=== pif_regbank ===
pif_regbank/pdn.png
Scale: 4 px per um. Pins as bars on the die edge.
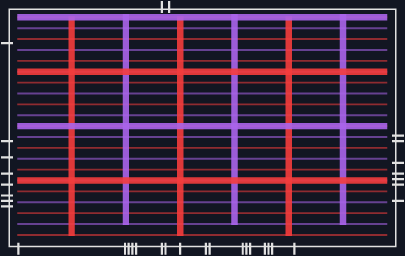
pif_regbank/met2.png
Scale: 4 px per um.
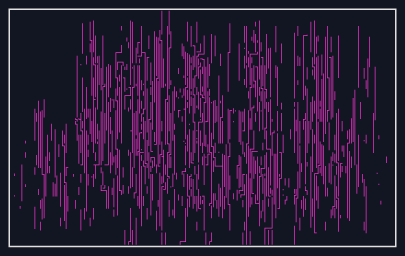
`src/rtl/pif_regbank.sv`:
```
// pif_regbank: ID ROM, scratch RAM, control and optional counter behind the PIF bridge.
// Optional free-running counter: define PIF_REGBANK_CNT_EN.
module pif_regbank #(
  parameter int          ADDR_W  = 6,
  parameter int          SUBA_W  = 3,
  parameter int          DATA_W  = 6,
  parameter logic [31:0] ID_WORD = 32'h50494601
) (
  input  logic              xclk,
  input  logic              rst,
  input  logic              XI_PWr,
  input  logic [ADDR_W-1:0] XI_PRWA,
  input  logic [DATA_W-1:0] XI_PD,
  input  logic              XI_PRdFinished,
  input  logic [SUBA_W-1:0] XI_PRdSubA,
  output logic [7:0]        XO,
  output logic [DATA_W-1:0] ctrl_o,
  output logic              wr_err
);

  localparam logic [ADDR_W-1:0] A_ID  = ADDR_W'(0);
  localparam logic [ADDR_W-1:0] A_SCR = ADDR_W'(1);
  localparam logic [ADDR_W-1:0] A_CTL = ADDR_W'(2);
  localparam logic [ADDR_W-1:0] A_CNT = ADDR_W'(3);

  logic [ADDR_W-1:0] r_prev_addr;
  logic [SUBA_W-1:0] r_wr_ptr;
  logic [7:0]        r_scratch [8];
  logic [DATA_W-1:0] r_ctrl;
  logic              r_wr_err;
  logic [7:0]        r_xo;

  logic              w_addr_chg;
  logic              w_is_id;
  logic              w_is_scr;
  logic              w_is_ctl;
  logic              w_is_cnt;
  logic              w_wr_bad;
  logic [2:0]        w_widx;
  logic [2:0]        w_ridx;
  logic [1:0]        w_idb;
  logic [SUBA_W-1:0] w_ptr_nxt;
  logic [7:0]        w_rd;
  logic [7:0]        w_cnt_rd;

  assign w_addr_chg = (XI_PRWA != r_prev_addr);
  assign w_is_id    = (XI_PRWA == A_ID);
  assign w_is_scr   = (XI_PRWA == A_SCR);
  assign w_is_ctl   = (XI_PRWA == A_CTL);
  assign w_is_cnt   = (XI_PRWA == A_CNT);
  assign w_wr_bad   = XI_PWr & ~(w_is_scr | w_is_ctl);
  assign w_widx     = w_addr_chg ? 3'd0 : 3'(r_wr_ptr);
  assign w_ridx     = 3'(XI_PRdSubA);
  assign w_idb      = 2'(XI_PRdSubA);

  // A write on the address-change cycle lands at index 0 and leaves ptr at 1
  always_comb begin
    w_ptr_nxt = r_wr_ptr;
    if (w_addr_chg)
      w_ptr_nxt = XI_PWr ? SUBA_W'(1) : '0;
    else if (XI_PWr)
      w_ptr_nxt = r_wr_ptr + SUBA_W'(1);
  end

`ifdef PIF_REGBANK_CNT_EN
  logic [15:0] r_cnt;
  logic [15:0] r_snap;
  logic        w_snap_ld;

  assign w_snap_ld = w_is_cnt &
                     (w_addr_chg |
                      (XI_PRdFinished & (XI_PRdSubA == SUBA_W'(1))));

  always_ff @(posedge xclk) begin
    if (rst) begin
      r_cnt  <= '0;
      r_snap <= '0;
    end else begin
      r_cnt <= r_cnt + 16'd1;
      if (w_snap_ld)
        r_snap <= r_cnt;
    end
  end

  always_comb begin
    w_cnt_rd = 8'h00;
    if (XI_PRdSubA == SUBA_W'(0))
      w_cnt_rd = r_snap[7:0];
    else if (XI_PRdSubA == SUBA_W'(1))
      w_cnt_rd = r_snap[15:8];
  end
`else
  logic w_unused;
  assign w_unused = XI_PRdFinished;
  assign w_cnt_rd = 8'h00;
`endif

  always_comb begin
    w_rd = 8'hFF;
    unique case (1'b1)
      w_is_id:  w_rd = 8'(ID_WORD >> {w_idb, 3'b000});
      w_is_scr: w_rd = r_scratch[w_ridx];
      w_is_ctl: w_rd = 8'(r_ctrl);
      w_is_cnt: w_rd = w_cnt_rd;
      default:  w_rd = 8'hFF;
    endcase
  end

  always_ff @(posedge xclk) begin
    if (rst) begin
      r_prev_addr <= '0;
      r_wr_ptr    <= '0;
      r_ctrl      <= '0;
      r_wr_err    <= 1'b0;
      r_xo        <= 8'h00;
      for (int i = 0; i < 8; i++)
        r_scratch[i] <= 8'h00;
    end else begin
      r_prev_addr <= XI_PRWA;
      r_wr_ptr    <= w_ptr_nxt;
      r_wr_err    <= w_wr_bad;
      r_xo        <= w_rd;
      if (XI_PWr && w_is_scr)
        r_scratch[w_widx] <= 8'(XI_PD);
      if (XI_PWr && w_is_ctl)
        r_ctrl <= XI_PD;
    end
  end

  assign XO     = r_xo;
  assign ctrl_o = r_ctrl;
  assign wr_err = r_wr_err;

endmodule
```
`config.mk`:
```
export PLATFORM = sky130hd
export DESIGN_NAME = pif_regbank
export DESIGN_NICKNAME = d
export VERILOG_FILES = /design/src/rtl/pif_regbank.sv
export SDC_FILE = /design/constraint.sdc
export NUM_CORES = 1
export LEC_CHECK = 0
export CAP_MARGIN = 20
export CORE_ASPECT_RATIO = 0.6
export CORE_MARGIN = 1.5
export CORE_UTILIZATION = 63
export CTS_BUF_LIST = sky130_fd_sc_hd__clkbuf_4
export DETAILED_ROUTE_END_ITERATION = 12
export GPL_ROUTABILITY_DRIVEN = 0
export GPL_TIMING_DRIVEN = 0
export PLACE_DENSITY = 0.95
export SETUP_SLACK_MARGIN = 0.02
export SYNTH_ARGS = -nofsm -noshare
export SYNTH_HDL_FRONTEND = slang
export SYNTH_SLANG_ARGS = --single-unit
```
`constraint.sdc`:
```
create_clock -name xclk -period 7.05 [get_ports xclk]
set_input_delay 1.0575 -clock xclk [delete_from_list [all_inputs] [get_ports xclk]]
set_output_delay 1.0575 -clock xclk [all_outputs]
set_load 0.01 [all_outputs]
```
==> results.cfg <==
; synthesis and place-and-route metrics
[setup_path]
r2r_setup_slack_ns = 4.50
worst_setup_path_start_kind = input port

[clocking]
cts_hold_buf = 0
cts_buffers = 9
clock-root-buffer = clkbuf_4

[global_routing]
grtUsageMet1_pct = 42.18
met3_usage_pct = 9.432

[drt]
met3WireLength_um = 862

[run_status]
outcome = completed

[synth]
syn_avg_cell_area_um2 = 12.31
synthTopCellsByCount = 48 x edfxtp_1, 38 x nor3_1, 24 x dfxtp_1, 20 x mux2i_1, 13 x nor2_1
xor_share_pct = 2.132
syn_area_um2 = 3287

[final_timing]
hold_violations = 0

[cells_and_area]
mostFrequentLayoutCells = 48 x edfxtp_1, 38 x nor3_1, 30 x clkdlybuf4s50_1, 24 x dfxtp_1, 20 x mux2i_1
## Picture notes: pif_regbank/pdn.png
- purple: VDD
- red: VSS
- met4 straps: 6
- met1 rails: 21
worst vdd ir: 0.0001325 V
DIE HEIGHT: 58.95 um
DIE WIDTH: 96.25 um

## Picture notes: pif_regbank/met2.png
- share of all routed wire: 46%
- longest straight run: 27.5 um
- nets with wire on the layer: 295


=== s2c_req_arb ===
s2c_req_arb/pdn.png
Scale: 1.5 px per um. Pins as bars on the die edge.
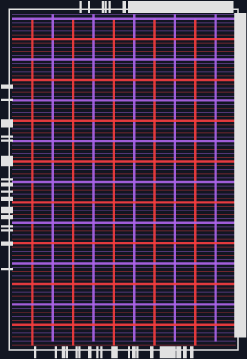
s2c_req_arb/met2.png
Scale: 1.5 px per um.
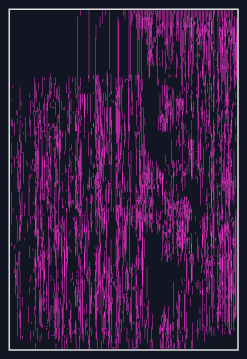
s2c_req_arb/final_clocks.png
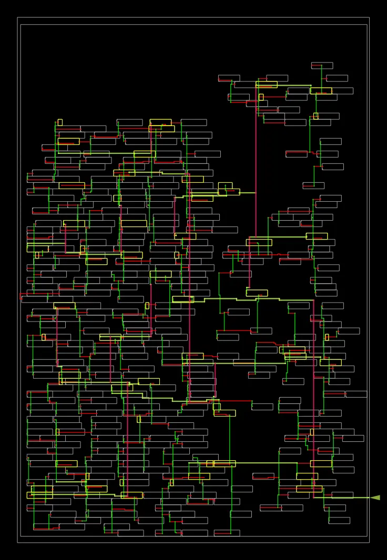
## src/rtl/s2c_pkg.sv

```systemverilog
// Shared types and helpers for the s2c request arbiter: FSM states, ret codes
// and the round-robin next-grant search used by s2c_rr_arb.
package s2c_pkg;

    typedef enum logic [1:0] {
        IDLE,
        ISSUE,
        COLLECT,
        DELIVER
    } state_t;

    localparam logic [31:0] RET_OK           = 32'h0000_0000;
    localparam logic [31:0] RET_TIMEOUT_DFLT = 32'hFFFF_FFFF;
    localparam int          MAX_CH           = 16;

    typedef struct packed {
        logic       found;
        logic [3:0] idx;
    } rr_pick_t;

    // First requesting channel at or after ptr, wrapping at n_ch. Scanning from
    // the far end lets the closest hit overwrite earlier ones without a break.
    function automatic rr_pick_t rr_next_grant(
        input logic [MAX_CH-1:0] req,
        input logic [3:0]        ptr,
        input int                n_ch
    );
        rr_pick_t pick;
        int       c;
        pick = '0;
        for (int k = MAX_CH - 1; k >= 0; k--) begin
            if (k < n_ch) begin
                c = int'(ptr) + k;
                if (c >= n_ch) c = c - n_ch;
                if (req[c]) begin
                    pick.found = 1'b1;
                    pick.idx   = 4'(c);
                end
            end
        end
        return pick;
    endfunction

endpackage

```

## src/rtl/s2c_rr_arb.sv

```systemverilog
// Combinational round-robin grant: picks the first requester at or after the
// priority pointer.
module s2c_rr_arb
    import s2c_pkg::*;
#(
    parameter int N_CH = 4,
    parameter int ID_W = 2
) (
    input  logic [N_CH-1:0] i_req,
    input  logic [ID_W-1:0] i_ptr,
    output logic            o_valid,
    output logic [ID_W-1:0] o_grant
);

    rr_pick_t w_pick;

    always_comb begin
        w_pick  = rr_next_grant(MAX_CH'(i_req), 4'(i_ptr), N_CH);
        o_valid = w_pick.found;
        o_grant = ID_W'(w_pick.idx);
    end

endmodule

```

## src/rtl/s2c_req_arb.sv

```systemverilog
// Round-robin arbiter of N_CH get-data requesters onto one downstream port;
// buffers the downstream response and streams it back to the granted channel.
module s2c_req_arb
    import s2c_pkg::*;
#(
    parameter int          N_CH        = 4,
    parameter int          FN_W        = 32,
    parameter int          DATA_W      = 32,
    parameter int          DATA_SIZE   = 8,
    parameter int unsigned TIMEOUT     = 1024,
    parameter logic [31:0] RET_TIMEOUT = RET_TIMEOUT_DFLT,
    localparam int         ID_W        = (N_CH > 1) ? $clog2(N_CH) : 1,
    localparam int         IDX_W       = (DATA_SIZE > 1) ? $clog2(DATA_SIZE) : 1
) (
    input  logic               clk,
    input  logic               rst_n,
    input  logic [N_CH-1:0]    ch_req,
    input  logic [N_CH*FN_W-1:0] ch_fn,
    output logic [N_CH-1:0]    ch_done,
    output logic               up_valid,
    output logic [ID_W-1:0]    up_ch,
    output logic [IDX_W-1:0]   up_idx,
    output logic [DATA_W-1:0]  up_data,
    output logic [31:0]        up_ret,
    input  logic               up_ready,
    output logic               dn_valid,
    output logic [ID_W-1:0]    dn_id,
    output logic [FN_W-1:0]    dn_fn,
    input  logic               dn_ready,
    input  logic               dn_rsp_valid,
    input  logic [31:0]        dn_rsp_ret,
    input  logic [DATA_W-1:0]  dn_rsp_data,
    input  logic               dn_rsp_last
);

    localparam int CNT_W = $clog2(DATA_SIZE + 1);
    localparam int TMR_W = (TIMEOUT > 0) ? $clog2(TIMEOUT + 1) : 1;

    state_t              r_state;
    logic [ID_W-1:0]     r_grant;
    logic [ID_W-1:0]     r_ptr;
    logic [FN_W-1:0]     r_fn;
    logic                r_dn_valid;
    logic [CNT_W-1:0]    r_cnt;
    logic [TMR_W-1:0]    r_timer;
    logic [31:0]         r_ret;
    logic [IDX_W-1:0]    r_idx;
    logic                r_up_valid;
    logic [N_CH-1:0]     r_done;
    logic [DATA_W-1:0]   r_buf [DATA_SIZE];

    logic                w_arb_valid;
    logic [ID_W-1:0]     w_arb_grant;
    logic [FN_W-1:0]     w_fn_sel;
    logic                w_room;
    logic [CNT_W-1:0]    w_cnt_next;
    logic [IDX_W-1:0]    w_wr_idx;
    logic                w_timeout;
    logic                w_rsp_end;

    s2c_rr_arb #(
        .N_CH (N_CH),
        .ID_W (ID_W)
    ) u_rr_arb (
        .i_req   (ch_req),
        .i_ptr   (r_ptr),
        .o_valid (w_arb_valid),
        .o_grant (w_arb_grant)
    );

    always_comb begin
        // NOTE: default first so the search loop can never leave w_fn_sel unassigned (no latch).
        w_fn_sel = '0;
        for (int c = 0; c < N_CH; c++) begin
            if (w_arb_grant == ID_W'(c)) w_fn_sel = ch_fn[c*FN_W +: FN_W];
        end
    end

    assign w_room     = (r_cnt < CNT_W'(DATA_SIZE));
    assign w_cnt_next = w_room ? r_cnt + CNT_W'(1) : r_cnt;
    assign w_wr_idx   = IDX_W'(r_cnt);
    assign w_rsp_end  = dn_rsp_valid && dn_rsp_last;
    // Timer holds cycles already spent in COLLECT; +1 counts the current one.
    assign w_timeout  = (TIMEOUT != 0) && ((32'(r_timer) + 32'd1) >= TIMEOUT);

    // NOTE: the response buffer is deliberately not reset; r_cnt masks stale entries on read.
    always_ff @(posedge clk) begin
        if (r_state == COLLECT && dn_rsp_valid && w_room) begin
            r_buf[w_wr_idx] <= dn_rsp_data;
        end
    end

    always_ff @(posedge clk or negedge rst_n) begin
        if (!rst_n) begin
            r_state    <= IDLE;
            r_grant    <= '0;
            r_ptr      <= '0;
            r_fn       <= '0;
            r_dn_valid <= 1'b0;
            r_cnt      <= '0;
            r_timer    <= '0;
            r_ret      <= RET_OK;
            r_idx      <= '0;
            r_up_valid <= 1'b0;
            r_done     <= '0;
        end else begin
            r_done <= '0;
            case (r_state)
                IDLE: begin
                    if (w_arb_valid) begin
                        r_grant    <= w_arb_grant;
                        r_fn       <= w_fn_sel;
                        r_dn_valid <= 1'b1;
                        r_state    <= ISSUE;
                    end
                end
                ISSUE: begin
                    if (dn_ready) begin
                        r_dn_valid <= 1'b0;
                        r_cnt      <= '0;
                        r_timer    <= '0;
                        r_state    <= COLLECT;
                    end
                end
                COLLECT: begin
                    if (32'(r_timer) < TIMEOUT) r_timer <= r_timer + TMR_W'(1);
                    if (dn_rsp_valid) begin
                        r_cnt <= w_cnt_next;
                        if (r_cnt == '0) r_ret <= dn_rsp_ret;
                    end
                    if (w_rsp_end) begin
                        r_idx      <= '0;
                        r_up_valid <= 1'b1;
                        r_state    <= DELIVER;
                    end else if (w_timeout) begin
                        // Zero fill count makes every delivered word read as 0.
                        r_ret      <= RET_TIMEOUT;
                        r_cnt      <= '0;
                        r_idx      <= '0;
                        r_up_valid <= 1'b1;
                        r_state    <= DELIVER;
                    end
                end
                DELIVER: begin
                    if (up_ready) begin
                        if (r_idx == IDX_W'(DATA_SIZE - 1)) begin
                            r_up_valid <= 1'b0;
                            r_idx      <= '0;
                            r_done     <= N_CH'(1) << r_grant;
                            r_ptr      <= (r_grant == ID_W'(N_CH - 1)) ? '0 : r_grant + ID_W'(1);
                            r_state    <= IDLE;
                        end else begin
                            r_idx <= r_idx + IDX_W'(1);
                        end
                    end
                end
                default: r_state <= IDLE;
            endcase
        end
    end

    assign ch_done  = r_done;
    assign dn_valid = r_dn_valid;
    assign dn_id    = r_grant;
    assign dn_fn    = r_fn;
    assign up_valid = r_up_valid;
    assign up_ch    = r_grant;
    assign up_idx   = r_idx;
    assign up_ret   = r_ret;
    assign up_data  = (32'(r_idx) < 32'(r_cnt)) ? r_buf[r_idx] : '0;

endmodule

```

## config.mk

```make
export PLATFORM = sky130hd
export DESIGN_NAME = s2c_req_arb
export DESIGN_NICKNAME = d
export VERILOG_FILES = /design/src/rtl/s2c_pkg.sv /design/src/rtl/s2c_rr_arb.sv /design/src/rtl/s2c_req_arb.sv
export SDC_FILE = /design/constraint.sdc
export NUM_CORES = 1
export LEC_CHECK = 0
export CAP_MARGIN = 20
export CORE_ASPECT_RATIO = 1.5
export CORE_UTILIZATION = 45
export DETAILED_ROUTE_END_ITERATION = 8
export GPL_TIMING_DRIVEN = 0
export PLACE_DENSITY = 0.79
export SLEW_MARGIN = 0
export SYNTH_ARGS = -nofsm -noshare
export SYNTH_HDL_FRONTEND = slang
export SYNTH_HIERARCHICAL = 1
export SYNTH_SLANG_ARGS = --single-unit
```

## constraint.sdc

```tcl
create_clock -name clk -period 4.95 [get_ports clk]
set_input_delay 1.2375 -clock clk [delete_from_list [all_inputs] [get_ports clk]]
set_output_delay 1.2375 -clock clk [all_outputs]
set_load 0.05 [all_outputs]
```

==> results.cfg <==
; synthesis and place-and-route metrics
[run_status]
outcome = completed

[cells_and_area]
finalNonFillerCells = 1690
largest-register = r_buf
n_all_inverters = 11
logic_gates = 476
sh_seq_area_pct = 49.74

[floorplanning]
fp-utilization_pct = 45.90
dieArea_um2 = 34250

[setup_path]
crit_arrival_ns = 3.50
path_max_fanout = 10

[clocking]
cts_sinks = 350
ctsResizeCount = 4
htreeDepth = 2

[final_timing]
finalSetupViolCount = 0
hold_violations = 0
rsz0062_at_grt = false

[power_and_ir_drop]
clockPowerShare_pct = 23.0
total_power_mw = 11.93

[synth]
simple_gate_share_pct = 6.724
synth-edff-count = 256
xor_share_pct = 0.05811
synth_area_leader_cell = edfxtp_1
aoi_share_pct = 2.739
synth-adder-area-share_pct = 1.660

[placement]
post-place-ws_ns = 0.4612
finalWeightedCongestion = 0.8248

[global_routing]
grt_busiest_layer = met2
grtUsageMet1_pct = 24.15
grt_antenna_before_repair = 3
Notes on s2c_req_arb/pdn.png above:
- purple: VDD
- red: VSS
- rows: 81
- signal pins: 311
- met1 rails: 82
- met4 straps: 10
core area: 32840 um^2
worst vdd ir: 0.0006075 V
DIE WIDTH: 151.4 um

Notes on s2c_req_arb/met2.png above:
- longest straight run: 107 um
- share of all routed wire: 54%

Notes on s2c_req_arb/final_clocks.png above:
Final Skew: 0.02232 ns
number of buffers created by CTS: 34
Late-Pin Clk Latency: 0.53 ns
clk pwr: 2.75 mW


=== gate_sweep_sequencer ===
**config.mk**
```make
export PLATFORM = sky130hd
export DESIGN_NAME = gate_sweep_sequencer
export DESIGN_NICKNAME = d
export VERILOG_FILES = /design/src/rtl/gate_sweep_sequencer.sv
export SDC_FILE = /design/constraint.sdc
export NUM_CORES = 1
export LEC_CHECK = 0
export CAP_MARGIN = 30
export CELL_PAD_IN_SITES_DETAIL_PLACEMENT = 0
export CELL_PAD_IN_SITES_GLOBAL_PLACEMENT = 2
export CORE_MARGIN = 10
export CORE_UTILIZATION = 30
export CTS_CLUSTER_DIAMETER = 80
export DETAILED_ROUTE_END_ITERATION = 16
export PLACE_DENSITY_LB_ADDON = 0.08
export SYNTH_ARGS = -nofsm -noshare
export SYNTH_HDL_FRONTEND = slang
export SYNTH_SLANG_ARGS = --single-unit
export TNS_END_PERCENT = 20
```
**constraint.sdc**
```tcl
create_clock -name clk -period 5.9 [get_ports clk]
set_input_delay 1.18 -clock clk [delete_from_list [all_inputs] [get_ports clk]]
set_output_delay 1.18 -clock clk [all_outputs]
set_load 0.005 [all_outputs]
```
**src/rtl/gate_sweep_sequencer.sv**
```systemverilog
// gate_sweep_sequencer
//
// Drives a 2-input combinational gate under test through its four input
// vectors (in the order {a,b} = 11, 10, 01, 00). It compares the gate's
// output against a truth table that is latched at start, and reports a
// pass/fail summary. One start pulse runs PASSES full sweeps. Each vector is
// held for SETTLE_CYCLES+1 cycles, and the gate output is sampled on the
// last edge of that window.
//
// Optional feature: define GATE_SWEEP_STOP_ON_FAIL_EN to end the run at the
// first mismatch. When it is undefined, every vector of every pass is applied.
//
// Parameters:
//   SETTLE_CYCLES  extra hold cycles per vector (0..15)
//   PASSES         full sweeps per start (1..255)
// Ports:
//   clk          clock, rising edge
//   reset        synchronous active-high reset
//   start        begin a run (ignored while busy)
//   truth_table  expected gate output, bit index = {a,b}
//   gate_r       output of the gate under test
//   gate_a       gate input a
//   gate_b       gate input b
//   busy         run in progress
//   done         run complete, held until restart or reset
//   pass         valid with done: 1 iff err_count == 0
//   err_count    saturating mismatch count
//   fail_mask    bit v set if vector v mismatched in any pass
module gate_sweep_sequencer #(
  parameter int SETTLE_CYCLES = 1,
  parameter int PASSES        = 1
) (
  input  logic       clk,
  input  logic       reset,
  input  logic       start,
  input  logic [3:0] truth_table,
  input  logic       gate_r,
  output logic       gate_a,
  output logic       gate_b,
  output logic       busy,
  output logic       done,
  output logic       pass,
  output logic [7:0] err_count,
  output logic [3:0] fail_mask
);

  localparam logic [3:0] SETTLE_LOAD = 4'(SETTLE_CYCLES);
  localparam logic [7:0] LAST_PASS   = 8'(PASSES - 1);

  typedef enum logic [1:0] {
    IDLE  = 2'd0,
    APPLY = 2'd1,
    DONE  = 2'd2
  } state_t;

  state_t     state, state_next;
  logic [3:0] tt_q, tt_next;
  logic [1:0] vec, vec_next;
  logic [7:0] pass_cnt, pass_cnt_next;
  logic [3:0] settle, settle_next;
  logic [7:0] err_next;
  logic [3:0] mask_next;
  logic       pass_next;
  logic       mismatch;
  logic       stop_now;

  // State and datapath registers. Reset has priority over everything.
  always_ff @(posedge clk) begin
    if (reset) begin
      state     <= IDLE;
      tt_q      <= 4'd0;
      vec       <= 2'd0;
      pass_cnt  <= 8'd0;
      settle    <= 4'd0;
      err_count <= 8'd0;
      fail_mask <= 4'd0;
      pass      <= 1'b0;
    end else begin
      state     <= state_next;
      tt_q      <= tt_next;
      vec       <= vec_next;
      pass_cnt  <= pass_cnt_next;
      settle    <= settle_next;
      err_count <= err_next;
      fail_mask <= mask_next;
      pass      <= pass_next;
    end
  end

  // Next-state logic. Each vector window ends when the settle counter is
  // zero. That last cycle samples gate_r and then advances the vector, the
  // pass counter, or the state.
  always_comb begin
    state_next    = state;
    tt_next       = tt_q;
    vec_next      = vec;
    pass_cnt_next = pass_cnt;
    settle_next   = settle;
    err_next      = err_count;
    mask_next     = fail_mask;
    pass_next     = pass;
    mismatch      = 1'b0;
    stop_now      = 1'b0;

    case (state)
      IDLE, DONE: begin
        if (start) begin
          tt_next       = truth_table;
          err_next      = 8'd0;
          mask_next     = 4'd0;
          pass_next     = 1'b0;
          vec_next      = 2'd3;
          pass_cnt_next = 8'd0;
          settle_next   = SETTLE_LOAD;
          state_next    = APPLY;
        end
      end

      APPLY: begin
        if (settle != 4'd0) begin
          settle_next = settle - 4'd1;
        end else begin
          mismatch = (gate_r != tt_q[vec]);
          if (mismatch) begin
            err_next  = (err_count == 8'hFF) ? err_count : err_count + 8'd1;
            mask_next = fail_mask | (4'b0001 << vec);
          end
`ifdef GATE_SWEEP_STOP_ON_FAIL_EN
          stop_now = mismatch;
`else
          stop_now = 1'b0;
`endif
          if (stop_now) begin
            state_next = DONE;
            pass_next  = 1'b0;
          end else if (vec != 2'd0) begin
            vec_next    = vec - 2'd1;
            settle_next = SETTLE_LOAD;
          end else if (pass_cnt != LAST_PASS) begin
            pass_cnt_next = pass_cnt + 8'd1;
            vec_next      = 2'd3;
            settle_next   = SETTLE_LOAD;
          end else begin
            state_next = DONE;
            pass_next  = (err_next == 8'd0);
          end
        end
      end

      default: state_next = IDLE;
    endcase
  end

  // The gate inputs are forced to 00 whenever no vector is being applied.
  assign busy   = (state == APPLY);
  assign done   = (state == DONE);
  assign gate_a = busy & vec[1];
  assign gate_b = busy & vec[0];

endmodule
```
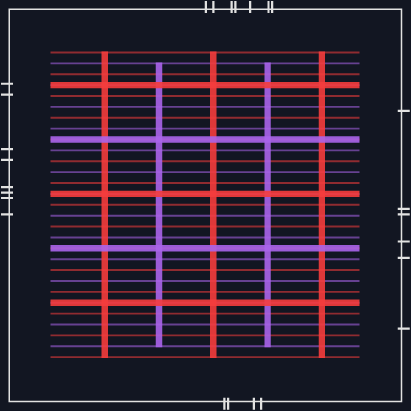
gate_sweep_sequencer/pdn.png
Scale: 4 px per um. Pins as bars on the die edge.
- red: VSS
- purple: VDD
- met5 straps: 5
- met4 straps: 5
- signal pins: 25
- rows: 28
core area: 5886 um^2
worst vdd ir: 0.0001294 V

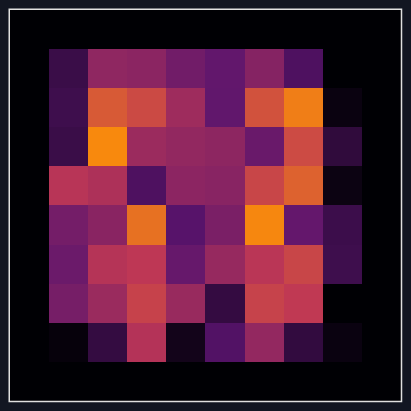
gate_sweep_sequencer/density.png
Scale: 4 px per um. The die is cut into 10 by 10 equal tiles; black is low, pale yellow is high, 0 to 100% covered.
- emptiest ninth of the die: lower right
- densest ninth of the die: centre
- nearly empty tiles: 39%
fp_density: 30.74%
Core Util, Final: 37.48%

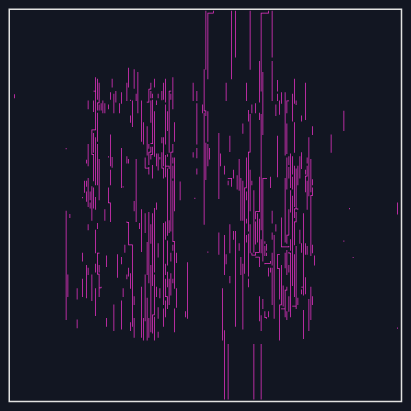
gate_sweep_sequencer/met2.png
Scale: 4 px per um.
- wire length on this layer: 2150 um
- longest straight run: 28.9 um
- nets with wire on the layer: 208
- main direction: vertical
Vias: 1642
final WL: 4.692 mm
met2 capacity usage during global routing: 15.28%

==> results.cfg <==
; synthesis and place-and-route metrics
[final_timing]
hold-worst-slack_ns = 0.4556
slew_violations = 0

[setup_path]
r2r_setup_slack_ns = 3.60
cp_slowest_stage_delay_ns = 0.58

[drt]
met3WireLength_um = 294
met2_length_mm = 2.151
top_layer_used = met4

[synth]
syn_nets = 237
synthFlopType = dfxtp_1
synth-adder-area-share_pct = 6.224
syn_avg_cell_area_um2 = 8.224

[floorplanning]
fp.dieH_um = 97.66

[cells_and_area]
layout-drive-gt1-share_pct = 7.438
final-nonclk-buf-share_pct = 10.89

[global_routing]
grtUsageTotal_pct = 9.690

[placement]
dp_hpwl_mm = 3.536

[run_status]
outcome = completed

[power_and_ir_drop]
switching_share_pct = 33.08
power_frac_seq_pct = 41.9
p_int_uw = 409.0

=== sobel_window_fetch ===
sobel_window_fetch/density.png
Scale: 2 px per um. The die is cut into 21 by 21 equal tiles; black is low, pale yellow is high, 0 to 100% covered.
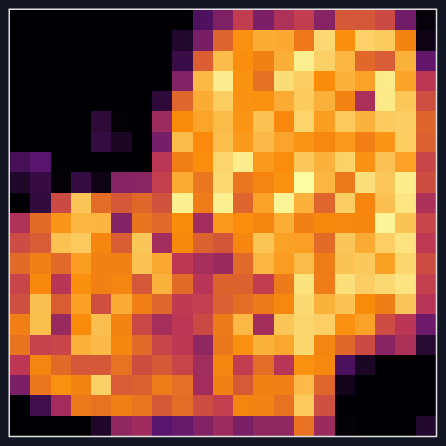
sobel_window_fetch/registers.png
Scale: 2 px per um.
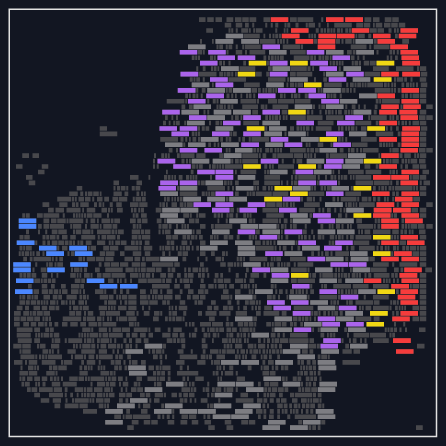
sobel_window_fetch/final_clocks.png
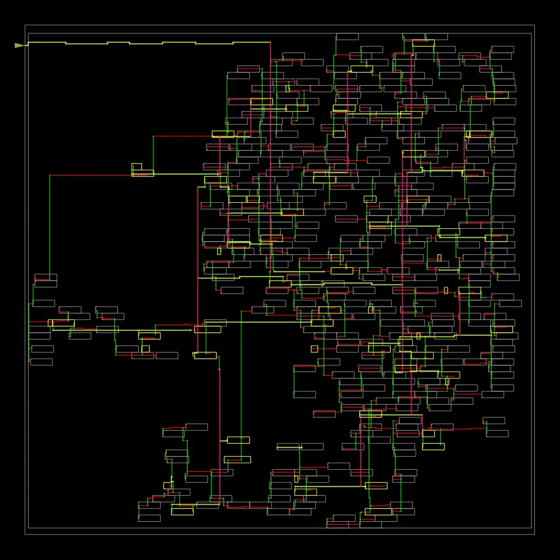
<file path="src/rtl/sobel_window_fetch.sv">
// Sobel read stage: fetches packed grayscale words and streams one
// 3x3 window per pixel in raster order over a valid/ready handshake.
// Ports: clk, reset (async, active-high), start;
//        addr/en/dataR memory read port (data one cycle after en);
//        win_valid/win_ready/win_data/win_border/win_last window stream;
//        busy/done frame status.
module sobel_window_fetch #(
  parameter int IMG_W     = 352,
  parameter int IMG_H     = 288,
  parameter int BASE_ADDR = 0
) (
  input  logic        clk,
  input  logic        reset,
  input  logic        start,
  output logic [15:0] addr,
  output logic        en,
  input  logic [31:0] dataR,
  output logic        win_valid,
  input  logic        win_ready,
  output logic [71:0] win_data,
  output logic        win_border,
  output logic        win_last,
  output logic        busy,
  output logic        done
);

  localparam int WPR = IMG_W / 4;
  localparam logic [15:0] L_WPR  = 16'(WPR);
  localparam logic [15:0] L_WPR1 = 16'(WPR - 1);
  localparam logic [15:0] L_W1   = 16'(IMG_W - 1);
  localparam logic [15:0] L_H1   = 16'(IMG_H - 1);
  localparam logic [15:0] L_BASE = 16'(BASE_ADDR);

  typedef enum logic [2:0] {
    S_IDLE, S_ROW, S_EDGE, S_PRIME,
    S_EMIT, S_FETCH, S_NEXTROW, S_DONE
  } state_t;

  function automatic logic [15:0] f_addr(
    input logic [15:0] row,
    input logic [15:0] word
  );
    return L_BASE + row * L_WPR + word;
  endfunction

  // 12-pixel row = {next, cur, prev}; pixel s of cur sits at index 4+s,
  // so its left/centre/right neighbours start at index 3+s.
  function automatic logic [23:0] f_slice(
    input logic [95:0] v,
    input logic [1:0]  s
  );
    return v[8*(3+int'(s)) +: 24];
  endfunction

  state_t      r_state;
  state_t      w_state_nx;
  logic [15:0] r_row;
  logic [15:0] r_col;
  logic [15:0] r_k;
  logic [1:0]  r_sub;
  logic [2:0]  r_cnt;
  logic [31:0] r_prev [3];
  logic [31:0] r_cur  [3];
  logic [31:0] r_nxt  [3];
  logic        r_en;
  logic [15:0] r_addr;
  logic        r_wv;
  logic [71:0] r_wd;
  logic        r_wb;
  logic        r_wl;
  logic        r_busy;
  logic        r_done;

  logic        w_xfer;
  logic [1:0]  w_ld_sub;
  logic [15:0] w_ld_col;
  logic [15:0] w_emit_col;
  logic        w_emit_border;
  logic [71:0] w_emit_data;
  logic [15:0] w_pr_off;
  logic [15:0] w_pr_word;

  assign w_xfer = r_wv & win_ready;

  // Position to load next: current one if nothing is shown yet,
  // otherwise the one after the window being accepted.
  assign w_ld_sub = r_wv ? r_sub + 2'd1 : r_sub;
  assign w_ld_col = r_wv ? r_col + 16'd1 : r_col;

  assign w_emit_col    = {r_k[13:0], 2'b00} + {14'd0, w_ld_sub};
  assign w_emit_border = (w_emit_col == 16'd0) ||
                         (w_emit_col == L_W1);

  always_comb begin
    w_emit_data = '0;
    for (int i = 0; i < 3; i++)
      w_emit_data[24*i +: 24] =
        f_slice({r_nxt[i], r_cur[i], r_prev[i]}, w_ld_sub);
  end

  // Prime read order: rows r-1,r,r+1 of word 0 then of word 1.
  // Selects the read that follows read number r_cnt.
  always_comb begin
    w_pr_off  = 16'd0;
    w_pr_word = 16'd0;
    unique case (r_cnt)
      3'd0: w_pr_off = 16'd1;
      3'd1: w_pr_off = 16'd2;
      3'd2: w_pr_word = 16'd1;
      3'd3: begin
        w_pr_off  = 16'd1;
        w_pr_word = 16'd1;
      end
      default: begin
        w_pr_off  = 16'd2;
        w_pr_word = 16'd1;
      end
    endcase
  end

  always_comb begin
    w_state_nx = r_state;
    unique case (r_state)
      S_IDLE, S_DONE:
        if (start) w_state_nx = S_ROW;
      S_ROW:
        w_state_nx = (r_row == 16'd0 || r_row == L_H1) ?
                     S_EDGE : S_PRIME;
      S_EDGE:
        if (w_xfer && r_col == L_W1) w_state_nx = S_NEXTROW;
      S_PRIME:
        if (r_cnt == 3'd6) w_state_nx = S_EMIT;
      S_EMIT:
        if (w_xfer && r_sub == 2'd3) begin
          if (r_k == L_WPR1)
            w_state_nx = S_NEXTROW;
          else if (r_k + 16'd2 < L_WPR)
            w_state_nx = S_FETCH;
        end
      S_FETCH:
        if (r_cnt == 3'd3) w_state_nx = S_EMIT;
      S_NEXTROW:
        w_state_nx = (r_row == L_H1) ? S_DONE : S_ROW;
    endcase
  end

  always_ff @(posedge clk or posedge reset) begin
    if (reset) begin
      r_state <= S_IDLE;
      r_row   <= '0;
      r_col   <= '0;
      r_k     <= '0;
      r_sub   <= '0;
      r_cnt   <= '0;
      r_en    <= 1'b0;
      r_addr  <= '0;
      r_wv    <= 1'b0;
      r_wd    <= '0;
      r_wb    <= 1'b0;
      r_wl    <= 1'b0;
      r_busy  <= 1'b0;
      r_done  <= 1'b0;
      for (int i = 0; i < 3; i++) begin
        r_prev[i] <= '0;
        r_cur[i]  <= '0;
        r_nxt[i]  <= '0;
      end
    end else begin
      r_state <= w_state_nx;
      r_busy  <= (w_state_nx != S_IDLE) &&
                 (w_state_nx != S_DONE);
      r_done  <= (w_state_nx == S_DONE);
      r_en    <= 1'b0;
      unique case (r_state)
        S_IDLE, S_DONE:
          if (start) r_row <= '0;
        S_ROW: begin
          r_col <= '0;
          r_k   <= '0;
          r_sub <= '0;
          r_cnt <= '0;
          if (w_state_nx == S_PRIME) begin
            for (int i = 0; i < 3; i++) r_prev[i] <= '0;
            r_en   <= 1'b1;
            r_addr <= f_addr(r_row - 16'd1, 16'd0);
          end
        end
        S_EDGE: begin
          if (!r_wv || (w_xfer && r_col != L_W1)) begin
            r_wv  <= 1'b1;
            r_wd  <= '0;
            r_wb  <= 1'b1;
            r_wl  <= (r_row == L_H1) && (w_ld_col == L_W1);
            r_col <= w_ld_col;
          end else if (w_xfer) begin
            r_wv  <= 1'b0;
            r_wb  <= 1'b0;
            r_wl  <= 1'b0;
            r_col <= '0;
          end
        end
        S_PRIME: begin
          r_cnt <= (r_cnt == 3'd6) ? 3'd0 : r_cnt + 3'd1;
          if (r_cnt < 3'd5) begin
            r_en   <= 1'b1;
            r_addr <= f_addr(r_row - 16'd1 + w_pr_off, w_pr_word);
          end
          unique case (r_cnt)
            3'd1: r_cur[0] <= dataR;
            3'd2: r_cur[1] <= dataR;
            3'd3: r_cur[2] <= dataR;
            3'd4: r_nxt[0] <= dataR;
            3'd5: r_nxt[1] <= dataR;
            3'd6: r_nxt[2] <= dataR;
            default: ;
          endcase
        end
        S_EMIT: begin
          if (!r_wv || (w_xfer && r_sub != 2'd3)) begin
            r_wv  <= 1'b1;
            r_wd  <= w_emit_border ? '0 : w_emit_data;
            r_wb  <= w_emit_border;
            r_wl  <= 1'b0;
            r_sub <= w_ld_sub;
          end else if (w_xfer) begin
            r_wv  <= 1'b0;
            r_wb  <= 1'b0;
            r_sub <= '0;
            r_cnt <= '0;
            if (r_k != L_WPR1) begin
              r_k <= r_k + 16'd1;
              for (int i = 0; i < 3; i++) begin
                r_prev[i] <= r_cur[i];
                r_cur[i]  <= r_nxt[i];
              end
              // Last word of the row has no right neighbour word.
              if (w_state_nx == S_FETCH) begin
                r_en   <= 1'b1;
                r_addr <= f_addr(r_row - 16'd1, r_k + 16'd2);
              end else begin
                for (int i = 0; i < 3; i++) r_nxt[i] <= '0;
              end
            end
          end
        end
        S_FETCH: begin
          r_cnt <= (r_cnt == 3'd3) ? 3'd0 : r_cnt + 3'd1;
          if (r_cnt < 3'd2) begin
            r_en   <= 1'b1;
            r_addr <= f_addr(r_row + {13'd0, r_cnt}, r_k + 16'd1);
          end
          unique case (r_cnt)
            3'd1: r_nxt[0] <= dataR;
            3'd2: r_nxt[1] <= dataR;
            3'd3: r_nxt[2] <= dataR;
            default: ;
          endcase
        end
        S_NEXTROW:
          if (w_state_nx == S_ROW) r_row <= r_row + 16'd1;
      endcase
    end
  end

  assign addr       = r_addr;
  assign en         = r_en;
  assign win_valid  = r_wv;
  assign win_data   = r_wd;
  assign win_border = r_wb;
  assign win_last   = r_wl;
  assign busy       = r_busy;
  assign done       = r_done;

endmodule
</file>
<file path="config.mk">
export PLATFORM = sky130hd
export DESIGN_NAME = sobel_window_fetch
export DESIGN_NICKNAME = d
export VERILOG_FILES = /design/src/rtl/sobel_window_fetch.sv
export SDC_FILE = /design/constraint.sdc
export NUM_CORES = 1
export LEC_CHECK = 0
export ABC_CLOCK_PERIOD_IN_PS = 18400
export CAP_MARGIN = 20
export CORE_UTILIZATION = 50
export DETAILED_ROUTE_END_ITERATION = 6
export GPL_TIMING_DRIVEN = 1
export PLACE_DENSITY = 0.8
export SYNTH_ARGS = -nofsm -noshare
export SYNTH_HDL_FRONTEND = slang
export SYNTH_SLANG_ARGS = --single-unit
</file>
<file path="constraint.sdc">
create_clock -name clk -period 18.4 [get_ports clk]
set_input_delay 5.52 -clock clk [delete_from_list [all_inputs] [get_ports clk]]
set_output_delay 5.52 -clock clk [all_outputs]
set_load 0.01 [all_outputs]
</file>
==> results.cfg <==
; synthesis and place-and-route metrics
[placement]
post-place-ws_ns = 9.420
io_buffers = 129
dp_hpwl_mm = 41.35
dp_cells = 3017

[min_path]
min_from = win_data[27]

[setup_path]
path_delay_family = simple AND/OR/NAND/NOR gates
reg2reg_from = r_row[0]
path_cells = clkdlybuf4s50_1 > nand3_1 > nor2_1 > o41ai_2 > buf_4 > a2111oi_0 > o311a_1 > or3_1 > nand2_1 > a31oi_1 > a31oi_1
worst-path-buf-inv = 2

[final_timing]
layout_min_cycle_time_ns = 8.422
relSlewSlack_pct = 33.13
tightest_slew_ns = 1.003
hold_violations = 0

[job]
cap_violations = 0

[synth]
synth-edff-count = 0
yosysTopAreaCellShare_pct = 41.18
ys_cells = 2438

[cells_and_area]
finalNonFillerCells = 3084
comb_area_share_pct = 48.03

[global_routing]
use_met2_pct = 41.71
met3_usage_pct = 3.692

[drt]
drc = 0

[run_status]
outcome = completed
## Picture notes: sobel_window_fetch/density.png
- tiles over 75% full: 32%
- nearly empty tiles: 18%
- densest ninth of the die: middle right
- emptiest ninth of the die: upper left
- fullest tile: 100%
fp_density: 51.18%
Core Util, Final: 58.11%
core area: 43460 um^2

## Picture notes: sobel_window_fetch/registers.png
- red: win_data (placed flops 72)
- blue: r_row (placed flops 16; where middle left)
- purple: r_nxt (placed flops 96)
- yellow: r_prev (placed flops 24)

## Picture notes: sobel_window_fetch/final_clocks.png
# clk buffers: 53
Late-Pin Clk Latency: 0.57 ns
seq_cells: 366


=== mem_access_unit_flat ===
mem_access_unit_flat/registers.png
Scale: 2 px per um.
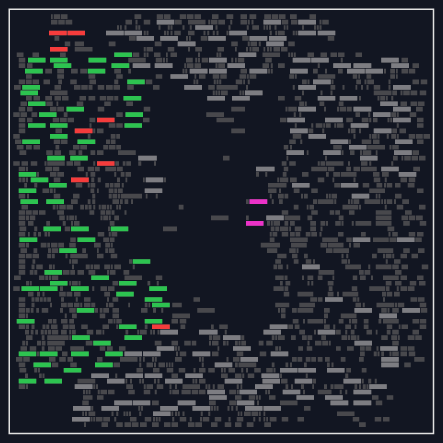
mem_access_unit_flat/met2.png
Scale: 2 px per um.
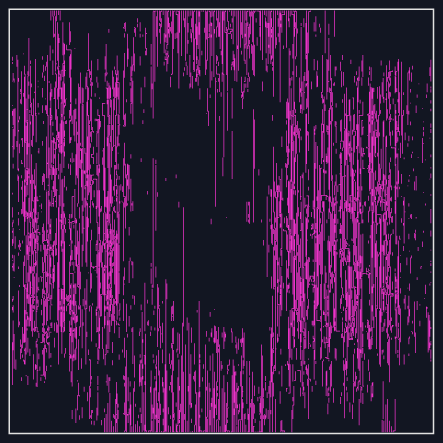
--- src/rtl/mem_access_unit_if.sv ---
// Size package and pipeline/data-bus interface for mem_access_unit.
// Ports: req_* (pipeline in), dbus_* (data bus), resp_* (completion out).
package mem_access_unit_pkg;
   typedef enum logic [1:0] {
      MSIZE1 = 2'd0,
      MSIZE2 = 2'd1,
      MSIZE4 = 2'd2,
      MSIZE8 = 2'd3
   } msize_t;
endpackage

interface mem_access_unit_if;
   import mem_access_unit_pkg::*;

   logic        req_valid;
   logic        req_ready;
   logic        req_write;
   logic [63:0] req_addr;
   logic [63:0] req_wdata;
   msize_t      req_msize;
   logic        req_unsigned;

   logic        dbus_valid;
   logic [63:0] dbus_addr;
   msize_t      dbus_size;
   logic [7:0]  dbus_strobe;
   logic [63:0] dbus_data;
   logic        dbus_addr_ok;
   logic        dbus_data_ok;
   logic [63:0] dbus_rdata;

   logic        resp_valid;
   logic [63:0] resp_data;
   logic        resp_misalign;

   modport slave (
      input  req_valid, req_write, req_addr, req_wdata,
      input  req_msize, req_unsigned,
      input  dbus_addr_ok, dbus_data_ok, dbus_rdata,
      output req_ready,
      output dbus_valid, dbus_addr, dbus_size,
      output dbus_strobe, dbus_data,
      output resp_valid, resp_data, resp_misalign
   );

   modport master (
      output req_valid, req_write, req_addr, req_wdata,
      output req_msize, req_unsigned,
      output dbus_addr_ok, dbus_data_ok, dbus_rdata,
      input  req_ready,
      input  dbus_valid, dbus_addr, dbus_size,
      input  dbus_strobe, dbus_data,
      input  resp_valid, resp_data, resp_misalign
   );
endinterface

--- src/rtl/mem_access_unit.sv ---
// Memory-stage data-bus controller: lane-formats stores, extends loads.
// Ports: clk, reset (async active-low), bus (mem_access_unit_if.slave).
// Option: MEM_MISALIGN_CHECK_EN rejects misaligned accesses unissued.
module mem_access_unit
   import mem_access_unit_pkg::*;
(
   input  logic             clk,
   input  logic             reset,
   mem_access_unit_if.slave bus
);

   typedef enum logic [1:0] {IDLE, BUS, DONE} state_t;

   state_t      state;
   logic        lat_write;
   logic        lat_unsigned;
   logic        misalign;
   logic [7:0]  st_strobe;
   logic [63:0] st_data;
   logic [63:0] ld_data;

   // addr_ok is informational only; completion waits on data_ok
   logic unused_addr_ok;
   assign unused_addr_ok = bus.dbus_addr_ok;

   function automatic logic [7:0] fmt_strobe(
      msize_t sz, logic [2:0] lo);
      logic [7:0] s;
      s = 8'h00;
      unique case (sz)
         MSIZE1: s = 8'h01 << lo;
         MSIZE2: s = 8'h03 << {lo[2:1], 1'b0};
         MSIZE4: s = lo[2] ? 8'hf0 : 8'h0f;
         MSIZE8: s = 8'hff;
      endcase
      return s;
   endfunction

   function automatic logic [63:0] fmt_store(
      msize_t sz, logic [2:0] lo, logic [63:0] w);
      logic [63:0] d;
      d = '0;
      unique case (sz)
         MSIZE1: d = {56'd0, w[7:0]} << {lo, 3'b000};
         MSIZE2: d = {48'd0, w[15:0]} << {lo[2:1], 4'b0000};
         MSIZE4: d = {32'd0, w[31:0]} << {lo[2], 5'b00000};
         MSIZE8: d = w;
      endcase
      return d;
   endfunction

   function automatic logic [63:0] fmt_load(
      msize_t sz, logic [2:0] lo, logic uns, logic [63:0] r);
      logic [63:0] sh;
      logic [63:0] d;
      logic        sx;
      sh = '0;
      d  = '0;
      sx = ~uns;
      unique case (sz)
         MSIZE1: begin
            sh = r >> {lo, 3'b000};
            d  = {{56{sx & sh[7]}}, sh[7:0]};
         end
         MSIZE2: begin
            sh = r >> {lo[2:1], 4'b0000};
            d  = {{48{sx & sh[15]}}, sh[15:0]};
         end
         MSIZE4: begin
            sh = r >> {lo[2], 5'b00000};
            d  = {{32{sx & sh[31]}}, sh[31:0]};
         end
         MSIZE8: d = r;
      endcase
      return d;
   endfunction

`ifdef MEM_MISALIGN_CHECK_EN
   always_comb begin
      misalign = 1'b0;
      unique case (bus.req_msize)
         MSIZE1: misalign = 1'b0;
         MSIZE2: misalign = bus.req_addr[0];
         MSIZE4: misalign = |bus.req_addr[1:0];
         MSIZE8: misalign = |bus.req_addr[2:0];
      endcase
   end
`else
   assign misalign = 1'b0;
`endif

   assign st_strobe = fmt_strobe(bus.req_msize, bus.req_addr[2:0]);
   assign st_data   = fmt_store(bus.req_msize, bus.req_addr[2:0],
                                bus.req_wdata);
   // Lane selection for loads uses the latched bus address/size
   assign ld_data   = fmt_load(bus.dbus_size, bus.dbus_addr[2:0],
                               lat_unsigned, bus.dbus_rdata);

   always_ff @(posedge clk or negedge reset) begin
      if (!reset) begin
         state             <= IDLE;
         lat_write         <= 1'b0;
         lat_unsigned      <= 1'b0;
         bus.req_ready     <= 1'b1;
         bus.dbus_valid    <= 1'b0;
         bus.dbus_addr     <= '0;
         bus.dbus_size     <= MSIZE1;
         bus.dbus_strobe   <= '0;
         bus.dbus_data     <= '0;
         bus.resp_valid    <= 1'b0;
         bus.resp_data     <= '0;
         bus.resp_misalign <= 1'b0;
      end else begin
         unique case (state)
            IDLE: begin
               if (bus.req_valid) begin
                  lat_write     <= bus.req_write;
                  lat_unsigned  <= bus.req_unsigned;
                  bus.dbus_addr <= bus.req_addr;
                  bus.dbus_size <= bus.req_msize;
                  bus.req_ready <= 1'b0;
                  if (misalign) begin
                     state             <= DONE;
                     bus.resp_valid    <= 1'b1;
                     bus.resp_data     <= '0;
                     bus.resp_misalign <= 1'b1;
                  end else begin
                     state           <= BUS;
                     bus.dbus_valid  <= 1'b1;
                     bus.dbus_strobe <= bus.req_write ? st_strobe : 8'h00;
                     bus.dbus_data   <= bus.req_write ? st_data : 64'd0;
                  end
               end
            end
            BUS: begin
               if (bus.dbus_data_ok) begin
                  state             <= DONE;
                  bus.dbus_valid    <= 1'b0;
                  bus.resp_valid    <= 1'b1;
                  bus.resp_data     <= lat_write ? 64'd0 : ld_data;
                  bus.resp_misalign <= 1'b0;
               end
            end
            DONE: begin
               state          <= IDLE;
               bus.resp_valid <= 1'b0;
               bus.req_ready  <= 1'b1;
            end
            default: state <= IDLE;
         endcase
      end
   end

endmodule

--- src/flat_wrapper.sv ---
// flat-port wrapper written by rule: the top's interface ports become plain ports
module mem_access_unit_flat import mem_access_unit_pkg::*;
  (clk, reset, bus_req_valid, bus_req_write, bus_req_addr, bus_req_wdata, bus_req_msize, bus_req_unsigned, bus_dbus_addr_ok, bus_dbus_data_ok, bus_dbus_rdata, bus_req_ready, bus_dbus_valid, bus_dbus_addr, bus_dbus_size, bus_dbus_strobe, bus_dbus_data, bus_resp_valid, bus_resp_data, bus_resp_misalign);
  mem_access_unit_if bus_i ();
  input  logic clk;
  input  logic reset;
  input wire logic [$bits(bus_i.req_valid)-1:0] bus_req_valid;
  input wire logic [$bits(bus_i.req_write)-1:0] bus_req_write;
  input wire logic [$bits(bus_i.req_addr)-1:0] bus_req_addr;
  input wire logic [$bits(bus_i.req_wdata)-1:0] bus_req_wdata;
  input wire logic [$bits(bus_i.req_msize)-1:0] bus_req_msize;
  input wire logic [$bits(bus_i.req_unsigned)-1:0] bus_req_unsigned;
  input wire logic [$bits(bus_i.dbus_addr_ok)-1:0] bus_dbus_addr_ok;
  input wire logic [$bits(bus_i.dbus_data_ok)-1:0] bus_dbus_data_ok;
  input wire logic [$bits(bus_i.dbus_rdata)-1:0] bus_dbus_rdata;
  output wire logic [$bits(bus_i.req_ready)-1:0] bus_req_ready;
  output wire logic [$bits(bus_i.dbus_valid)-1:0] bus_dbus_valid;
  output wire logic [$bits(bus_i.dbus_addr)-1:0] bus_dbus_addr;
  output wire logic [$bits(bus_i.dbus_size)-1:0] bus_dbus_size;
  output wire logic [$bits(bus_i.dbus_strobe)-1:0] bus_dbus_strobe;
  output wire logic [$bits(bus_i.dbus_data)-1:0] bus_dbus_data;
  output wire logic [$bits(bus_i.resp_valid)-1:0] bus_resp_valid;
  output wire logic [$bits(bus_i.resp_data)-1:0] bus_resp_data;
  output wire logic [$bits(bus_i.resp_misalign)-1:0] bus_resp_misalign;
  assign bus_i.req_valid = bus_req_valid;
  assign bus_i.req_write = bus_req_write;
  assign bus_i.req_addr = bus_req_addr;
  assign bus_i.req_wdata = bus_req_wdata;
  assign bus_i.req_msize = bus_req_msize;
  assign bus_i.req_unsigned = bus_req_unsigned;
  assign bus_i.dbus_addr_ok = bus_dbus_addr_ok;
  assign bus_i.dbus_data_ok = bus_dbus_data_ok;
  assign bus_i.dbus_rdata = bus_dbus_rdata;
  assign bus_req_ready = bus_i.req_ready;
  assign bus_dbus_valid = bus_i.dbus_valid;
  assign bus_dbus_addr = bus_i.dbus_addr;
  assign bus_dbus_size = bus_i.dbus_size;
  assign bus_dbus_strobe = bus_i.dbus_strobe;
  assign bus_dbus_data = bus_i.dbus_data;
  assign bus_resp_valid = bus_i.resp_valid;
  assign bus_resp_data = bus_i.resp_data;
  assign bus_resp_misalign = bus_i.resp_misalign;
  mem_access_unit u_core (.clk(clk), .reset(reset), .bus(bus_i));
endmodule
--- config.mk ---
export PLATFORM = sky130hd
export DESIGN_NAME = mem_access_unit_flat
export DESIGN_NICKNAME = d
export VERILOG_FILES = /design/src/rtl/mem_access_unit_if.sv /design/src/rtl/mem_access_unit.sv /design/src/flat_wrapper.sv
export SDC_FILE = /design/constraint.sdc
export NUM_CORES = 1
export LEC_CHECK = 0
export ABC_CLOCK_PERIOD_IN_PS = 3450
export CORE_UTILIZATION = 25
export DETAILED_ROUTE_END_ITERATION = 8
export PLACE_DENSITY = 0.51
export SLEW_MARGIN = 20
export SYNTH_ARGS = -nofsm -noshare
export SYNTH_HDL_FRONTEND = slang
export SYNTH_SLANG_ARGS = --single-unit
--- constraint.sdc ---
create_clock -name clk -period 3.45 [get_ports clk]
set_input_delay 0.69 -clock clk [delete_from_list [all_inputs] [get_ports clk]]
set_output_delay 0.69 -clock clk [all_outputs]
set_load 0.005 [all_outputs]
==> results.cfg <==
; synthesis and place-and-route metrics
[cells_and_area]
layout_top_cell = clkdlybuf4s50_1
final-nonclk-buf-share_pct = 26.75

[clocking]
cts_setup_buffers = 0
cts_tree = done

[global_routing]
grt_pass1_wl_mm = 71.35
grtUsageMet1_pct = 26.31

[synth]
simple_gate_share_pct = 16.35
syn_avg_cell_area_um2 = 9.459
synth_area_leader_cell = dfrtp_1
synth-adder-area-share_pct = 0
ys_ff = 209
aoi_share_pct = 22.28
ys_seq_share_pct = 47.72
syn_inst = 1159

[power_and_ir_drop]
powerSeq_mw = 4.26
p_comb_mw = 6.11

[run_status]
outcome = completed

[drt]
antenna_left = 0
## Picture notes: mem_access_unit_flat/registers.png
- green: u_core.bus.dbus_data (placed flops 64; where a column on the left)
- red: u_core.bus.dbus_strobe (placed flops 8)
- magenta: u_core.bus.dbus_size (placed flops 2)
- not coloured: 135

## Picture notes: mem_access_unit_flat/met2.png
- main direction: vertical
- wire length on this layer: 22.8 mm
- share of all routed wire: 47%
met2 capacity usage during global routing: 35.38%
final WL: 48.08 mm
Vias: 10.76k


=== reg_write_arbiter_flat ===
reg_write_arbiter_flat/density.png
Scale: 4 px per um. The die is cut into 9 by 9 equal tiles; black is low, pale yellow is high, 0 to 100% covered.
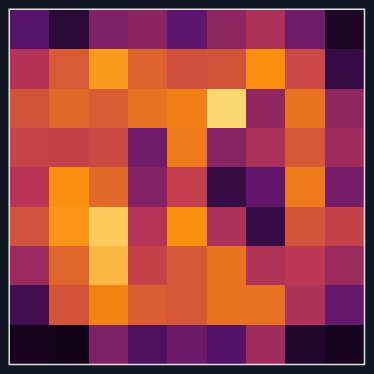
reg_write_arbiter_flat/met2.png
Scale: 4 px per um.
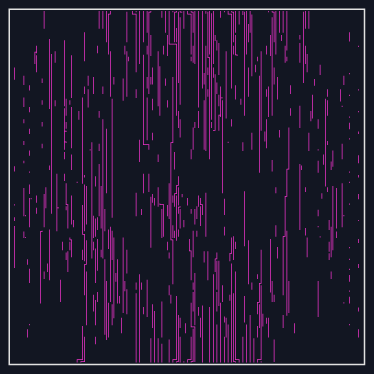
reg_write_arbiter_flat/pdn.png
Scale: 4 px per um. Pins as bars on the die edge.
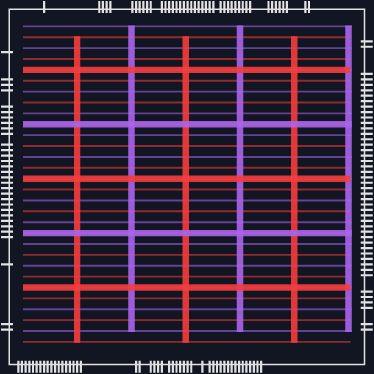
## src/rtl/reg_write_arbiter_pkg.sv

```systemverilog
// Shared widths, FSM state encoding and helpers for the register-file write arbiter.
// Latency: n/a (declarations only).
// Backpressure: n/a.
package reg_write_arb_pkg;

  localparam int REG_ADDR_W = 5;
  localparam int DATA_W     = 32;
  localparam int NUM_REGS   = 32;
  localparam int STARVE_W   = 4;

  typedef enum logic [0:0] {
    WB_PRI   = 1'b0,
    MC_FORCE = 1'b1
  } arb_state_e;

  // One-hot mask selecting a single architectural register.
  function automatic logic [NUM_REGS-1:0] reg_onehot(input logic [REG_ADDR_W-1:0] idx);
    reg_onehot      = '0;
    reg_onehot[idx] = 1'b1;
  endfunction

endpackage

```

## src/rtl/reg_write_arbiter_if.sv

```systemverilog
// Bus between the write requesters (WB pipeline, multicycle unit) and the arbiter,
// including the RF write port and the scoreboard issue/query signals.
// The arbiter side uses the slave modport; requesters/environment use master.
interface reg_write_arbiter_if;
  import reg_write_arb_pkg::*;

  logic                  wb_valid;
  logic                  wb_ready;
  logic [REG_ADDR_W-1:0] wb_dest;
  logic [DATA_W-1:0]     wb_val;

  logic                  mc_valid;
  logic                  mc_ready;
  logic [REG_ADDR_W-1:0] mc_dest;
  logic [DATA_W-1:0]     mc_val;

  logic                  rf_write_en;
  logic [REG_ADDR_W-1:0] rf_dest;
  logic [DATA_W-1:0]     rf_write_val;

  logic                  mc_issue;
  logic [REG_ADDR_W-1:0] mc_issue_dest;

  logic [REG_ADDR_W-1:0] src1;
  logic [REG_ADDR_W-1:0] src2;
  logic                  hazard;
  logic [NUM_REGS-1:0]   busy_mask;

  modport master (
    output wb_valid, wb_dest, wb_val,
    output mc_valid, mc_dest, mc_val,
    output mc_issue, mc_issue_dest, src1, src2,
    input  wb_ready, mc_ready,
    input  rf_write_en, rf_dest, rf_write_val,
    input  hazard, busy_mask
  );

  modport slave (
    input  wb_valid, wb_dest, wb_val,
    input  mc_valid, mc_dest, mc_val,
    input  mc_issue, mc_issue_dest, src1, src2,
    output wb_ready, mc_ready,
    output rf_write_en, rf_dest, rf_write_val,
    output hazard, busy_mask
  );

endinterface

```

## src/rtl/reg_write_arbiter_scoreboard.sv

```systemverilog
// Busy-register scoreboard: tracks registers awaiting a multicycle result.
// Latency: set/clear take effect at the next edge; hazard is combinational from state.
// Backpressure: none; set wins over a same-cycle clear, register 0 is never busy.
module reg_scoreboard
  import reg_write_arb_pkg::*;
(
  input  logic                  clk,
  input  logic                  rst,
  input  logic                  i_set_vld,
  input  logic [REG_ADDR_W-1:0] i_set_idx,
  input  logic                  i_clr_vld,
  input  logic [REG_ADDR_W-1:0] i_clr_idx,
  input  logic [REG_ADDR_W-1:0] i_src1,
  input  logic [REG_ADDR_W-1:0] i_src2,
  output logic [NUM_REGS-1:0]   o_busy_mask,
  output logic                  o_hazard
);

  logic [NUM_REGS-1:0] r_busy;
  logic [NUM_REGS-1:0] w_set_mask;
  logic [NUM_REGS-1:0] w_clr_mask;
  logic [NUM_REGS-1:0] w_busy_nxt;

  // Next busy state: clear first, then set, so a same-cycle set dominates.
  always_comb begin
    w_set_mask    = (i_set_vld && (i_set_idx != '0)) ? reg_onehot(i_set_idx) : '0;
    w_clr_mask    = i_clr_vld ? reg_onehot(i_clr_idx) : '0;
    w_busy_nxt    = (r_busy & ~w_clr_mask) | w_set_mask;
    w_busy_nxt[0] = 1'b0;
  end

  // Busy-bit storage.
  always_ff @(posedge clk or negedge rst) begin
    if (!rst) begin
      r_busy <= '0;
    end else begin
      r_busy <= w_busy_nxt;
    end
  end

  assign o_busy_mask = r_busy;
  assign o_hazard    = r_busy[i_src1] | r_busy[i_src2];

endmodule

```

## src/rtl/reg_write_arbiter.sv

```systemverilog
// Arbitrates WB and multicycle writes onto one RF write port; WB has priority with MC anti-starvation.
// Latency: a write accepted in cycle N is driven on the RF port in cycle N+1 for one cycle.
// Backpressure: valid/ready; MC stalls behind WB until STARVE_LIMIT losses force one MC grant.
// Optional scoreboard enabled by macro REG_WRITE_ARB_SCOREBOARD_EN (otherwise busy_mask/hazard read 0).
module reg_write_arbiter
  import reg_write_arb_pkg::*;
#(
  parameter int STARVE_LIMIT = 4
) (
  input logic                clk,
  input logic                rst,
  reg_write_arbiter_if.slave bus
);

  arb_state_e            r_state;
  logic [STARVE_W-1:0]   r_starve_cnt;
  logic [STARVE_W-1:0]   w_starve_inc;

  logic                  w_wb_rdy;
  logic                  w_mc_rdy;
  logic                  w_wb_acc;
  logic                  w_mc_acc;
  logic                  w_acc;
  logic [REG_ADDR_W-1:0] w_sel_dest;
  logic [DATA_W-1:0]     w_sel_val;

  logic                  r_rf_write_en;
  logic [REG_ADDR_W-1:0] r_rf_dest;
  logic [DATA_W-1:0]     r_rf_write_val;

  logic [NUM_REGS-1:0]   w_busy_mask;
  logic                  w_hazard;

  // Ready generation: both requesters are held off while reset is asserted.
  always_comb begin
    w_wb_rdy = 1'b0;
    w_mc_rdy = 1'b0;
    if (rst) begin
      case (r_state)
        WB_PRI: begin
          w_wb_rdy = 1'b1;
          w_mc_rdy = !bus.wb_valid;
        end
        MC_FORCE: begin
          w_wb_rdy = 1'b0;
          w_mc_rdy = 1'b1;
        end
        default: begin
          w_wb_rdy = 1'b0;
          w_mc_rdy = 1'b0;
        end
      endcase
    end
  end

  // The ready rules above never grant both requesters in the same cycle.
  assign w_wb_acc     = bus.wb_valid & w_wb_rdy;
  assign w_mc_acc     = bus.mc_valid & w_mc_rdy;
  assign w_acc        = w_wb_acc | w_mc_acc;
  assign w_sel_dest   = w_wb_acc ? bus.wb_dest : bus.mc_dest;
  assign w_sel_val    = w_wb_acc ? bus.wb_val  : bus.mc_val;
  assign w_starve_inc = r_starve_cnt + 1'b1;

  // Arbitration FSM with starve counter; MC_FORCE lasts exactly one cycle (grant or withdrawal).
  always_ff @(posedge clk or negedge rst) begin
    if (!rst) begin
      r_state      <= WB_PRI;
      r_starve_cnt <= '0;
    end else begin
      case (r_state)
        WB_PRI: begin
          if (w_mc_acc) begin
            r_starve_cnt <= '0;
          end else if (bus.wb_valid && bus.mc_valid) begin
            r_starve_cnt <= w_starve_inc;
            if (w_starve_inc == STARVE_W'(STARVE_LIMIT)) begin
              r_state <= MC_FORCE;
            end
          end
        end
        MC_FORCE: begin
          r_state      <= WB_PRI;
          r_starve_cnt <= '0;
        end
        default: begin
          r_state      <= WB_PRI;
          r_starve_cnt <= '0;
        end
      endcase
    end
  end

  // RF write port: one-cycle pulse after acceptance; writes to register 0 are swallowed.
  always_ff @(posedge clk or negedge rst) begin
    if (!rst) begin
      r_rf_write_en  <= 1'b0;
      r_rf_dest      <= '0;
      r_rf_write_val <= '0;
    end else begin
      r_rf_write_en <= w_acc && (w_sel_dest != '0);
      if (w_acc && (w_sel_dest != '0)) begin
        r_rf_dest      <= w_sel_dest;
        r_rf_write_val <= w_sel_val;
      end
    end
  end

`ifdef REG_WRITE_ARB_SCOREBOARD_EN
  reg_scoreboard u_scoreboard (
    .clk         (clk),
    .rst         (rst),
    .i_set_vld   (bus.mc_issue),
    .i_set_idx   (bus.mc_issue_dest),
    .i_clr_vld   (w_mc_acc),
    .i_clr_idx   (bus.mc_dest),
    .i_src1      (bus.src1),
    .i_src2      (bus.src2),
    .o_busy_mask (w_busy_mask),
    .o_hazard    (w_hazard)
  );
`else
  logic w_unused_sb;
  assign w_unused_sb = ^{bus.mc_issue, bus.mc_issue_dest, bus.src1, bus.src2};
  assign w_busy_mask = '0;
  assign w_hazard    = 1'b0;
`endif

  assign bus.wb_ready     = w_wb_rdy;
  assign bus.mc_ready     = w_mc_rdy;
  assign bus.rf_write_en  = r_rf_write_en;
  assign bus.rf_dest      = r_rf_dest;
  assign bus.rf_write_val = r_rf_write_val;
  assign bus.busy_mask    = w_busy_mask;
  assign bus.hazard       = w_hazard;

endmodule

```

## src/flat_wrapper.sv

```systemverilog
// flat-port wrapper written by rule: the top's interface ports become plain ports
module reg_write_arbiter_flat import reg_write_arb_pkg::*;
#(
  parameter int STARVE_LIMIT = 4
)
  (clk, rst, bus_wb_valid, bus_wb_dest, bus_wb_val, bus_mc_valid, bus_mc_dest, bus_mc_val, bus_mc_issue, bus_mc_issue_dest, bus_src1, bus_src2, bus_wb_ready, bus_mc_ready, bus_rf_write_en, bus_rf_dest, bus_rf_write_val, bus_hazard, bus_busy_mask);
  reg_write_arbiter_if bus_i ();
  input logic clk;
  input logic rst;
  input wire logic [$bits(bus_i.wb_valid)-1:0] bus_wb_valid;
  input wire logic [$bits(bus_i.wb_dest)-1:0] bus_wb_dest;
  input wire logic [$bits(bus_i.wb_val)-1:0] bus_wb_val;
  input wire logic [$bits(bus_i.mc_valid)-1:0] bus_mc_valid;
  input wire logic [$bits(bus_i.mc_dest)-1:0] bus_mc_dest;
  input wire logic [$bits(bus_i.mc_val)-1:0] bus_mc_val;
  input wire logic [$bits(bus_i.mc_issue)-1:0] bus_mc_issue;
  input wire logic [$bits(bus_i.mc_issue_dest)-1:0] bus_mc_issue_dest;
  input wire logic [$bits(bus_i.src1)-1:0] bus_src1;
  input wire logic [$bits(bus_i.src2)-1:0] bus_src2;
  output wire logic [$bits(bus_i.wb_ready)-1:0] bus_wb_ready;
  output wire logic [$bits(bus_i.mc_ready)-1:0] bus_mc_ready;
  output wire logic [$bits(bus_i.rf_write_en)-1:0] bus_rf_write_en;
  output wire logic [$bits(bus_i.rf_dest)-1:0] bus_rf_dest;
  output wire logic [$bits(bus_i.rf_write_val)-1:0] bus_rf_write_val;
  output wire logic [$bits(bus_i.hazard)-1:0] bus_hazard;
  output wire logic [$bits(bus_i.busy_mask)-1:0] bus_busy_mask;
  assign bus_i.wb_valid = bus_wb_valid;
  assign bus_i.wb_dest = bus_wb_dest;
  assign bus_i.wb_val = bus_wb_val;
  assign bus_i.mc_valid = bus_mc_valid;
  assign bus_i.mc_dest = bus_mc_dest;
  assign bus_i.mc_val = bus_mc_val;
  assign bus_i.mc_issue = bus_mc_issue;
  assign bus_i.mc_issue_dest = bus_mc_issue_dest;
  assign bus_i.src1 = bus_src1;
  assign bus_i.src2 = bus_src2;
  assign bus_wb_ready = bus_i.wb_ready;
  assign bus_mc_ready = bus_i.mc_ready;
  assign bus_rf_write_en = bus_i.rf_write_en;
  assign bus_rf_dest = bus_i.rf_dest;
  assign bus_rf_write_val = bus_i.rf_write_val;
  assign bus_hazard = bus_i.hazard;
  assign bus_busy_mask = bus_i.busy_mask;
  reg_write_arbiter #(.STARVE_LIMIT(STARVE_LIMIT)) u_core (.clk(clk), .rst(rst), .bus(bus_i));
endmodule
```

## config.mk

```make
export PLATFORM = sky130hd
export DESIGN_NAME = reg_write_arbiter_flat
export DESIGN_NICKNAME = d
export VERILOG_FILES = /design/src/rtl/reg_write_arbiter_pkg.sv /design/src/rtl/reg_write_arbiter_if.sv /design/src/rtl/reg_write_arbiter_scoreboard.sv /design/src/rtl/reg_write_arbiter.sv /design/src/flat_wrapper.sv
export SDC_FILE = /design/constraint.sdc
export NUM_CORES = 1
export LEC_CHECK = 0
export CORE_MARGIN = 3
export CORE_UTILIZATION = 36
export CTS_CLUSTER_SIZE = 40
export DETAILED_ROUTE_END_ITERATION = 8
export HOLD_SLACK_MARGIN = 0.05
export PLACE_DENSITY_LB_ADDON = 0.08
export SLEW_MARGIN = 20
export SYNTH_ARGS = -nofsm -noshare
export SYNTH_HDL_FRONTEND = slang
export SYNTH_SLANG_ARGS = --single-unit
```

## constraint.sdc

```tcl
create_clock -name clk -period 1.95 [get_ports clk]
set_input_delay 0.39 -clock clk [delete_from_list [all_inputs] [get_ports clk]]
set_output_delay 0.39 -clock clk [all_outputs]
set_load 0.02 [all_outputs]
```

==> results.cfg <==
; synthesis and place-and-route metrics
[placement]
post-place-ws_ns = -0.3439

[setup_path]
r2r_setup_slack_ns = 0.15
reg2reg_from = u_core.r_state
rr_endpoint = u_core.bus.rf_write_val[13]

[synth]
synth-edff-count = 0
simple_gate_share_pct = 4.299
ys_ff = 43

[power_and_ir_drop]
p_comb_mw = 1.08
power_frac_comb_pct = 38.9

[cells_and_area]
n_all_inverters = 2
clock_area_share_pct = 2.283
finalNonFillerCells = 397
mostFrequentLayoutCells = 108 x clkdlybuf4s50_1, 70 x mux2_2, 42 x dfrtp_1, 33 x conb_1, 9 x buf_4
final_util_pct = 59.40

[clocking]
ctsResizeCount = 7

[final_timing]
layout_min_cycle_time_ns = 1.878
tns_ns = 0

[run_status]
outcome = completed
About reg_write_arbiter_flat/density.png:
- mean over tiles: 48%
- fullest tile: 91%
- densest ninth of the die: middle left

About reg_write_arbiter_flat/met2.png:
- share of all routed wire: 52%
- nets with wire on the layer: 362
- main direction: vertical
- wire length on this layer: 2810 um
- longest straight run: 39.8 um
final WL: 5.443 mm
met2 capacity usage during global routing: 24.68%
Vias: 1808

About reg_write_arbiter_flat/pdn.png:
- red: VSS
- purple: VDD
- signal pins: 167
- met5 straps: 5
- rows: 29


=== march_lr_bist ===
march_lr_bist/registers.png
Scale: 4 px per um.
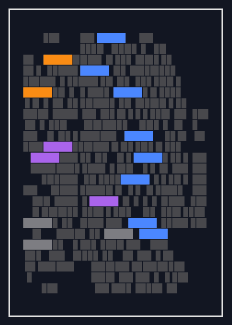
march_lr_bist/met2.png
Scale: 4 px per um.
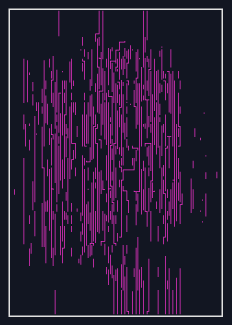
$ cat src/rtl/march_lr_pkg.sv
// March LR encodings: FSM states, elements, ops, per-element op tables, backgrounds.
// Pure definitions; no latency or backpressure of its own.
package march_lr_pkg;

  typedef enum logic [1:0] {
    ST_IDLE = 2'd0,
    ST_RUN  = 2'd1,
    ST_DONE = 2'd2
  } state_t;

  typedef enum logic [2:0] {
    E0 = 3'd0,
    E1 = 3'd1,
    E2 = 3'd2,
    E3 = 3'd3,
    E4 = 3'd4,
    E5 = 3'd5
  } elem_t;

  typedef enum logic {
    OP_R = 1'b0,
    OP_W = 1'b1
  } op_kind_t;

  // bg selects the background word: 0 -> D0 (all zeros), 1 -> D1 (all ones)
  typedef struct packed {
    op_kind_t kind;
    logic     bg;
  } op_t;

  localparam logic  BG_D0     = 1'b0;
  localparam logic  BG_D1     = 1'b1;
  localparam elem_t LAST_ELEM = E5;

  function automatic logic elem_down(elem_t e);
    return (e == E1);
  endfunction

  function automatic logic [1:0] elem_last_op(elem_t e);
    case (e)
      E0, E5:  return 2'd0;
      E1, E3:  return 2'd1;
      default: return 2'd3;
    endcase
  endfunction

  function automatic op_t elem_op(elem_t e, logic [1:0] idx);
    op_t op;
    op = '{kind: OP_R, bg: BG_D0};
    case (e)
      E0: op = '{kind: OP_W, bg: BG_D0};
      E1: case (idx)
            2'd0:    op = '{kind: OP_R, bg: BG_D0};
            default: op = '{kind: OP_W, bg: BG_D1};
          endcase
      E2: case (idx)
            2'd0:    op = '{kind: OP_R, bg: BG_D1};
            2'd1:    op = '{kind: OP_W, bg: BG_D0};
            2'd2:    op = '{kind: OP_R, bg: BG_D0};
            default: op = '{kind: OP_W, bg: BG_D1};
          endcase
      E3: case (idx)
            2'd0:    op = '{kind: OP_R, bg: BG_D1};
            default: op = '{kind: OP_W, bg: BG_D0};
          endcase
      E4: case (idx)
            2'd0:    op = '{kind: OP_R, bg: BG_D0};
            2'd1:    op = '{kind: OP_W, bg: BG_D1};
            2'd2:    op = '{kind: OP_R, bg: BG_D1};
            default: op = '{kind: OP_W, bg: BG_D0};
          endcase
      default: op = '{kind: OP_R, bg: BG_D0};
    endcase
    return op;
  endfunction

endpackage

$ cat src/rtl/march_addr_gen.sv
// Loadable up/down address counter with a combinational last-address flag.
// Load/step take effect on the next rising edge; no backpressure.
module march_addr_gen #(
  parameter int ADDR_W = 8
) (
  input  logic              clk,
  input  logic              rst,
  input  logic              load,
  input  logic              load_down,
  input  logic              step,
  input  logic              down,
  output logic [ADDR_W-1:0] addr,
  output logic              last
);

  localparam logic [ADDR_W-1:0] ADDR_MAX = {ADDR_W{1'b1}};

  always_ff @(posedge clk) begin
    if (rst) begin
      addr <= '0;
    end else if (load) begin
      addr <= load_down ? ADDR_MAX : '0;
    end else if (step) begin
      addr <= down ? addr - 1'b1 : addr + 1'b1;
    end
  end

  assign last = down ? (addr == '0) : (addr == ADDR_MAX);

endmodule

$ cat src/rtl/march_lr_bist.sv
// March LR BIST controller: one SRAM op per cycle, 14*2^ADDR_W cycles per run, no stall input.
// Define BIST_FAIL_LOG_EN to capture the first miscompare on fail_addr/element/expected/actual.
module march_lr_bist
  import march_lr_pkg::*;
#(
  parameter int ADDR_W = 8,
  parameter int DATA_W = 4
) (
  input  logic              clk,
  input  logic              rst,
  input  logic              start,
  output logic [ADDR_W-1:0] mem_addr,
  output logic [DATA_W-1:0] mem_wdata,
  output logic              mem_we,
  input  logic [DATA_W-1:0] mem_rdata,
  output logic              busy,
  output logic              done,
  output logic              fail,
  output logic [ADDR_W-1:0] fail_addr,
  output logic [2:0]        fail_element,
  output logic [DATA_W-1:0] fail_expected,
  output logic [DATA_W-1:0] fail_actual
);

  state_t            state, state_nxt;
  elem_t             elem_q, elem_d;
  logic [1:0]        op_q, op_d;
  logic              fail_q;

  logic              ag_load, ag_load_down, ag_step, ag_down;
  logic [ADDR_W-1:0] addr;
  logic              addr_last;

  op_t               cur_op;
  logic              is_run, op_last, start_acc, rd_miscmp;
  logic [DATA_W-1:0] bg_word;
  elem_t             elem_nxt;

  march_addr_gen #(.ADDR_W(ADDR_W)) u_addr_gen (
    .clk       (clk),
    .rst       (rst),
    .load      (ag_load),
    .load_down (ag_load_down),
    .step      (ag_step),
    .down      (ag_down),
    .addr      (addr),
    .last      (addr_last)
  );

  always_comb begin
    state_nxt    = state;
    elem_d       = elem_q;
    op_d         = op_q;
    ag_load      = 1'b0;
    ag_load_down = 1'b0;
    ag_step      = 1'b0;
    start_acc    = 1'b0;
    is_run       = (state == ST_RUN);
    cur_op       = elem_op(elem_q, op_q);
    op_last      = (op_q == elem_last_op(elem_q));
    bg_word      = {DATA_W{cur_op.bg}};
    ag_down      = elem_down(elem_q);
    elem_nxt     = elem_t'(elem_q + 3'd1);

    case (state)
      ST_IDLE, ST_DONE: begin
        if (start) begin
          start_acc    = 1'b1;
          state_nxt    = ST_RUN;
          elem_d       = E0;
          op_d         = 2'd0;
          ag_load      = 1'b1;
          ag_load_down = elem_down(E0);
        end
      end
      ST_RUN: begin
        if (!op_last) begin
          op_d = op_q + 2'd1;
        end else begin
          op_d = 2'd0;
          if (!addr_last) begin
            ag_step = 1'b1;
          end else if (elem_q == LAST_ELEM) begin
            state_nxt = ST_DONE;
          end else begin
            // address reloads to the next element's starting end, so no wrap
            elem_d       = elem_nxt;
            ag_load      = 1'b1;
            ag_load_down = elem_down(elem_nxt);
          end
        end
      end
      default: state_nxt = ST_IDLE;
    endcase

    mem_we    = is_run && (cur_op.kind == OP_W);
    mem_addr  = is_run ? addr : '0;
    mem_wdata = mem_we ? bg_word : '0;
    rd_miscmp = is_run && (cur_op.kind == OP_R) && (mem_rdata != bg_word);
  end

  always_ff @(posedge clk) begin
    if (rst) begin
      state  <= ST_IDLE;
      elem_q <= E0;
      op_q   <= 2'd0;
      fail_q <= 1'b0;
    end else begin
      state  <= state_nxt;
      elem_q <= elem_d;
      op_q   <= op_d;
      if (start_acc) begin
        fail_q <= 1'b0;
      end else if (rd_miscmp) begin
        fail_q <= 1'b1;
      end
    end
  end

  assign busy = (state == ST_RUN);
  assign done = (state == ST_DONE);
  assign fail = fail_q;

`ifdef BIST_FAIL_LOG_EN
  logic [ADDR_W-1:0] log_addr;
  logic [2:0]        log_elem;
  logic [DATA_W-1:0] log_exp, log_act;

  always_ff @(posedge clk) begin
    if (rst || start_acc) begin
      log_addr <= '0;
      log_elem <= '0;
      log_exp  <= '0;
      log_act  <= '0;
    end else if (rd_miscmp && !fail_q) begin
      log_addr <= addr;
      log_elem <= elem_q;
      log_exp  <= bg_word;
      log_act  <= mem_rdata;
    end
  end

  assign fail_addr     = log_addr;
  assign fail_element  = log_elem;
  assign fail_expected = log_exp;
  assign fail_actual   = log_act;
`else
  assign fail_addr     = '0;
  assign fail_element  = '0;
  assign fail_expected = '0;
  assign fail_actual   = '0;
`endif

endmodule

$ cat config.mk
export PLATFORM = sky130hd
export DESIGN_NAME = march_lr_bist
export DESIGN_NICKNAME = d
export VERILOG_FILES = /design/src/rtl/march_lr_pkg.sv /design/src/rtl/march_addr_gen.sv /design/src/rtl/march_lr_bist.sv
export SDC_FILE = /design/constraint.sdc
export NUM_CORES = 1
export LEC_CHECK = 0
export ABC_AREA = 1
export CAP_MARGIN = 30
export CORE_ASPECT_RATIO = 1.5
export CORE_MARGIN = 3
export CORE_UTILIZATION = 53
export CTS_CLUSTER_DIAMETER = 150
export CTS_CLUSTER_SIZE = 16
export DETAILED_ROUTE_END_ITERATION = 10
export GPL_TIMING_DRIVEN = 0
export PLACE_DENSITY = 0.95
export SLEW_MARGIN = 5
export SYNTH_ARGS = -nofsm -noshare
export SYNTH_HDL_FRONTEND = slang
export SYNTH_SLANG_ARGS = --single-unit
$ cat constraint.sdc
create_clock -name clk -period 6.1 [get_ports clk]
set_input_delay 1.525 -clock clk [delete_from_list [all_inputs] [get_ports clk]]
set_output_delay 1.525 -clock clk [all_outputs]
set_load 0.03 [all_outputs]
==> results.cfg <==
; synthesis and place-and-route metrics
[run_status]
outcome = completed

[synth]
synth-adder-area-share_pct = 6.438
syn_inst = 277
syn_avg_cell_area_um2 = 6.315
simple_gate_share_pct = 43.20
async_flop_share_pct = 0
logic_family = simple AND/OR/NAND/NOR gates

[final_timing]
tns_ns = 0
hold-worst-slack_ns = 0.4733
clock.fmax_ghz = 0.2279

[clocking]
cts_hold_buf = 0
cts_sinks = 16

[job]
warnings = 31

[cells_and_area]
mostFrequentLayoutCells = 57 x nand2_1, 38 x nor2_1, 36 x inv_1, 22 x buf_4, 22 x clkdlybuf4s50_1
flops = 16
final-nonclk-buf-share_pct = 19.40
clock_area_share_pct = 2.572
nClkBuffers = 4

[global_routing]
grt_antenna_before_repair = 0
grtUsageMet1_pct = 24.10
grt_pass1_vias = 1728

[power_and_ir_drop]
p_leak_nw = 1.066
powerDensity_nw_per_um2 = 462.0

[setup_path]
worst_setup_path_start_kind = flip-flop
r2r_setup_slack_ns = 3.76
worst-path-buf-inv = 3

[min_path]
hp-class = flip-flop to flip-flop

[floorplanning]
rows = 24

[drt]
drtIter0Drc = 58
routed_wl_mm = 4.103
## Picture notes: march_lr_bist/registers.png
- purple: elem_q (placed flops 3)
- orange: state (placed flops 2)
- blue: u_addr_gen.addr (placed flops 8)

## Picture notes: march_lr_bist/met2.png
- longest straight run: 36.4 um
- main direction: vertical
- wire length on this layer: 2240 um


=== jpeg_rle_symbolizer ===
File: src/rtl/jpeg_rle_symbolizer.sv
// JPEG run-length symbolizer: turns zig-zag ordered quantized coefficients into
// DC-difference, AC (run,size,amp), ZRL and EOB symbols for the Huffman stage.
module jpeg_rle_symbolizer #(
    parameter int unsigned COEF_W = 12
) (
    input  logic              clk,
    input  logic              rst,
    input  logic              pred_clr,
    input  logic              in_valid,
    output logic              in_ready,
    input  logic [COEF_W-1:0] in_coef,
    input  logic              in_sob,
    output logic              out_valid,
    input  logic              out_ready,
    output logic              out_dc,
    output logic [3:0]        out_run,
    output logic [3:0]        out_size,
    output logic [COEF_W:0]   out_amp,
    output logic              out_eob,
    output logic              sync_err
);
    localparam int unsigned AW = COEF_W + 1;
    localparam int unsigned IW = 6;
    localparam int unsigned ZW = 6;

    typedef enum logic {RUN, FLUSH} state_t;

    // Bit length of |v|; zero maps to category 0.
    function automatic logic [3:0] cat_of(input logic signed [AW-1:0] v);
        logic [AW-1:0] mag;
        mag = v[AW-1] ? AW'(-v) : AW'(v);
        cat_of = 4'd0;
        for (int i = 0; i < int'(AW); i++)
            if (mag[i]) cat_of = 4'(i + 1);
    endfunction

    // Negative values are sent as (v-1) truncated to the category width.
    function automatic logic [AW-1:0] amp_of(input logic signed [AW-1:0] v,
                                             input logic [3:0] c);
        logic [AW-1:0] mask;
        mask = (AW'(1) << c) - AW'(1);
        amp_of = v[AW-1] ? (AW'(v - AW'(1)) & mask) : AW'(v);
    endfunction

    state_t                   state;
    logic [IW-1:0]            idx;
    logic [ZW-1:0]            zrun;
    logic signed [COEF_W-1:0] pred;
    logic [3:0]               hold_size;
    logic [AW-1:0]            hold_amp;

    logic                     load, accept, is_dc;
    logic signed [AW-1:0]     coef_x, pred_x, sym_val;
    logic [3:0]               sym_cat;
    logic [AW-1:0]            sym_amp;

    assign load     = !out_valid || out_ready;
    assign in_ready = !rst && (state == RUN) && load;
    assign accept   = in_valid && in_ready;
    assign is_dc    = in_sob || (idx == '0);
    assign coef_x   = {in_coef[COEF_W-1], in_coef};
    assign pred_x   = pred_clr ? '0 : {pred[COEF_W-1], pred};
    assign sym_val  = is_dc ? (coef_x - pred_x) : coef_x;
    assign sym_cat  = cat_of(sym_val);
    assign sym_amp  = amp_of(sym_val, sym_cat);

    always_ff @(posedge clk or posedge rst) begin
        if (rst) begin
            state     <= RUN;
            idx       <= '0;
            zrun      <= '0;
            pred      <= '0;
            hold_size <= '0;
            hold_amp  <= '0;
            out_valid <= 1'b0;
            out_dc    <= 1'b0;
            out_run   <= '0;
            out_size  <= '0;
            out_amp   <= '0;
            out_eob   <= 1'b0;
            sync_err  <= 1'b0;
        end else begin
            if (pred_clr) pred <= '0;
            if (state == RUN) begin
                if (load) begin
                    out_valid <= 1'b0;
                    out_dc    <= 1'b0;
                    out_run   <= '0;
                    out_size  <= '0;
                    out_amp   <= '0;
                    out_eob   <= 1'b0;
                    if (accept) begin
                        // A DC coefficient always restarts the block at index 1.
                        idx <= is_dc ? IW'(1) : IW'(idx + IW'(1));
                        if (in_sob && idx != '0) sync_err <= 1'b1;
                        if (is_dc) begin
                            pred      <= in_coef;
                            zrun      <= '0;
                            out_valid <= 1'b1;
                            out_dc    <= 1'b1;
                            out_size  <= sym_cat;
                            out_amp   <= sym_amp;
                        end else if (in_coef == '0) begin
                            if (idx == IW'(63)) begin
                                zrun      <= '0;
                                out_valid <= 1'b1;
                                out_eob   <= 1'b1;
                            end else begin
                                zrun <= ZW'(zrun + ZW'(1));
                            end
                        end else if (zrun < ZW'(16)) begin
                            zrun      <= '0;
                            out_valid <= 1'b1;
                            out_run   <= zrun[3:0];
                            out_size  <= sym_cat;
                            out_amp   <= sym_amp;
                        end else begin
                            hold_size <= sym_cat;
                            hold_amp  <= sym_amp;
                            state     <= FLUSH;
                        end
                    end
                end
            end else if (load) begin
                // Drain one ZRL per slot, then the held symbol with the remainder run.
                out_valid <= 1'b1;
                out_dc    <= 1'b0;
                out_eob   <= 1'b0;
                if (zrun >= ZW'(16)) begin
                    zrun     <= ZW'(zrun - ZW'(16));
                    out_run  <= 4'd15;
                    out_size <= '0;
                    out_amp  <= '0;
                end else begin
                    zrun     <= '0;
                    out_run  <= zrun[3:0];
                    out_size <= hold_size;
                    out_amp  <= hold_amp;
                    state    <= RUN;
                end
            end
        end
    end
endmodule

File: config.mk
export PLATFORM = sky130hd
export DESIGN_NAME = jpeg_rle_symbolizer
export DESIGN_NICKNAME = d
export VERILOG_FILES = /design/src/rtl/jpeg_rle_symbolizer.sv
export SDC_FILE = /design/constraint.sdc
export NUM_CORES = 1
export LEC_CHECK = 0
export ABC_AREA = 1
export CORE_ASPECT_RATIO = 1.4
export CORE_MARGIN = 10
export CORE_UTILIZATION = 50
export DETAILED_ROUTE_END_ITERATION = 10
export GPL_TIMING_DRIVEN = 0
export PLACE_DENSITY = 0.74
export SKIP_CTS_REPAIR_TIMING = 1
export SLEW_MARGIN = 10
export SYNTH_ARGS = -nofsm -noshare
export SYNTH_HDL_FRONTEND = slang
export SYNTH_SLANG_ARGS = --single-unit
File: constraint.sdc
create_clock -name clk -period 3.3 [get_ports clk]
set_clock_uncertainty 0.05 [all_clocks]
set_input_delay 0.66 -clock clk [delete_from_list [all_inputs] [get_ports clk]]
set_output_delay 0.66 -clock clk [all_outputs]
set_load 0.005 [all_outputs]
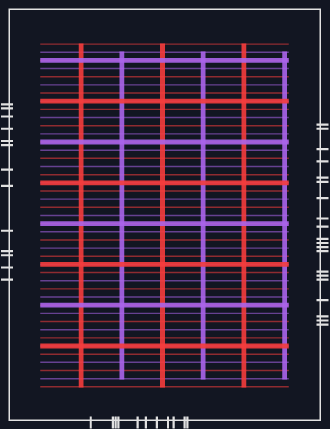
jpeg_rle_symbolizer/pdn.png
Scale: 3 px per um. Pins as bars on the die edge.
- purple: VDD
- red: VSS
- met1 rails: 43
- met4 straps: 6
worst vdd ir: 0.0003585 V
core area: 9459 um^2

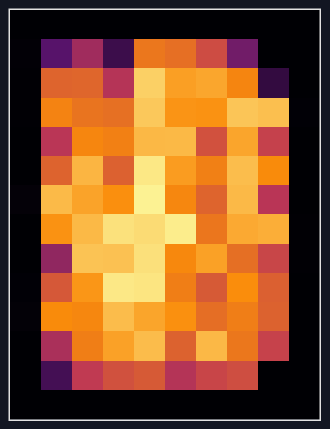
jpeg_rle_symbolizer/density.png
Scale: 3 px per um. The die is cut into 10 by 14 equal tiles; black is low, pale yellow is high, 0 to 100% covered.
- mean over tiles: 47%
- tiles over 75% full: 29%
- fullest tile: 97%
- densest ninth of the die: centre
- nearly empty tiles: 33%
fp_density: 51.23%
Core Util, Final: 71.18%

==> results.cfg <==
; synthesis and place-and-route metrics
[run_status]
outcome = finished, violations left
violations = negative setup slack

[final_timing]
clock.fmax_ghz = 0.2483
finalSetupViolCount = 23
post-route-worst-setup-slack_ns = -0.7279

[drt]
antenna_left = 0
first_pass_iters = 5
wl_met1_mm = 5.755

[cells_and_area]
logic_gates = 530
nClkBuffers = 11
design_area_um2 = 6733

[global_routing]
grt_max_degree = 53

[setup_path]
crit_required_ns = 3.52

[job]
warnings = 29

[synth]
synth-adder-area-share_pct = 4.802
syn_avg_cell_area_um2 = 6.825

[power_and_ir_drop]
total_power_mw = 4.700
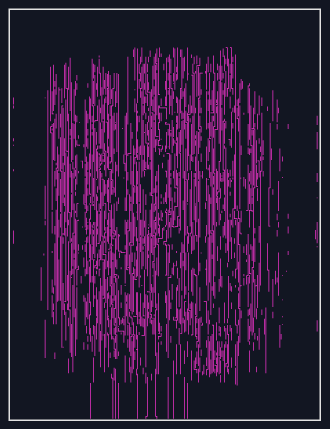
jpeg_rle_symbolizer/met2.png
Scale: 3 px per um.
- longest straight run: 73.1 um
- share of all routed wire: 52%
- nets with wire on the layer: 712
- wire length on this layer: 8000 um
- main direction: vertical


=== pmp_fault_ctrl ===
pmp_fault_ctrl/registers.png
Scale: 4 px per um.
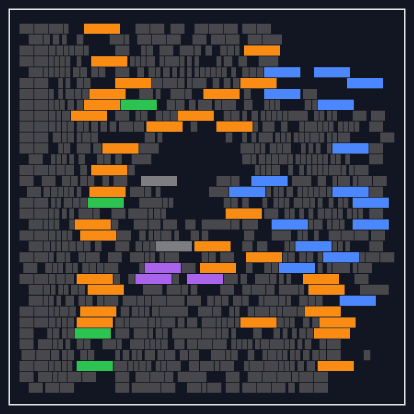
pmp_fault_ctrl/final_clocks.png
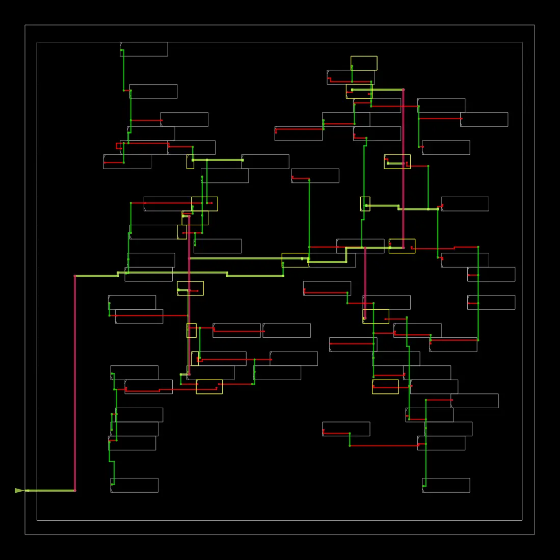
<file path="src/rtl/pmp_fault_ctrl.sv">
// PMP access-fault controller: blocks faulting requests and holds one
// access-fault exception for the trap unit.
//
// Ports:
//   clk, rst_n    clock, asynchronous active-low reset
//   v_req_vld     per-channel request valid            [CH-1:0]
//   v_req_addr    per-channel address, channel i at    [i*ADDR_WIDTH +: ADDR_WIDTH]
//   v_req_mode    per-channel access type (01 ld, 10 st, 11 fetch) [i*2 +: 2]
//   v_req_id      per-channel request tag              [i*ID_WIDTH +: ID_WIDTH]
//   v_pass        per-channel PMP check result         [CH-1:0]
//   v_blk         per-channel access suppress (combinational)
//   excp_vld      held exception present
//   excp_cause    mcause of held fault (fetch 1, load 5, store 7)
//   excp_tval     faulting address of held fault
//   excp_id       tag of held fault
//   excp_ack      trap unit accepts the held exception
//   flush         pipeline flush, discards held exception
//   fault_ovf     sticky: a fault was dropped while holding
//   fault_cnt     saturating count of captured faults
module pmp_fault_ctrl #(
   parameter int REQ_CHANNEL_NUM = 3,
   parameter int ADDR_WIDTH      = 32,
   parameter int ID_WIDTH        = 4
) (
   input  logic                                  clk,
   input  logic                                  rst_n,
   input  logic [REQ_CHANNEL_NUM-1:0]            v_req_vld,
   input  logic [REQ_CHANNEL_NUM*ADDR_WIDTH-1:0] v_req_addr,
   input  logic [REQ_CHANNEL_NUM*2-1:0]          v_req_mode,
   input  logic [REQ_CHANNEL_NUM*ID_WIDTH-1:0]   v_req_id,
   input  logic [REQ_CHANNEL_NUM-1:0]            v_pass,
   output logic [REQ_CHANNEL_NUM-1:0]            v_blk,
   output logic                                  excp_vld,
   output logic [4:0]                            excp_cause,
   output logic [ADDR_WIDTH-1:0]                 excp_tval,
   output logic [ID_WIDTH-1:0]                   excp_id,
   input  logic                                  excp_ack,
   input  logic                                  flush,
   output logic                                  fault_ovf,
   output logic [15:0]                           fault_cnt
);

   typedef enum logic {
      IDLE,
      HOLD
   } state_t;

   state_t state;

   logic [REQ_CHANNEL_NUM-1:0] fault;
   logic                       any_fault;
   logic [ADDR_WIDTH-1:0]      sel_addr;
   logic [1:0]                 sel_mode;
   logic [ID_WIDTH-1:0]        sel_id;
   logic [4:0]                 sel_cause;
   logic                       capture;
   logic                       release_hold;
   logic                       ovf_set;

   // Mode 00 carries no access and so can never fault.
   always_comb begin
      fault = '0;
      for (int i = 0; i < REQ_CHANNEL_NUM; i++) begin
         fault[i] = v_req_vld[i]
                  & (v_req_mode[i*2 +: 2] != 2'b00)
                  & ~v_pass[i];
      end
   end

   assign any_fault = |fault;

   // While holding, every valid request is blocked so nothing slips past
   // the pending trap.
   always_comb begin
      v_blk = fault;
      if (state == HOLD) begin
         v_blk = fault | v_req_vld;
      end
   end

   // Scan from the top down so the lowest faulting index wins.
   always_comb begin
      sel_addr = '0;
      sel_mode = '0;
      sel_id   = '0;
      for (int i = REQ_CHANNEL_NUM - 1; i >= 0; i--) begin
         if (fault[i]) begin
            sel_addr = v_req_addr[i*ADDR_WIDTH +: ADDR_WIDTH];
            sel_mode = v_req_mode[i*2 +: 2];
            sel_id   = v_req_id[i*ID_WIDTH +: ID_WIDTH];
         end
      end
   end

   always_comb begin
      sel_cause = 5'd0;
      unique case (sel_mode)
         2'b01:   sel_cause = 5'd5;
         2'b10:   sel_cause = 5'd7;
         2'b11:   sel_cause = 5'd1;
         default: sel_cause = 5'd0;
      endcase
   end

   // An ack in HOLD frees the slot in the same cycle, so a coincident
   // fault is taken back-to-back. Flush overrides any capture.
   assign capture = ~flush & any_fault
                  & ((state == IDLE) | excp_ack);

   assign release_hold = (state == HOLD)
                       & (flush | excp_ack)
                       & ~capture;

   assign ovf_set = (state == HOLD) & any_fault
                  & ~excp_ack & ~flush;

   always_ff @(posedge clk or negedge rst_n) begin
      if (!rst_n) begin
         state      <= IDLE;
         excp_vld   <= 1'b0;
         excp_cause <= '0;
         excp_tval  <= '0;
         excp_id    <= '0;
         fault_ovf  <= 1'b0;
         fault_cnt  <= '0;
      end else begin
         if (flush) begin
            fault_ovf <= 1'b0;
         end else if (ovf_set) begin
            fault_ovf <= 1'b1;
         end

         if (capture) begin
            state      <= HOLD;
            excp_vld   <= 1'b1;
            excp_cause <= sel_cause;
            excp_tval  <= sel_addr;
            excp_id    <= sel_id;
            if (fault_cnt != 16'hFFFF) begin
               fault_cnt <= fault_cnt + 16'd1;
            end
         end else if (release_hold) begin
            state      <= IDLE;
            excp_vld   <= 1'b0;
            excp_cause <= '0;
            excp_tval  <= '0;
            excp_id    <= '0;
         end
      end
   end

endmodule

</file>
<file path="config.mk">
export PLATFORM = sky130hd
export DESIGN_NAME = pmp_fault_ctrl
export DESIGN_NICKNAME = d
export VERILOG_FILES = /design/src/rtl/pmp_fault_ctrl.sv
export SDC_FILE = /design/constraint.sdc
export NUM_CORES = 1
export LEC_CHECK = 0
export ABC_AREA = 1
export CAP_MARGIN = 10
export CORE_MARGIN = 2
export CORE_UTILIZATION = 45
export DETAILED_ROUTE_END_ITERATION = 10
export GPL_TIMING_DRIVEN = 1
export HOLD_SLACK_MARGIN = 0.12
export PLACE_DENSITY = 0.91
export SETUP_SLACK_MARGIN = 0.2
export SYNTH_ARGS = -nofsm -noshare
export SYNTH_HDL_FRONTEND = slang
export SYNTH_SLANG_ARGS = --single-unit
</file>
<file path="constraint.sdc">
create_clock -name clk -period 3.02 [get_ports clk]
set_input_delay 0.755 -clock clk [delete_from_list [all_inputs] [get_ports clk]]
set_output_delay 0.755 -clock clk [all_outputs]
set_load 0.05 [all_outputs]
</file>
==> results.cfg <==
; synthesis and place-and-route metrics
[cells_and_area]
largest-register = excp_tval
logic_gates = 489
clock_area_share_pct = 2.841
design_area_um2 = 6121
layout_top_cell = clkdlybuf4s50_1
comb_area_share_pct = 37.41

[synth]
synth_area_leader_cell = dfrtp_1
synth.area.mux_share_pct = 0
aoi_share_pct = 6.629
async_flop_share_pct = 100.0
topCellsByArea = dfrtp_1 35%, nand3_1 15%, nand2_1 15%, nor2_1 8.5%, or2_2 5.6%
syn_inst = 612
xor_share_pct = 1.525

[setup_path]
path_max_fanout = 4
crit_required_ns = 2.26
cp_slowest_stage_delay_ns = 0.45
crit_arrival_ns = 1.91
cp_num_cells = 6

[global_routing]
use_met2_pct = 47.41

[floorplanning]
rows = 34
core-area_um2 = 8678

[power_and_ir_drop]
powerDensity_nw_per_um2 = 465.8
maxPowerGroup = combinational cells

[placement]
finalWeightedCongestion = 0.9033

[job]
cap_violations = 0

[drt]
wl_per_cell_um = 14.94
routed_wl_mm = 13.35

[run_status]
outcome = completed

[clocking]
cts_setup_buffers = 0

[final_timing]
slew_violations = 0
## Picture notes: pmp_fault_ctrl/registers.png
- purple: excp_cause (placed flops 3)
- orange: excp_tval (placed flops 32)
- blue: fault_cnt (placed flops 16)
- green: excp_id (placed flops 4)

## Picture notes: pmp_fault_ctrl/final_clocks.png
# clk buffers: 13
Sink Count: 57
clk pwr: 646 uW


=== game_ctrl_fsm ===
`src/rtl/game_pkg.sv`:
```
// Shared game status encoding and small sizing helpers.
// Imported by the controller, debouncer and renderer.
package game_pkg;

  localparam int STATUS_W = 2;

  localparam logic [STATUS_W-1:0] STATUS_LOAD      = 2'b00;
  localparam logic [STATUS_W-1:0] STATUS_ACTIVATE  = 2'b01;
  localparam logic [STATUS_W-1:0] STATUS_PAUSE     = 2'b10;
  localparam logic [STATUS_W-1:0] STATUS_TERMINATE = 2'b11;

  typedef enum logic [STATUS_W-1:0] {
    ST_LOAD      = STATUS_LOAD,
    ST_ACTIVATE  = STATUS_ACTIVATE,
    ST_PAUSE     = STATUS_PAUSE,
    ST_TERMINATE = STATUS_TERMINATE
  } state_t;

  // Bits needed for a counter that runs 0..n-1 (never below 1).
  function automatic int cnt_w(input int n);
    return (n <= 2) ? 1 : $clog2(n);
  endfunction

endpackage

```
`src/rtl/game_ctrl_fsm_key_debounce.sv`:
```
// Key synchroniser and debouncer: 2-flop sync, stable counter,
// debounced level and a single-cycle press pulse on its rising edge.
module key_debounce
  import game_pkg::*;
#(
  parameter int DEB_CYCLES = 500000
) (
  input  logic clk,
  input  logic clr,
  input  logic key_raw,
  output logic level,
  output logic press
);

  localparam int CW = cnt_w(DEB_CYCLES);
  localparam logic [CW-1:0] CNT_LAST = CW'(DEB_CYCLES - 1);

  logic          sync1_q, sync1_d;
  logic          sync2_q, sync2_d;
  logic          level_q, level_d;
  logic          press_q, press_d;
  logic [CW-1:0] cnt_q, cnt_d;

  // Count consecutive clocks the synced key disagrees with the level.
  always_comb begin
    sync1_d = key_raw;
    sync2_d = sync1_q;
    level_d = level_q;
    press_d = 1'b0;
    cnt_d   = '0;
    if (sync2_q != level_q) begin
      if (cnt_q == CNT_LAST) begin
        level_d = sync2_q;
        press_d = sync2_q;
      end else begin
        cnt_d = cnt_q + CW'(1);
      end
    end
  end

  // Debouncer state registers.
  always_ff @(posedge clk) begin
    if (clr) begin
      sync1_q <= 1'b0;
      sync2_q <= 1'b0;
      level_q <= 1'b0;
      press_q <= 1'b0;
      cnt_q   <= '0;
    end else begin
      sync1_q <= sync1_d;
      sync2_q <= sync2_d;
      level_q <= level_d;
      press_q <= press_d;
      cnt_q   <= cnt_d;
    end
  end

  assign level = level_q;
  assign press = press_q;

endmodule

```
`src/rtl/game_ctrl_fsm.sv`:
```
// Game controller: status FSM, key debounce, pixel enable,
// score prescaler with saturation and high-score tracking.
module game_ctrl_fsm
  import game_pkg::*;
#(
  parameter int CLK_DIV    = 4,
  parameter int DEB_CYCLES = 500000,
  parameter int SCORE_DIV  = 1000000,
  parameter int SCORE_W    = 16
) (
  input  logic                clk,
  input  logic                clr,
  input  logic                key_start,
  input  logic                key_pause,
  input  logic                crash,
  output logic                pix_en,
  output logic [STATUS_W-1:0] status,
  output logic [SCORE_W-1:0]  score,
  output logic [SCORE_W-1:0]  hi_score,
  output logic                game_over
);

  localparam int DIV_W = cnt_w(CLK_DIV);
  localparam int PRE_W = cnt_w(SCORE_DIV);
  localparam logic [DIV_W-1:0] DIV_LAST = DIV_W'(CLK_DIV - 1);
  localparam logic [PRE_W-1:0] PRE_LAST = PRE_W'(SCORE_DIV - 1);
  localparam logic [SCORE_W-1:0] SCORE_MAX = '1;

  logic start_evt, pause_evt;
  logic start_lvl, pause_lvl;
  logic unused_lvl;

  state_t             state_q, state_d;
  logic               go_q, go_d;
  logic [DIV_W-1:0]   div_q, div_d;
  logic [PRE_W-1:0]   pre_q, pre_d;
  logic [SCORE_W-1:0] score_q, score_d;
  logic [SCORE_W-1:0] hi_q, hi_d;
  logic               inc;
  logic [SCORE_W-1:0] score_inc;

  key_debounce #(.DEB_CYCLES(DEB_CYCLES)) u_start (
    .clk     (clk),
    .clr     (clr),
    .key_raw (key_start),
    .level   (start_lvl),
    .press   (start_evt)
  );

  key_debounce #(.DEB_CYCLES(DEB_CYCLES)) u_pause (
    .clk     (clk),
    .clr     (clr),
    .key_raw (key_pause),
    .level   (pause_lvl),
    .press   (pause_evt)
  );

  assign unused_lvl = start_lvl ^ pause_lvl;

  // Free-running pixel divider, wraps at CLK_DIV-1.
  always_comb begin
    div_d = div_q + DIV_W'(1);
    if (div_q == DIV_LAST) div_d = '0;
  end

  // Status transitions; crash outranks pause in ACTIVATE.
  always_comb begin
    state_d = state_q;
    go_d    = 1'b0;
    unique case (state_q)
      ST_LOAD: begin
        if (start_evt) state_d = ST_ACTIVATE;
      end
      ST_ACTIVATE: begin
        if (crash) begin
          state_d = ST_TERMINATE;
          go_d    = 1'b1;
        end else if (pause_evt) begin
          state_d = ST_PAUSE;
        end
      end
      ST_PAUSE: begin
        if (pause_evt || start_evt) state_d = ST_ACTIVATE;
      end
      ST_TERMINATE: begin
        if (start_evt) state_d = ST_LOAD;
      end
      default: state_d = ST_LOAD;
    endcase
  end

  // Score prescaler, saturating score and high-score capture.
  always_comb begin
    pre_d     = pre_q;
    score_d   = score_q;
    hi_d      = hi_q;
    inc       = (state_q == ST_ACTIVATE) && (pre_q == PRE_LAST);
    score_inc = (score_q == SCORE_MAX) ? score_q
                                       : score_q + SCORE_W'(1);
    unique case (state_q)
      ST_LOAD: begin
        if (start_evt) begin
          pre_d   = '0;
          score_d = '0;
        end
      end
      ST_ACTIVATE: begin
        pre_d = inc ? '0 : pre_q + PRE_W'(1);
        if (inc) score_d = score_inc;
        if (crash && (score_d > hi_q)) hi_d = score_d;
      end
      ST_TERMINATE: begin
        if (start_evt) begin
          pre_d   = '0;
          score_d = '0;
        end
      end
      default: begin
        pre_d = pre_q;
      end
    endcase
  end

  // Controller registers with synchronous clear.
  always_ff @(posedge clk) begin
    if (clr) begin
      state_q <= ST_LOAD;
      go_q    <= 1'b0;
      div_q   <= '0;
      pre_q   <= '0;
      score_q <= '0;
      hi_q    <= '0;
    end else begin
      state_q <= state_d;
      go_q    <= go_d;
      div_q   <= div_d;
      pre_q   <= pre_d;
      score_q <= score_d;
      hi_q    <= hi_d;
    end
  end

  assign pix_en    = (div_q == DIV_LAST);
  assign status    = state_q;
  assign score     = score_q;
  assign hi_score  = hi_q;
  assign game_over = go_q;

endmodule

```
`config.mk`:
```
export PLATFORM = sky130hd
export DESIGN_NAME = game_ctrl_fsm
export DESIGN_NICKNAME = d
export VERILOG_FILES = /design/src/rtl/game_pkg.sv /design/src/rtl/game_ctrl_fsm_key_debounce.sv /design/src/rtl/game_ctrl_fsm.sv
export SDC_FILE = /design/constraint.sdc
export NUM_CORES = 1
export LEC_CHECK = 0
export CORE_MARGIN = 1
export CORE_UTILIZATION = 42
export DETAILED_ROUTE_END_ITERATION = 8
export SETUP_SLACK_MARGIN = 0.4
export SYNTH_ARGS = -nofsm -noshare
export SYNTH_HDL_FRONTEND = slang
export SYNTH_SLANG_ARGS = --single-unit
```
`constraint.sdc`:
```
create_clock -name clk -period 5.75 [get_ports clk]
set_input_delay 0.575 -clock clk [delete_from_list [all_inputs] [get_ports clk]]
set_output_delay 0.575 -clock clk [all_outputs]
set_load 0.005 [all_outputs]
```
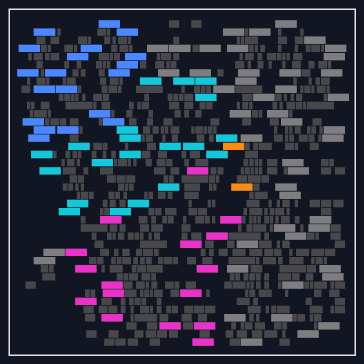
game_ctrl_fsm/registers.png
Scale: 3 px per um.
- magenta: score (placed flops 16; where bottom centre)
- cyan: pre_q (placed flops 20)
- orange: status (placed flops 2)
- blue: u_start.cnt_q (placed flops 19; where upper left)
- not coloured: 46
Core Util, Final: 49.82%
P_seq: 730 uW
Seq area share: 33.90%
register area: 2062 um^2

==> results.cfg <==
; synthesis and place-and-route metrics
[run_status]
outcome = completed

[setup_path]
path_cells = inv_1 > ha_1 > and4bb_2 > nand4b_1 > nor3_2 > nand2_1 > xnor2_1 > ha_1 > a21oi_1 > o21ai_0 > a2111o_1 > o31ai_2 > buf_4 > nor2_1 > a211oi_1
critPathCaptureType = flip-flop
rr_endpoint = hi_score[2]
crit_arrival_ns = 4.84

[global_routing]
grt_antenna_before_repair = 0

[synth]
synth_chip_area_um2 = 5345
yosysTopAreaCellShare_pct = 38.58
synth.area.mux_share_pct = 0.6554
synth_area_leader_cell = dfxtp_1
syn_nets = 653

[clocking]
ctsResizeCount = 0
htreeDepth = 3
cts_buffers = 9
clk_pin_slew_ns = 0.07

[drt]
first_pass_iters = 5
wl_met1_mm = 5.960
via_count = 4578

[cells_and_area]
n_all_inverters = 27
dominant_cells = logic gates
top_regs = pre_q (20), u_pause.cnt_q (19), u_start.cnt_q (19)

[floorplanning]
dieArea_um2 = 13180

[power_and_ir_drop]
switching_share_pct = 23.22

[final_timing]
tightest_slew_ns = 0.8202
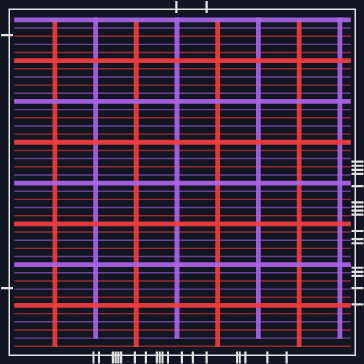
game_ctrl_fsm/pdn.png
Scale: 3 px per um. Pins as bars on the die edge.
- red: VSS
- purple: VDD
- met1 rails: 41
- signal pins: 41
- met4 straps: 8


=== snoop_cache_node ===
snoop_cache_node/met2.png
Scale: 4 px per um.
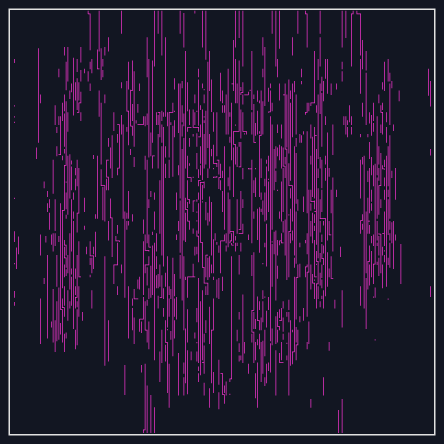
**src/rtl/snoop_cache_node.sv**
```systemverilog
// Direct-mapped MSI snooping cache node. It sits between one CPU front end
// and the shared snoop bus. It holds one data word per line, keeps
// saturating hit/miss counters, and exposes its controller state on fsm_state.
//
// Handshakes:
//   - CPU request: a transfer happens on a rising edge where cpu_req_valid
//     and cpu_req_ready are both 1. cpu_req_ready is 1 only in IDLE. The
//     request is latched on that edge. cpu_resp_valid is a one-cycle pulse
//     with no back-pressure.
//   - Bus ownership: bus_req is held until a cycle with bus_gnt=1 is used for
//     the node's own message. The message then appears, registered, for
//     exactly one cycle on bus_out_*.
//   - A snoop reply (RETURN or WB) uses the following cycle without
//     arbitration and takes priority over the node's own message. A grant
//     that collides with a snoop reply is not consumed, and bus_req stays
//     high.
module snoop_cache_node #(
    parameter int CPU_ID = 0,
    parameter int ID_W   = 2,
    parameter int IDX_W  = 2,
    parameter int TAG_W  = 1,
    parameter int DATA_W = 3,
    parameter int CNT_W  = 8
) (
    input  logic                   clk,
    input  logic                   reset,
    input  logic                   cpu_req_valid,
    input  logic                   cpu_req_we,
    input  logic [IDX_W+TAG_W-1:0] cpu_req_addr,
    input  logic [DATA_W-1:0]      cpu_req_wdata,
    output logic                   cpu_req_ready,
    output logic                   cpu_resp_valid,
    output logic [DATA_W-1:0]      cpu_resp_rdata,
    output logic                   cpu_resp_hit,
    output logic                   bus_req,
    input  logic                   bus_gnt,
    output logic                   bus_out_valid,
    output logic [1:0]             bus_out_cmd,
    output logic [ID_W-1:0]        bus_out_id,
    output logic [IDX_W+TAG_W-1:0] bus_out_addr,
    output logic [DATA_W-1:0]      bus_out_data,
    input  logic                   bus_in_valid,
    input  logic [1:0]             bus_in_cmd,
    input  logic [ID_W-1:0]        bus_in_id,
    input  logic [IDX_W+TAG_W-1:0] bus_in_addr,
    input  logic [DATA_W-1:0]      bus_in_data,
    output logic [CNT_W-1:0]       hit_count,
    output logic [CNT_W-1:0]       miss_count,
    output logic [2:0]             fsm_state
);

    localparam int ADDR_W = IDX_W + TAG_W;
    localparam int LINES  = 1 << IDX_W;

    localparam logic [1:0] ST_I = 2'b00;
    localparam logic [1:0] ST_S = 2'b01;
    localparam logic [1:0] ST_M = 2'b10;

    localparam logic [1:0] CMD_WB  = 2'b00;
    localparam logic [1:0] CMD_RM  = 2'b01;
    localparam logic [1:0] CMD_INV = 2'b10;
    localparam logic [1:0] CMD_RET = 2'b11;

    localparam logic [ID_W-1:0] MY_ID = ID_W'(CPU_ID);

    typedef enum logic [2:0] {
        IDLE     = 3'd0,
        WB_REQ   = 3'd1,
        MISS_REQ = 3'd2,
        WAIT_RET = 3'd3,
        RESP     = 3'd4
    } fsm_t;

    fsm_t state, next_state;

    // Line storage
    logic [1:0]        line_st   [LINES];
    logic [TAG_W-1:0]  line_tag  [LINES];
    logic [DATA_W-1:0] line_data [LINES];

    // Latched request and response
    logic              req_we;
    logic [ADDR_W-1:0] req_addr;
    logic [DATA_W-1:0] req_wdata;
    logic [DATA_W-1:0] resp_data;
    logic              resp_hit;

    logic [IDX_W-1:0] req_idx;
    logic [TAG_W-1:0] req_tag;
    assign req_idx = req_addr[IDX_W-1:0];
    assign req_tag = req_addr[ADDR_W-1:IDX_W];

    // Snoop decode
    logic [IDX_W-1:0] sn_idx;
    logic [TAG_W-1:0] sn_tag;
    logic             sn_foreign;
    logic             sn_line_hit;
    logic             sn_blocked;
    logic             snoop_upd;
    logic [1:0]       snoop_new_st;
    logic             snoop_reply;
    logic [1:0]       reply_cmd;
    logic [ID_W-1:0]  reply_id;

    assign sn_idx      = bus_in_addr[IDX_W-1:0];
    assign sn_tag      = bus_in_addr[ADDR_W-1:IDX_W];
    assign sn_foreign  = bus_in_valid && (bus_in_id != MY_ID);
    assign sn_line_hit = (line_st[sn_idx] != ST_I) && (line_tag[sn_idx] == sn_tag);
    // While a fill is pending, the line being filled ignores invalidates; the fill wins.
    assign sn_blocked  = (state == WAIT_RET) && (sn_idx == req_idx);

    // Decide what a foreign snoop does to its line and whether it needs a bus reply.
    always_comb begin
        snoop_upd    = 1'b0;
        snoop_new_st = line_st[sn_idx];
        snoop_reply  = 1'b0;
        reply_cmd    = CMD_WB;
        reply_id     = MY_ID;
        if (sn_foreign && sn_line_hit) begin
            if (bus_in_cmd == CMD_RM && line_st[sn_idx] == ST_M) begin
                snoop_upd    = 1'b1;
                snoop_new_st = ST_S;
                snoop_reply  = 1'b1;
                reply_cmd    = CMD_RET;
                reply_id     = bus_in_id;
            end else if (bus_in_cmd == CMD_INV && !sn_blocked) begin
                snoop_upd    = 1'b1;
                snoop_new_st = ST_I;
                if (line_st[sn_idx] == ST_M) begin
                    snoop_reply = 1'b1;
                    reply_cmd   = CMD_WB;
                    reply_id    = MY_ID;
                end
            end
        end
    end

    // Lookup sees this cycle's snoop already applied, so a snooped victim is judged
    // by its post-snoop state.
    logic [IDX_W-1:0]  lk_idx;
    logic [1:0]        lk_st;
    logic [TAG_W-1:0]  lk_tag;
    logic [DATA_W-1:0] lk_data;
    logic              accept;
    logic              acc_hit;
    logic              acc_done;
    logic              own_send;
    logic              ret_match;

    // Line lookup for the incoming request (IDLE) or the latched one.
    always_comb begin
        lk_idx  = (state == IDLE) ? cpu_req_addr[IDX_W-1:0] : req_idx;
        lk_st   = (snoop_upd && sn_idx == lk_idx) ? snoop_new_st : line_st[lk_idx];
        lk_tag  = line_tag[lk_idx];
        lk_data = line_data[lk_idx];
    end

    assign accept    = cpu_req_valid && cpu_req_ready;
    assign acc_hit   = (lk_st != ST_I) && (lk_tag == cpu_req_addr[ADDR_W-1:IDX_W]);
    // A hit completes immediately unless it is a write to a shared line (upgrade).
    assign acc_done  = acc_hit && (!cpu_req_we || lk_st == ST_M);
    assign own_send  = bus_req && bus_gnt && !snoop_reply;
    assign ret_match = (state == WAIT_RET) && bus_in_valid && (bus_in_cmd == CMD_RET)
                       && (bus_in_id == MY_ID) && (bus_in_addr == req_addr);

    // Controller state register.
    always_ff @(posedge clk) begin
        if (reset) state <= IDLE;
        else       state <= next_state;
    end

    // Next-state and bus request.
    always_comb begin
        next_state = state;
        bus_req    = 1'b0;
        case (state)
            IDLE: begin
                if (accept) begin
                    if (acc_done)            next_state = RESP;
                    else if (lk_st == ST_M)  next_state = WB_REQ;
                    else                     next_state = MISS_REQ;
                end
            end
            WB_REQ: begin
                // A snoop may already have cleaned the victim; skip the writeback then.
                if (lk_st != ST_M) begin
                    next_state = MISS_REQ;
                end else begin
                    bus_req = 1'b1;
                    if (bus_gnt && !snoop_reply) next_state = MISS_REQ;
                end
            end
            MISS_REQ: begin
                bus_req = 1'b1;
                if (bus_gnt && !snoop_reply) next_state = req_we ? RESP : WAIT_RET;
            end
            WAIT_RET: begin
                if (ret_match) next_state = RESP;
            end
            RESP:    next_state = IDLE;
            default: next_state = IDLE;
        endcase
    end

    assign cpu_req_ready  = (state == IDLE);
    assign cpu_resp_valid = (state == RESP);
    assign cpu_resp_rdata = resp_data;
    assign cpu_resp_hit   = resp_hit;
    assign fsm_state      = state;

    // Line array, request latch and response data. The snoop update comes first
    // so that the node's own update of the same line takes precedence.
    always_ff @(posedge clk) begin
        if (reset) begin
            for (int i = 0; i < LINES; i++) begin
                line_st[i]   <= ST_I;
                line_tag[i]  <= '0;
                line_data[i] <= '0;
            end
            req_we    <= 1'b0;
            req_addr  <= '0;
            req_wdata <= '0;
            resp_data <= '0;
            resp_hit  <= 1'b0;
        end else begin
            if (snoop_upd) line_st[sn_idx] <= snoop_new_st;
            if (accept) begin
                req_we    <= cpu_req_we;
                req_addr  <= cpu_req_addr;
                req_wdata <= cpu_req_wdata;
            end
            case (state)
                IDLE: begin
                    if (accept && acc_done) begin
                        if (cpu_req_we) line_data[lk_idx] <= cpu_req_wdata;
                        resp_data <= cpu_req_we ? cpu_req_wdata : lk_data;
                        resp_hit  <= 1'b1;
                    end
                end
                WB_REQ: begin
                    if (own_send) line_st[req_idx] <= ST_I;
                end
                MISS_REQ: begin
                    // A write covers the whole line, so it is installed without a fetch.
                    if (own_send && req_we) begin
                        line_st[req_idx]   <= ST_M;
                        line_tag[req_idx]  <= req_tag;
                        line_data[req_idx] <= req_wdata;
                        resp_data          <= req_wdata;
                        resp_hit           <= 1'b0;
                    end
                end
                WAIT_RET: begin
                    if (ret_match) begin
                        line_st[req_idx]   <= ST_S;
                        line_tag[req_idx]  <= req_tag;
                        line_data[req_idx] <= bus_in_data;
                        resp_data          <= bus_in_data;
                        resp_hit           <= 1'b0;
                    end
                end
                default: ;
            endcase
        end
    end

    // Registered bus output; a snoop reply wins over the node's own message.
    always_ff @(posedge clk) begin
        if (reset) begin
            bus_out_valid <= 1'b0;
            bus_out_cmd   <= '0;
            bus_out_id    <= '0;
            bus_out_addr  <= '0;
            bus_out_data  <= '0;
        end else begin
            bus_out_valid <= 1'b0;
            bus_out_cmd   <= '0;
            bus_out_id    <= '0;
            bus_out_addr  <= '0;
            bus_out_data  <= '0;
            if (snoop_reply) begin
                bus_out_valid <= 1'b1;
                bus_out_cmd   <= reply_cmd;
                bus_out_id    <= reply_id;
                bus_out_addr  <= bus_in_addr;
                bus_out_data  <= line_data[sn_idx];
            end else if (own_send) begin
                bus_out_valid <= 1'b1;
                bus_out_id    <= MY_ID;
                if (state == WB_REQ) begin
                    bus_out_cmd  <= CMD_WB;
                    bus_out_addr <= {lk_tag, req_idx};
                    bus_out_data <= lk_data;
                end else begin
                    bus_out_cmd  <= req_we ? CMD_INV : CMD_RM;
                    bus_out_addr <= req_addr;
                end
            end
        end
    end

    // Saturating hit/miss counters, stepped once per completed CPU request.
    always_ff @(posedge clk) begin
        if (reset) begin
            hit_count  <= '0;
            miss_count <= '0;
        end else if (state == RESP) begin
            if (resp_hit) begin
                if (hit_count != '1) hit_count <= hit_count + CNT_W'(1);
            end else begin
                if (miss_count != '1) miss_count <= miss_count + CNT_W'(1);
            end
        end
    end

endmodule

```
**config.mk**
```make
export PLATFORM = sky130hd
export DESIGN_NAME = snoop_cache_node
export DESIGN_NICKNAME = d
export VERILOG_FILES = /design/src/rtl/snoop_cache_node.sv
export SDC_FILE = /design/constraint.sdc
export NUM_CORES = 1
export LEC_CHECK = 0
export ABC_AREA = 1
export ABC_CLOCK_PERIOD_IN_PS = 4510
export CAP_MARGIN = 20
export CELL_PAD_IN_SITES_DETAIL_PLACEMENT = 0
export CELL_PAD_IN_SITES_GLOBAL_PLACEMENT = 1
export CORE_MARGIN = 5
export CORE_UTILIZATION = 42
export DETAILED_ROUTE_END_ITERATION = 8
export GPL_TIMING_DRIVEN = 0
export HOLD_SLACK_MARGIN = 0.15
export PLACE_DENSITY = 0.86
export REMOVE_ABC_BUFFERS = 1
export SLEW_MARGIN = 20
export SYNTH_ARGS = -nofsm -noshare
export SYNTH_HDL_FRONTEND = slang
export SYNTH_SLANG_ARGS = --single-unit
```
**constraint.sdc**
```tcl
create_clock -name clk -period 4.51 [get_ports clk]
set_input_delay 0.6765 -clock clk [delete_from_list [all_inputs] [get_ports clk]]
set_output_delay 0.6765 -clock clk [all_outputs]
set_load 0.005 [all_outputs]
```
==> results.cfg <==
; synthesis and place-and-route metrics
[run_status]
outcome = completed

[global_routing]
grt_max_degree = 32
grtUsageTotal_pct = 19.08
use_met2_pct = 32.65

[cells_and_area]
comb_area_um2 = 1941
nClkBuffers = 12
largest-register = line_data

[floorplanning]
fp-utilization_pct = 42.51

[setup_path]
cp-endpoint = bus_req

[final_timing]
post-route-worst-setup-slack_ns = 0.4488
clock.fmax_ghz = 0.2462

[power_and_ir_drop]
total_power_mw = 2.110
vdd_drop_max_v = 0.0002397

[clocking]
cts_buffers = 9
clkLatencyLatePin_ns = 0.34
About snoop_cache_node/met2.png:
- main direction: vertical
- share of all routed wire: 47%
- wire length on this layer: 4980 um



## Gallery

Met2 routing.
picture 1
Scale: 3 px per um.
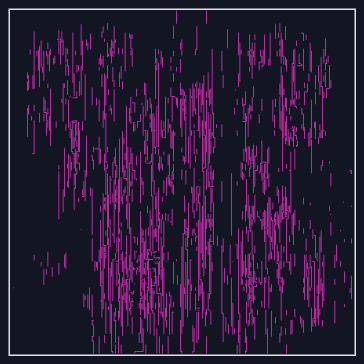
picture 2
Scale: 4 px per um.
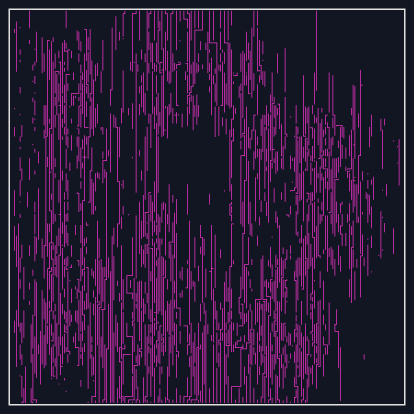
picture 3
Scale: 2 px per um.
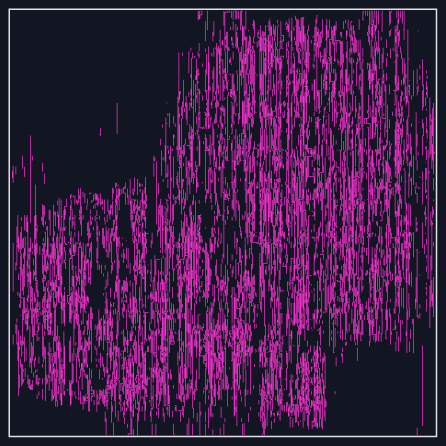
sobel_window_fetch: picture 3
pmp_fault_ctrl: picture 2
game_ctrl_fsm: picture 1

Key to picture 2:
- nets with wire on the layer: 716
- main direction: vertical
- wire length on this layer: 6620 um
- share of all routed wire: 50%


==> screenshots <==
Register map, names as in the netlist.
shot_01.png
Scale: 4 px per um.
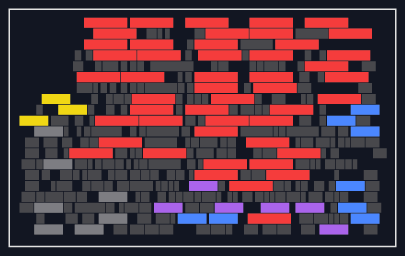
shot_02.png
Scale: 3 px per um.
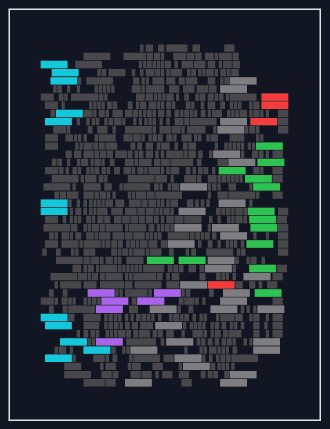
shot_03.png
Scale: 4 px per um.
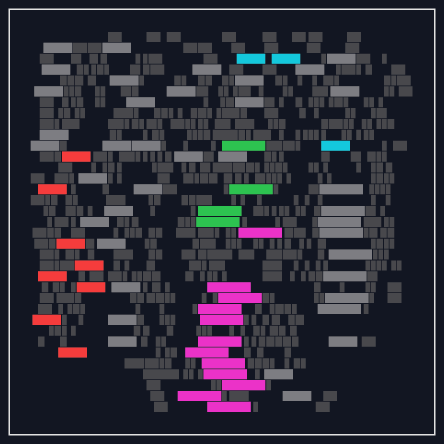
shot_04.png
Scale: 4 px per um.
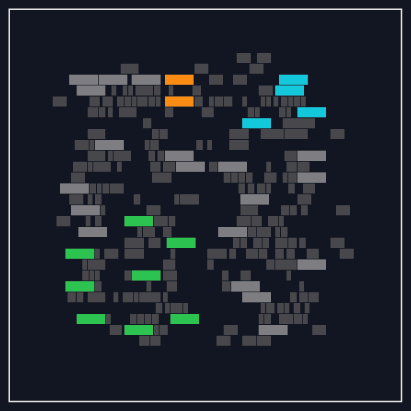
shot_05.png
Scale: 1.5 px per um.
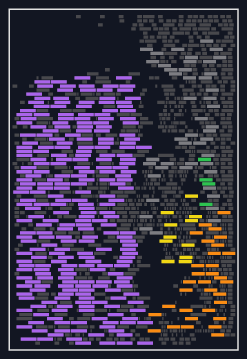
shot_06.png
Scale: 4 px per um.
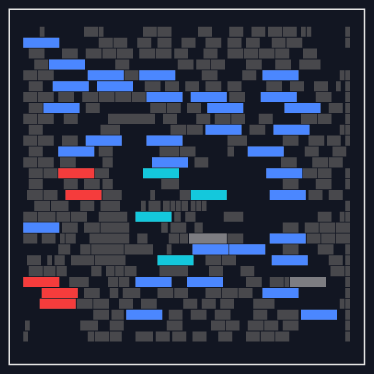
shot_01.png -> pif_regbank
shot_03.png -> snoop_cache_node
shot_06.png -> reg_write_arbiter_flat
shot_05.png -> s2c_req_arb
shot_04.png -> gate_sweep_sequencer
shot_02.png -> jpeg_rle_symbolizer
The one with the fewest cells is shot_04.png.

Power is estimated from default activity; no workload was simulated.
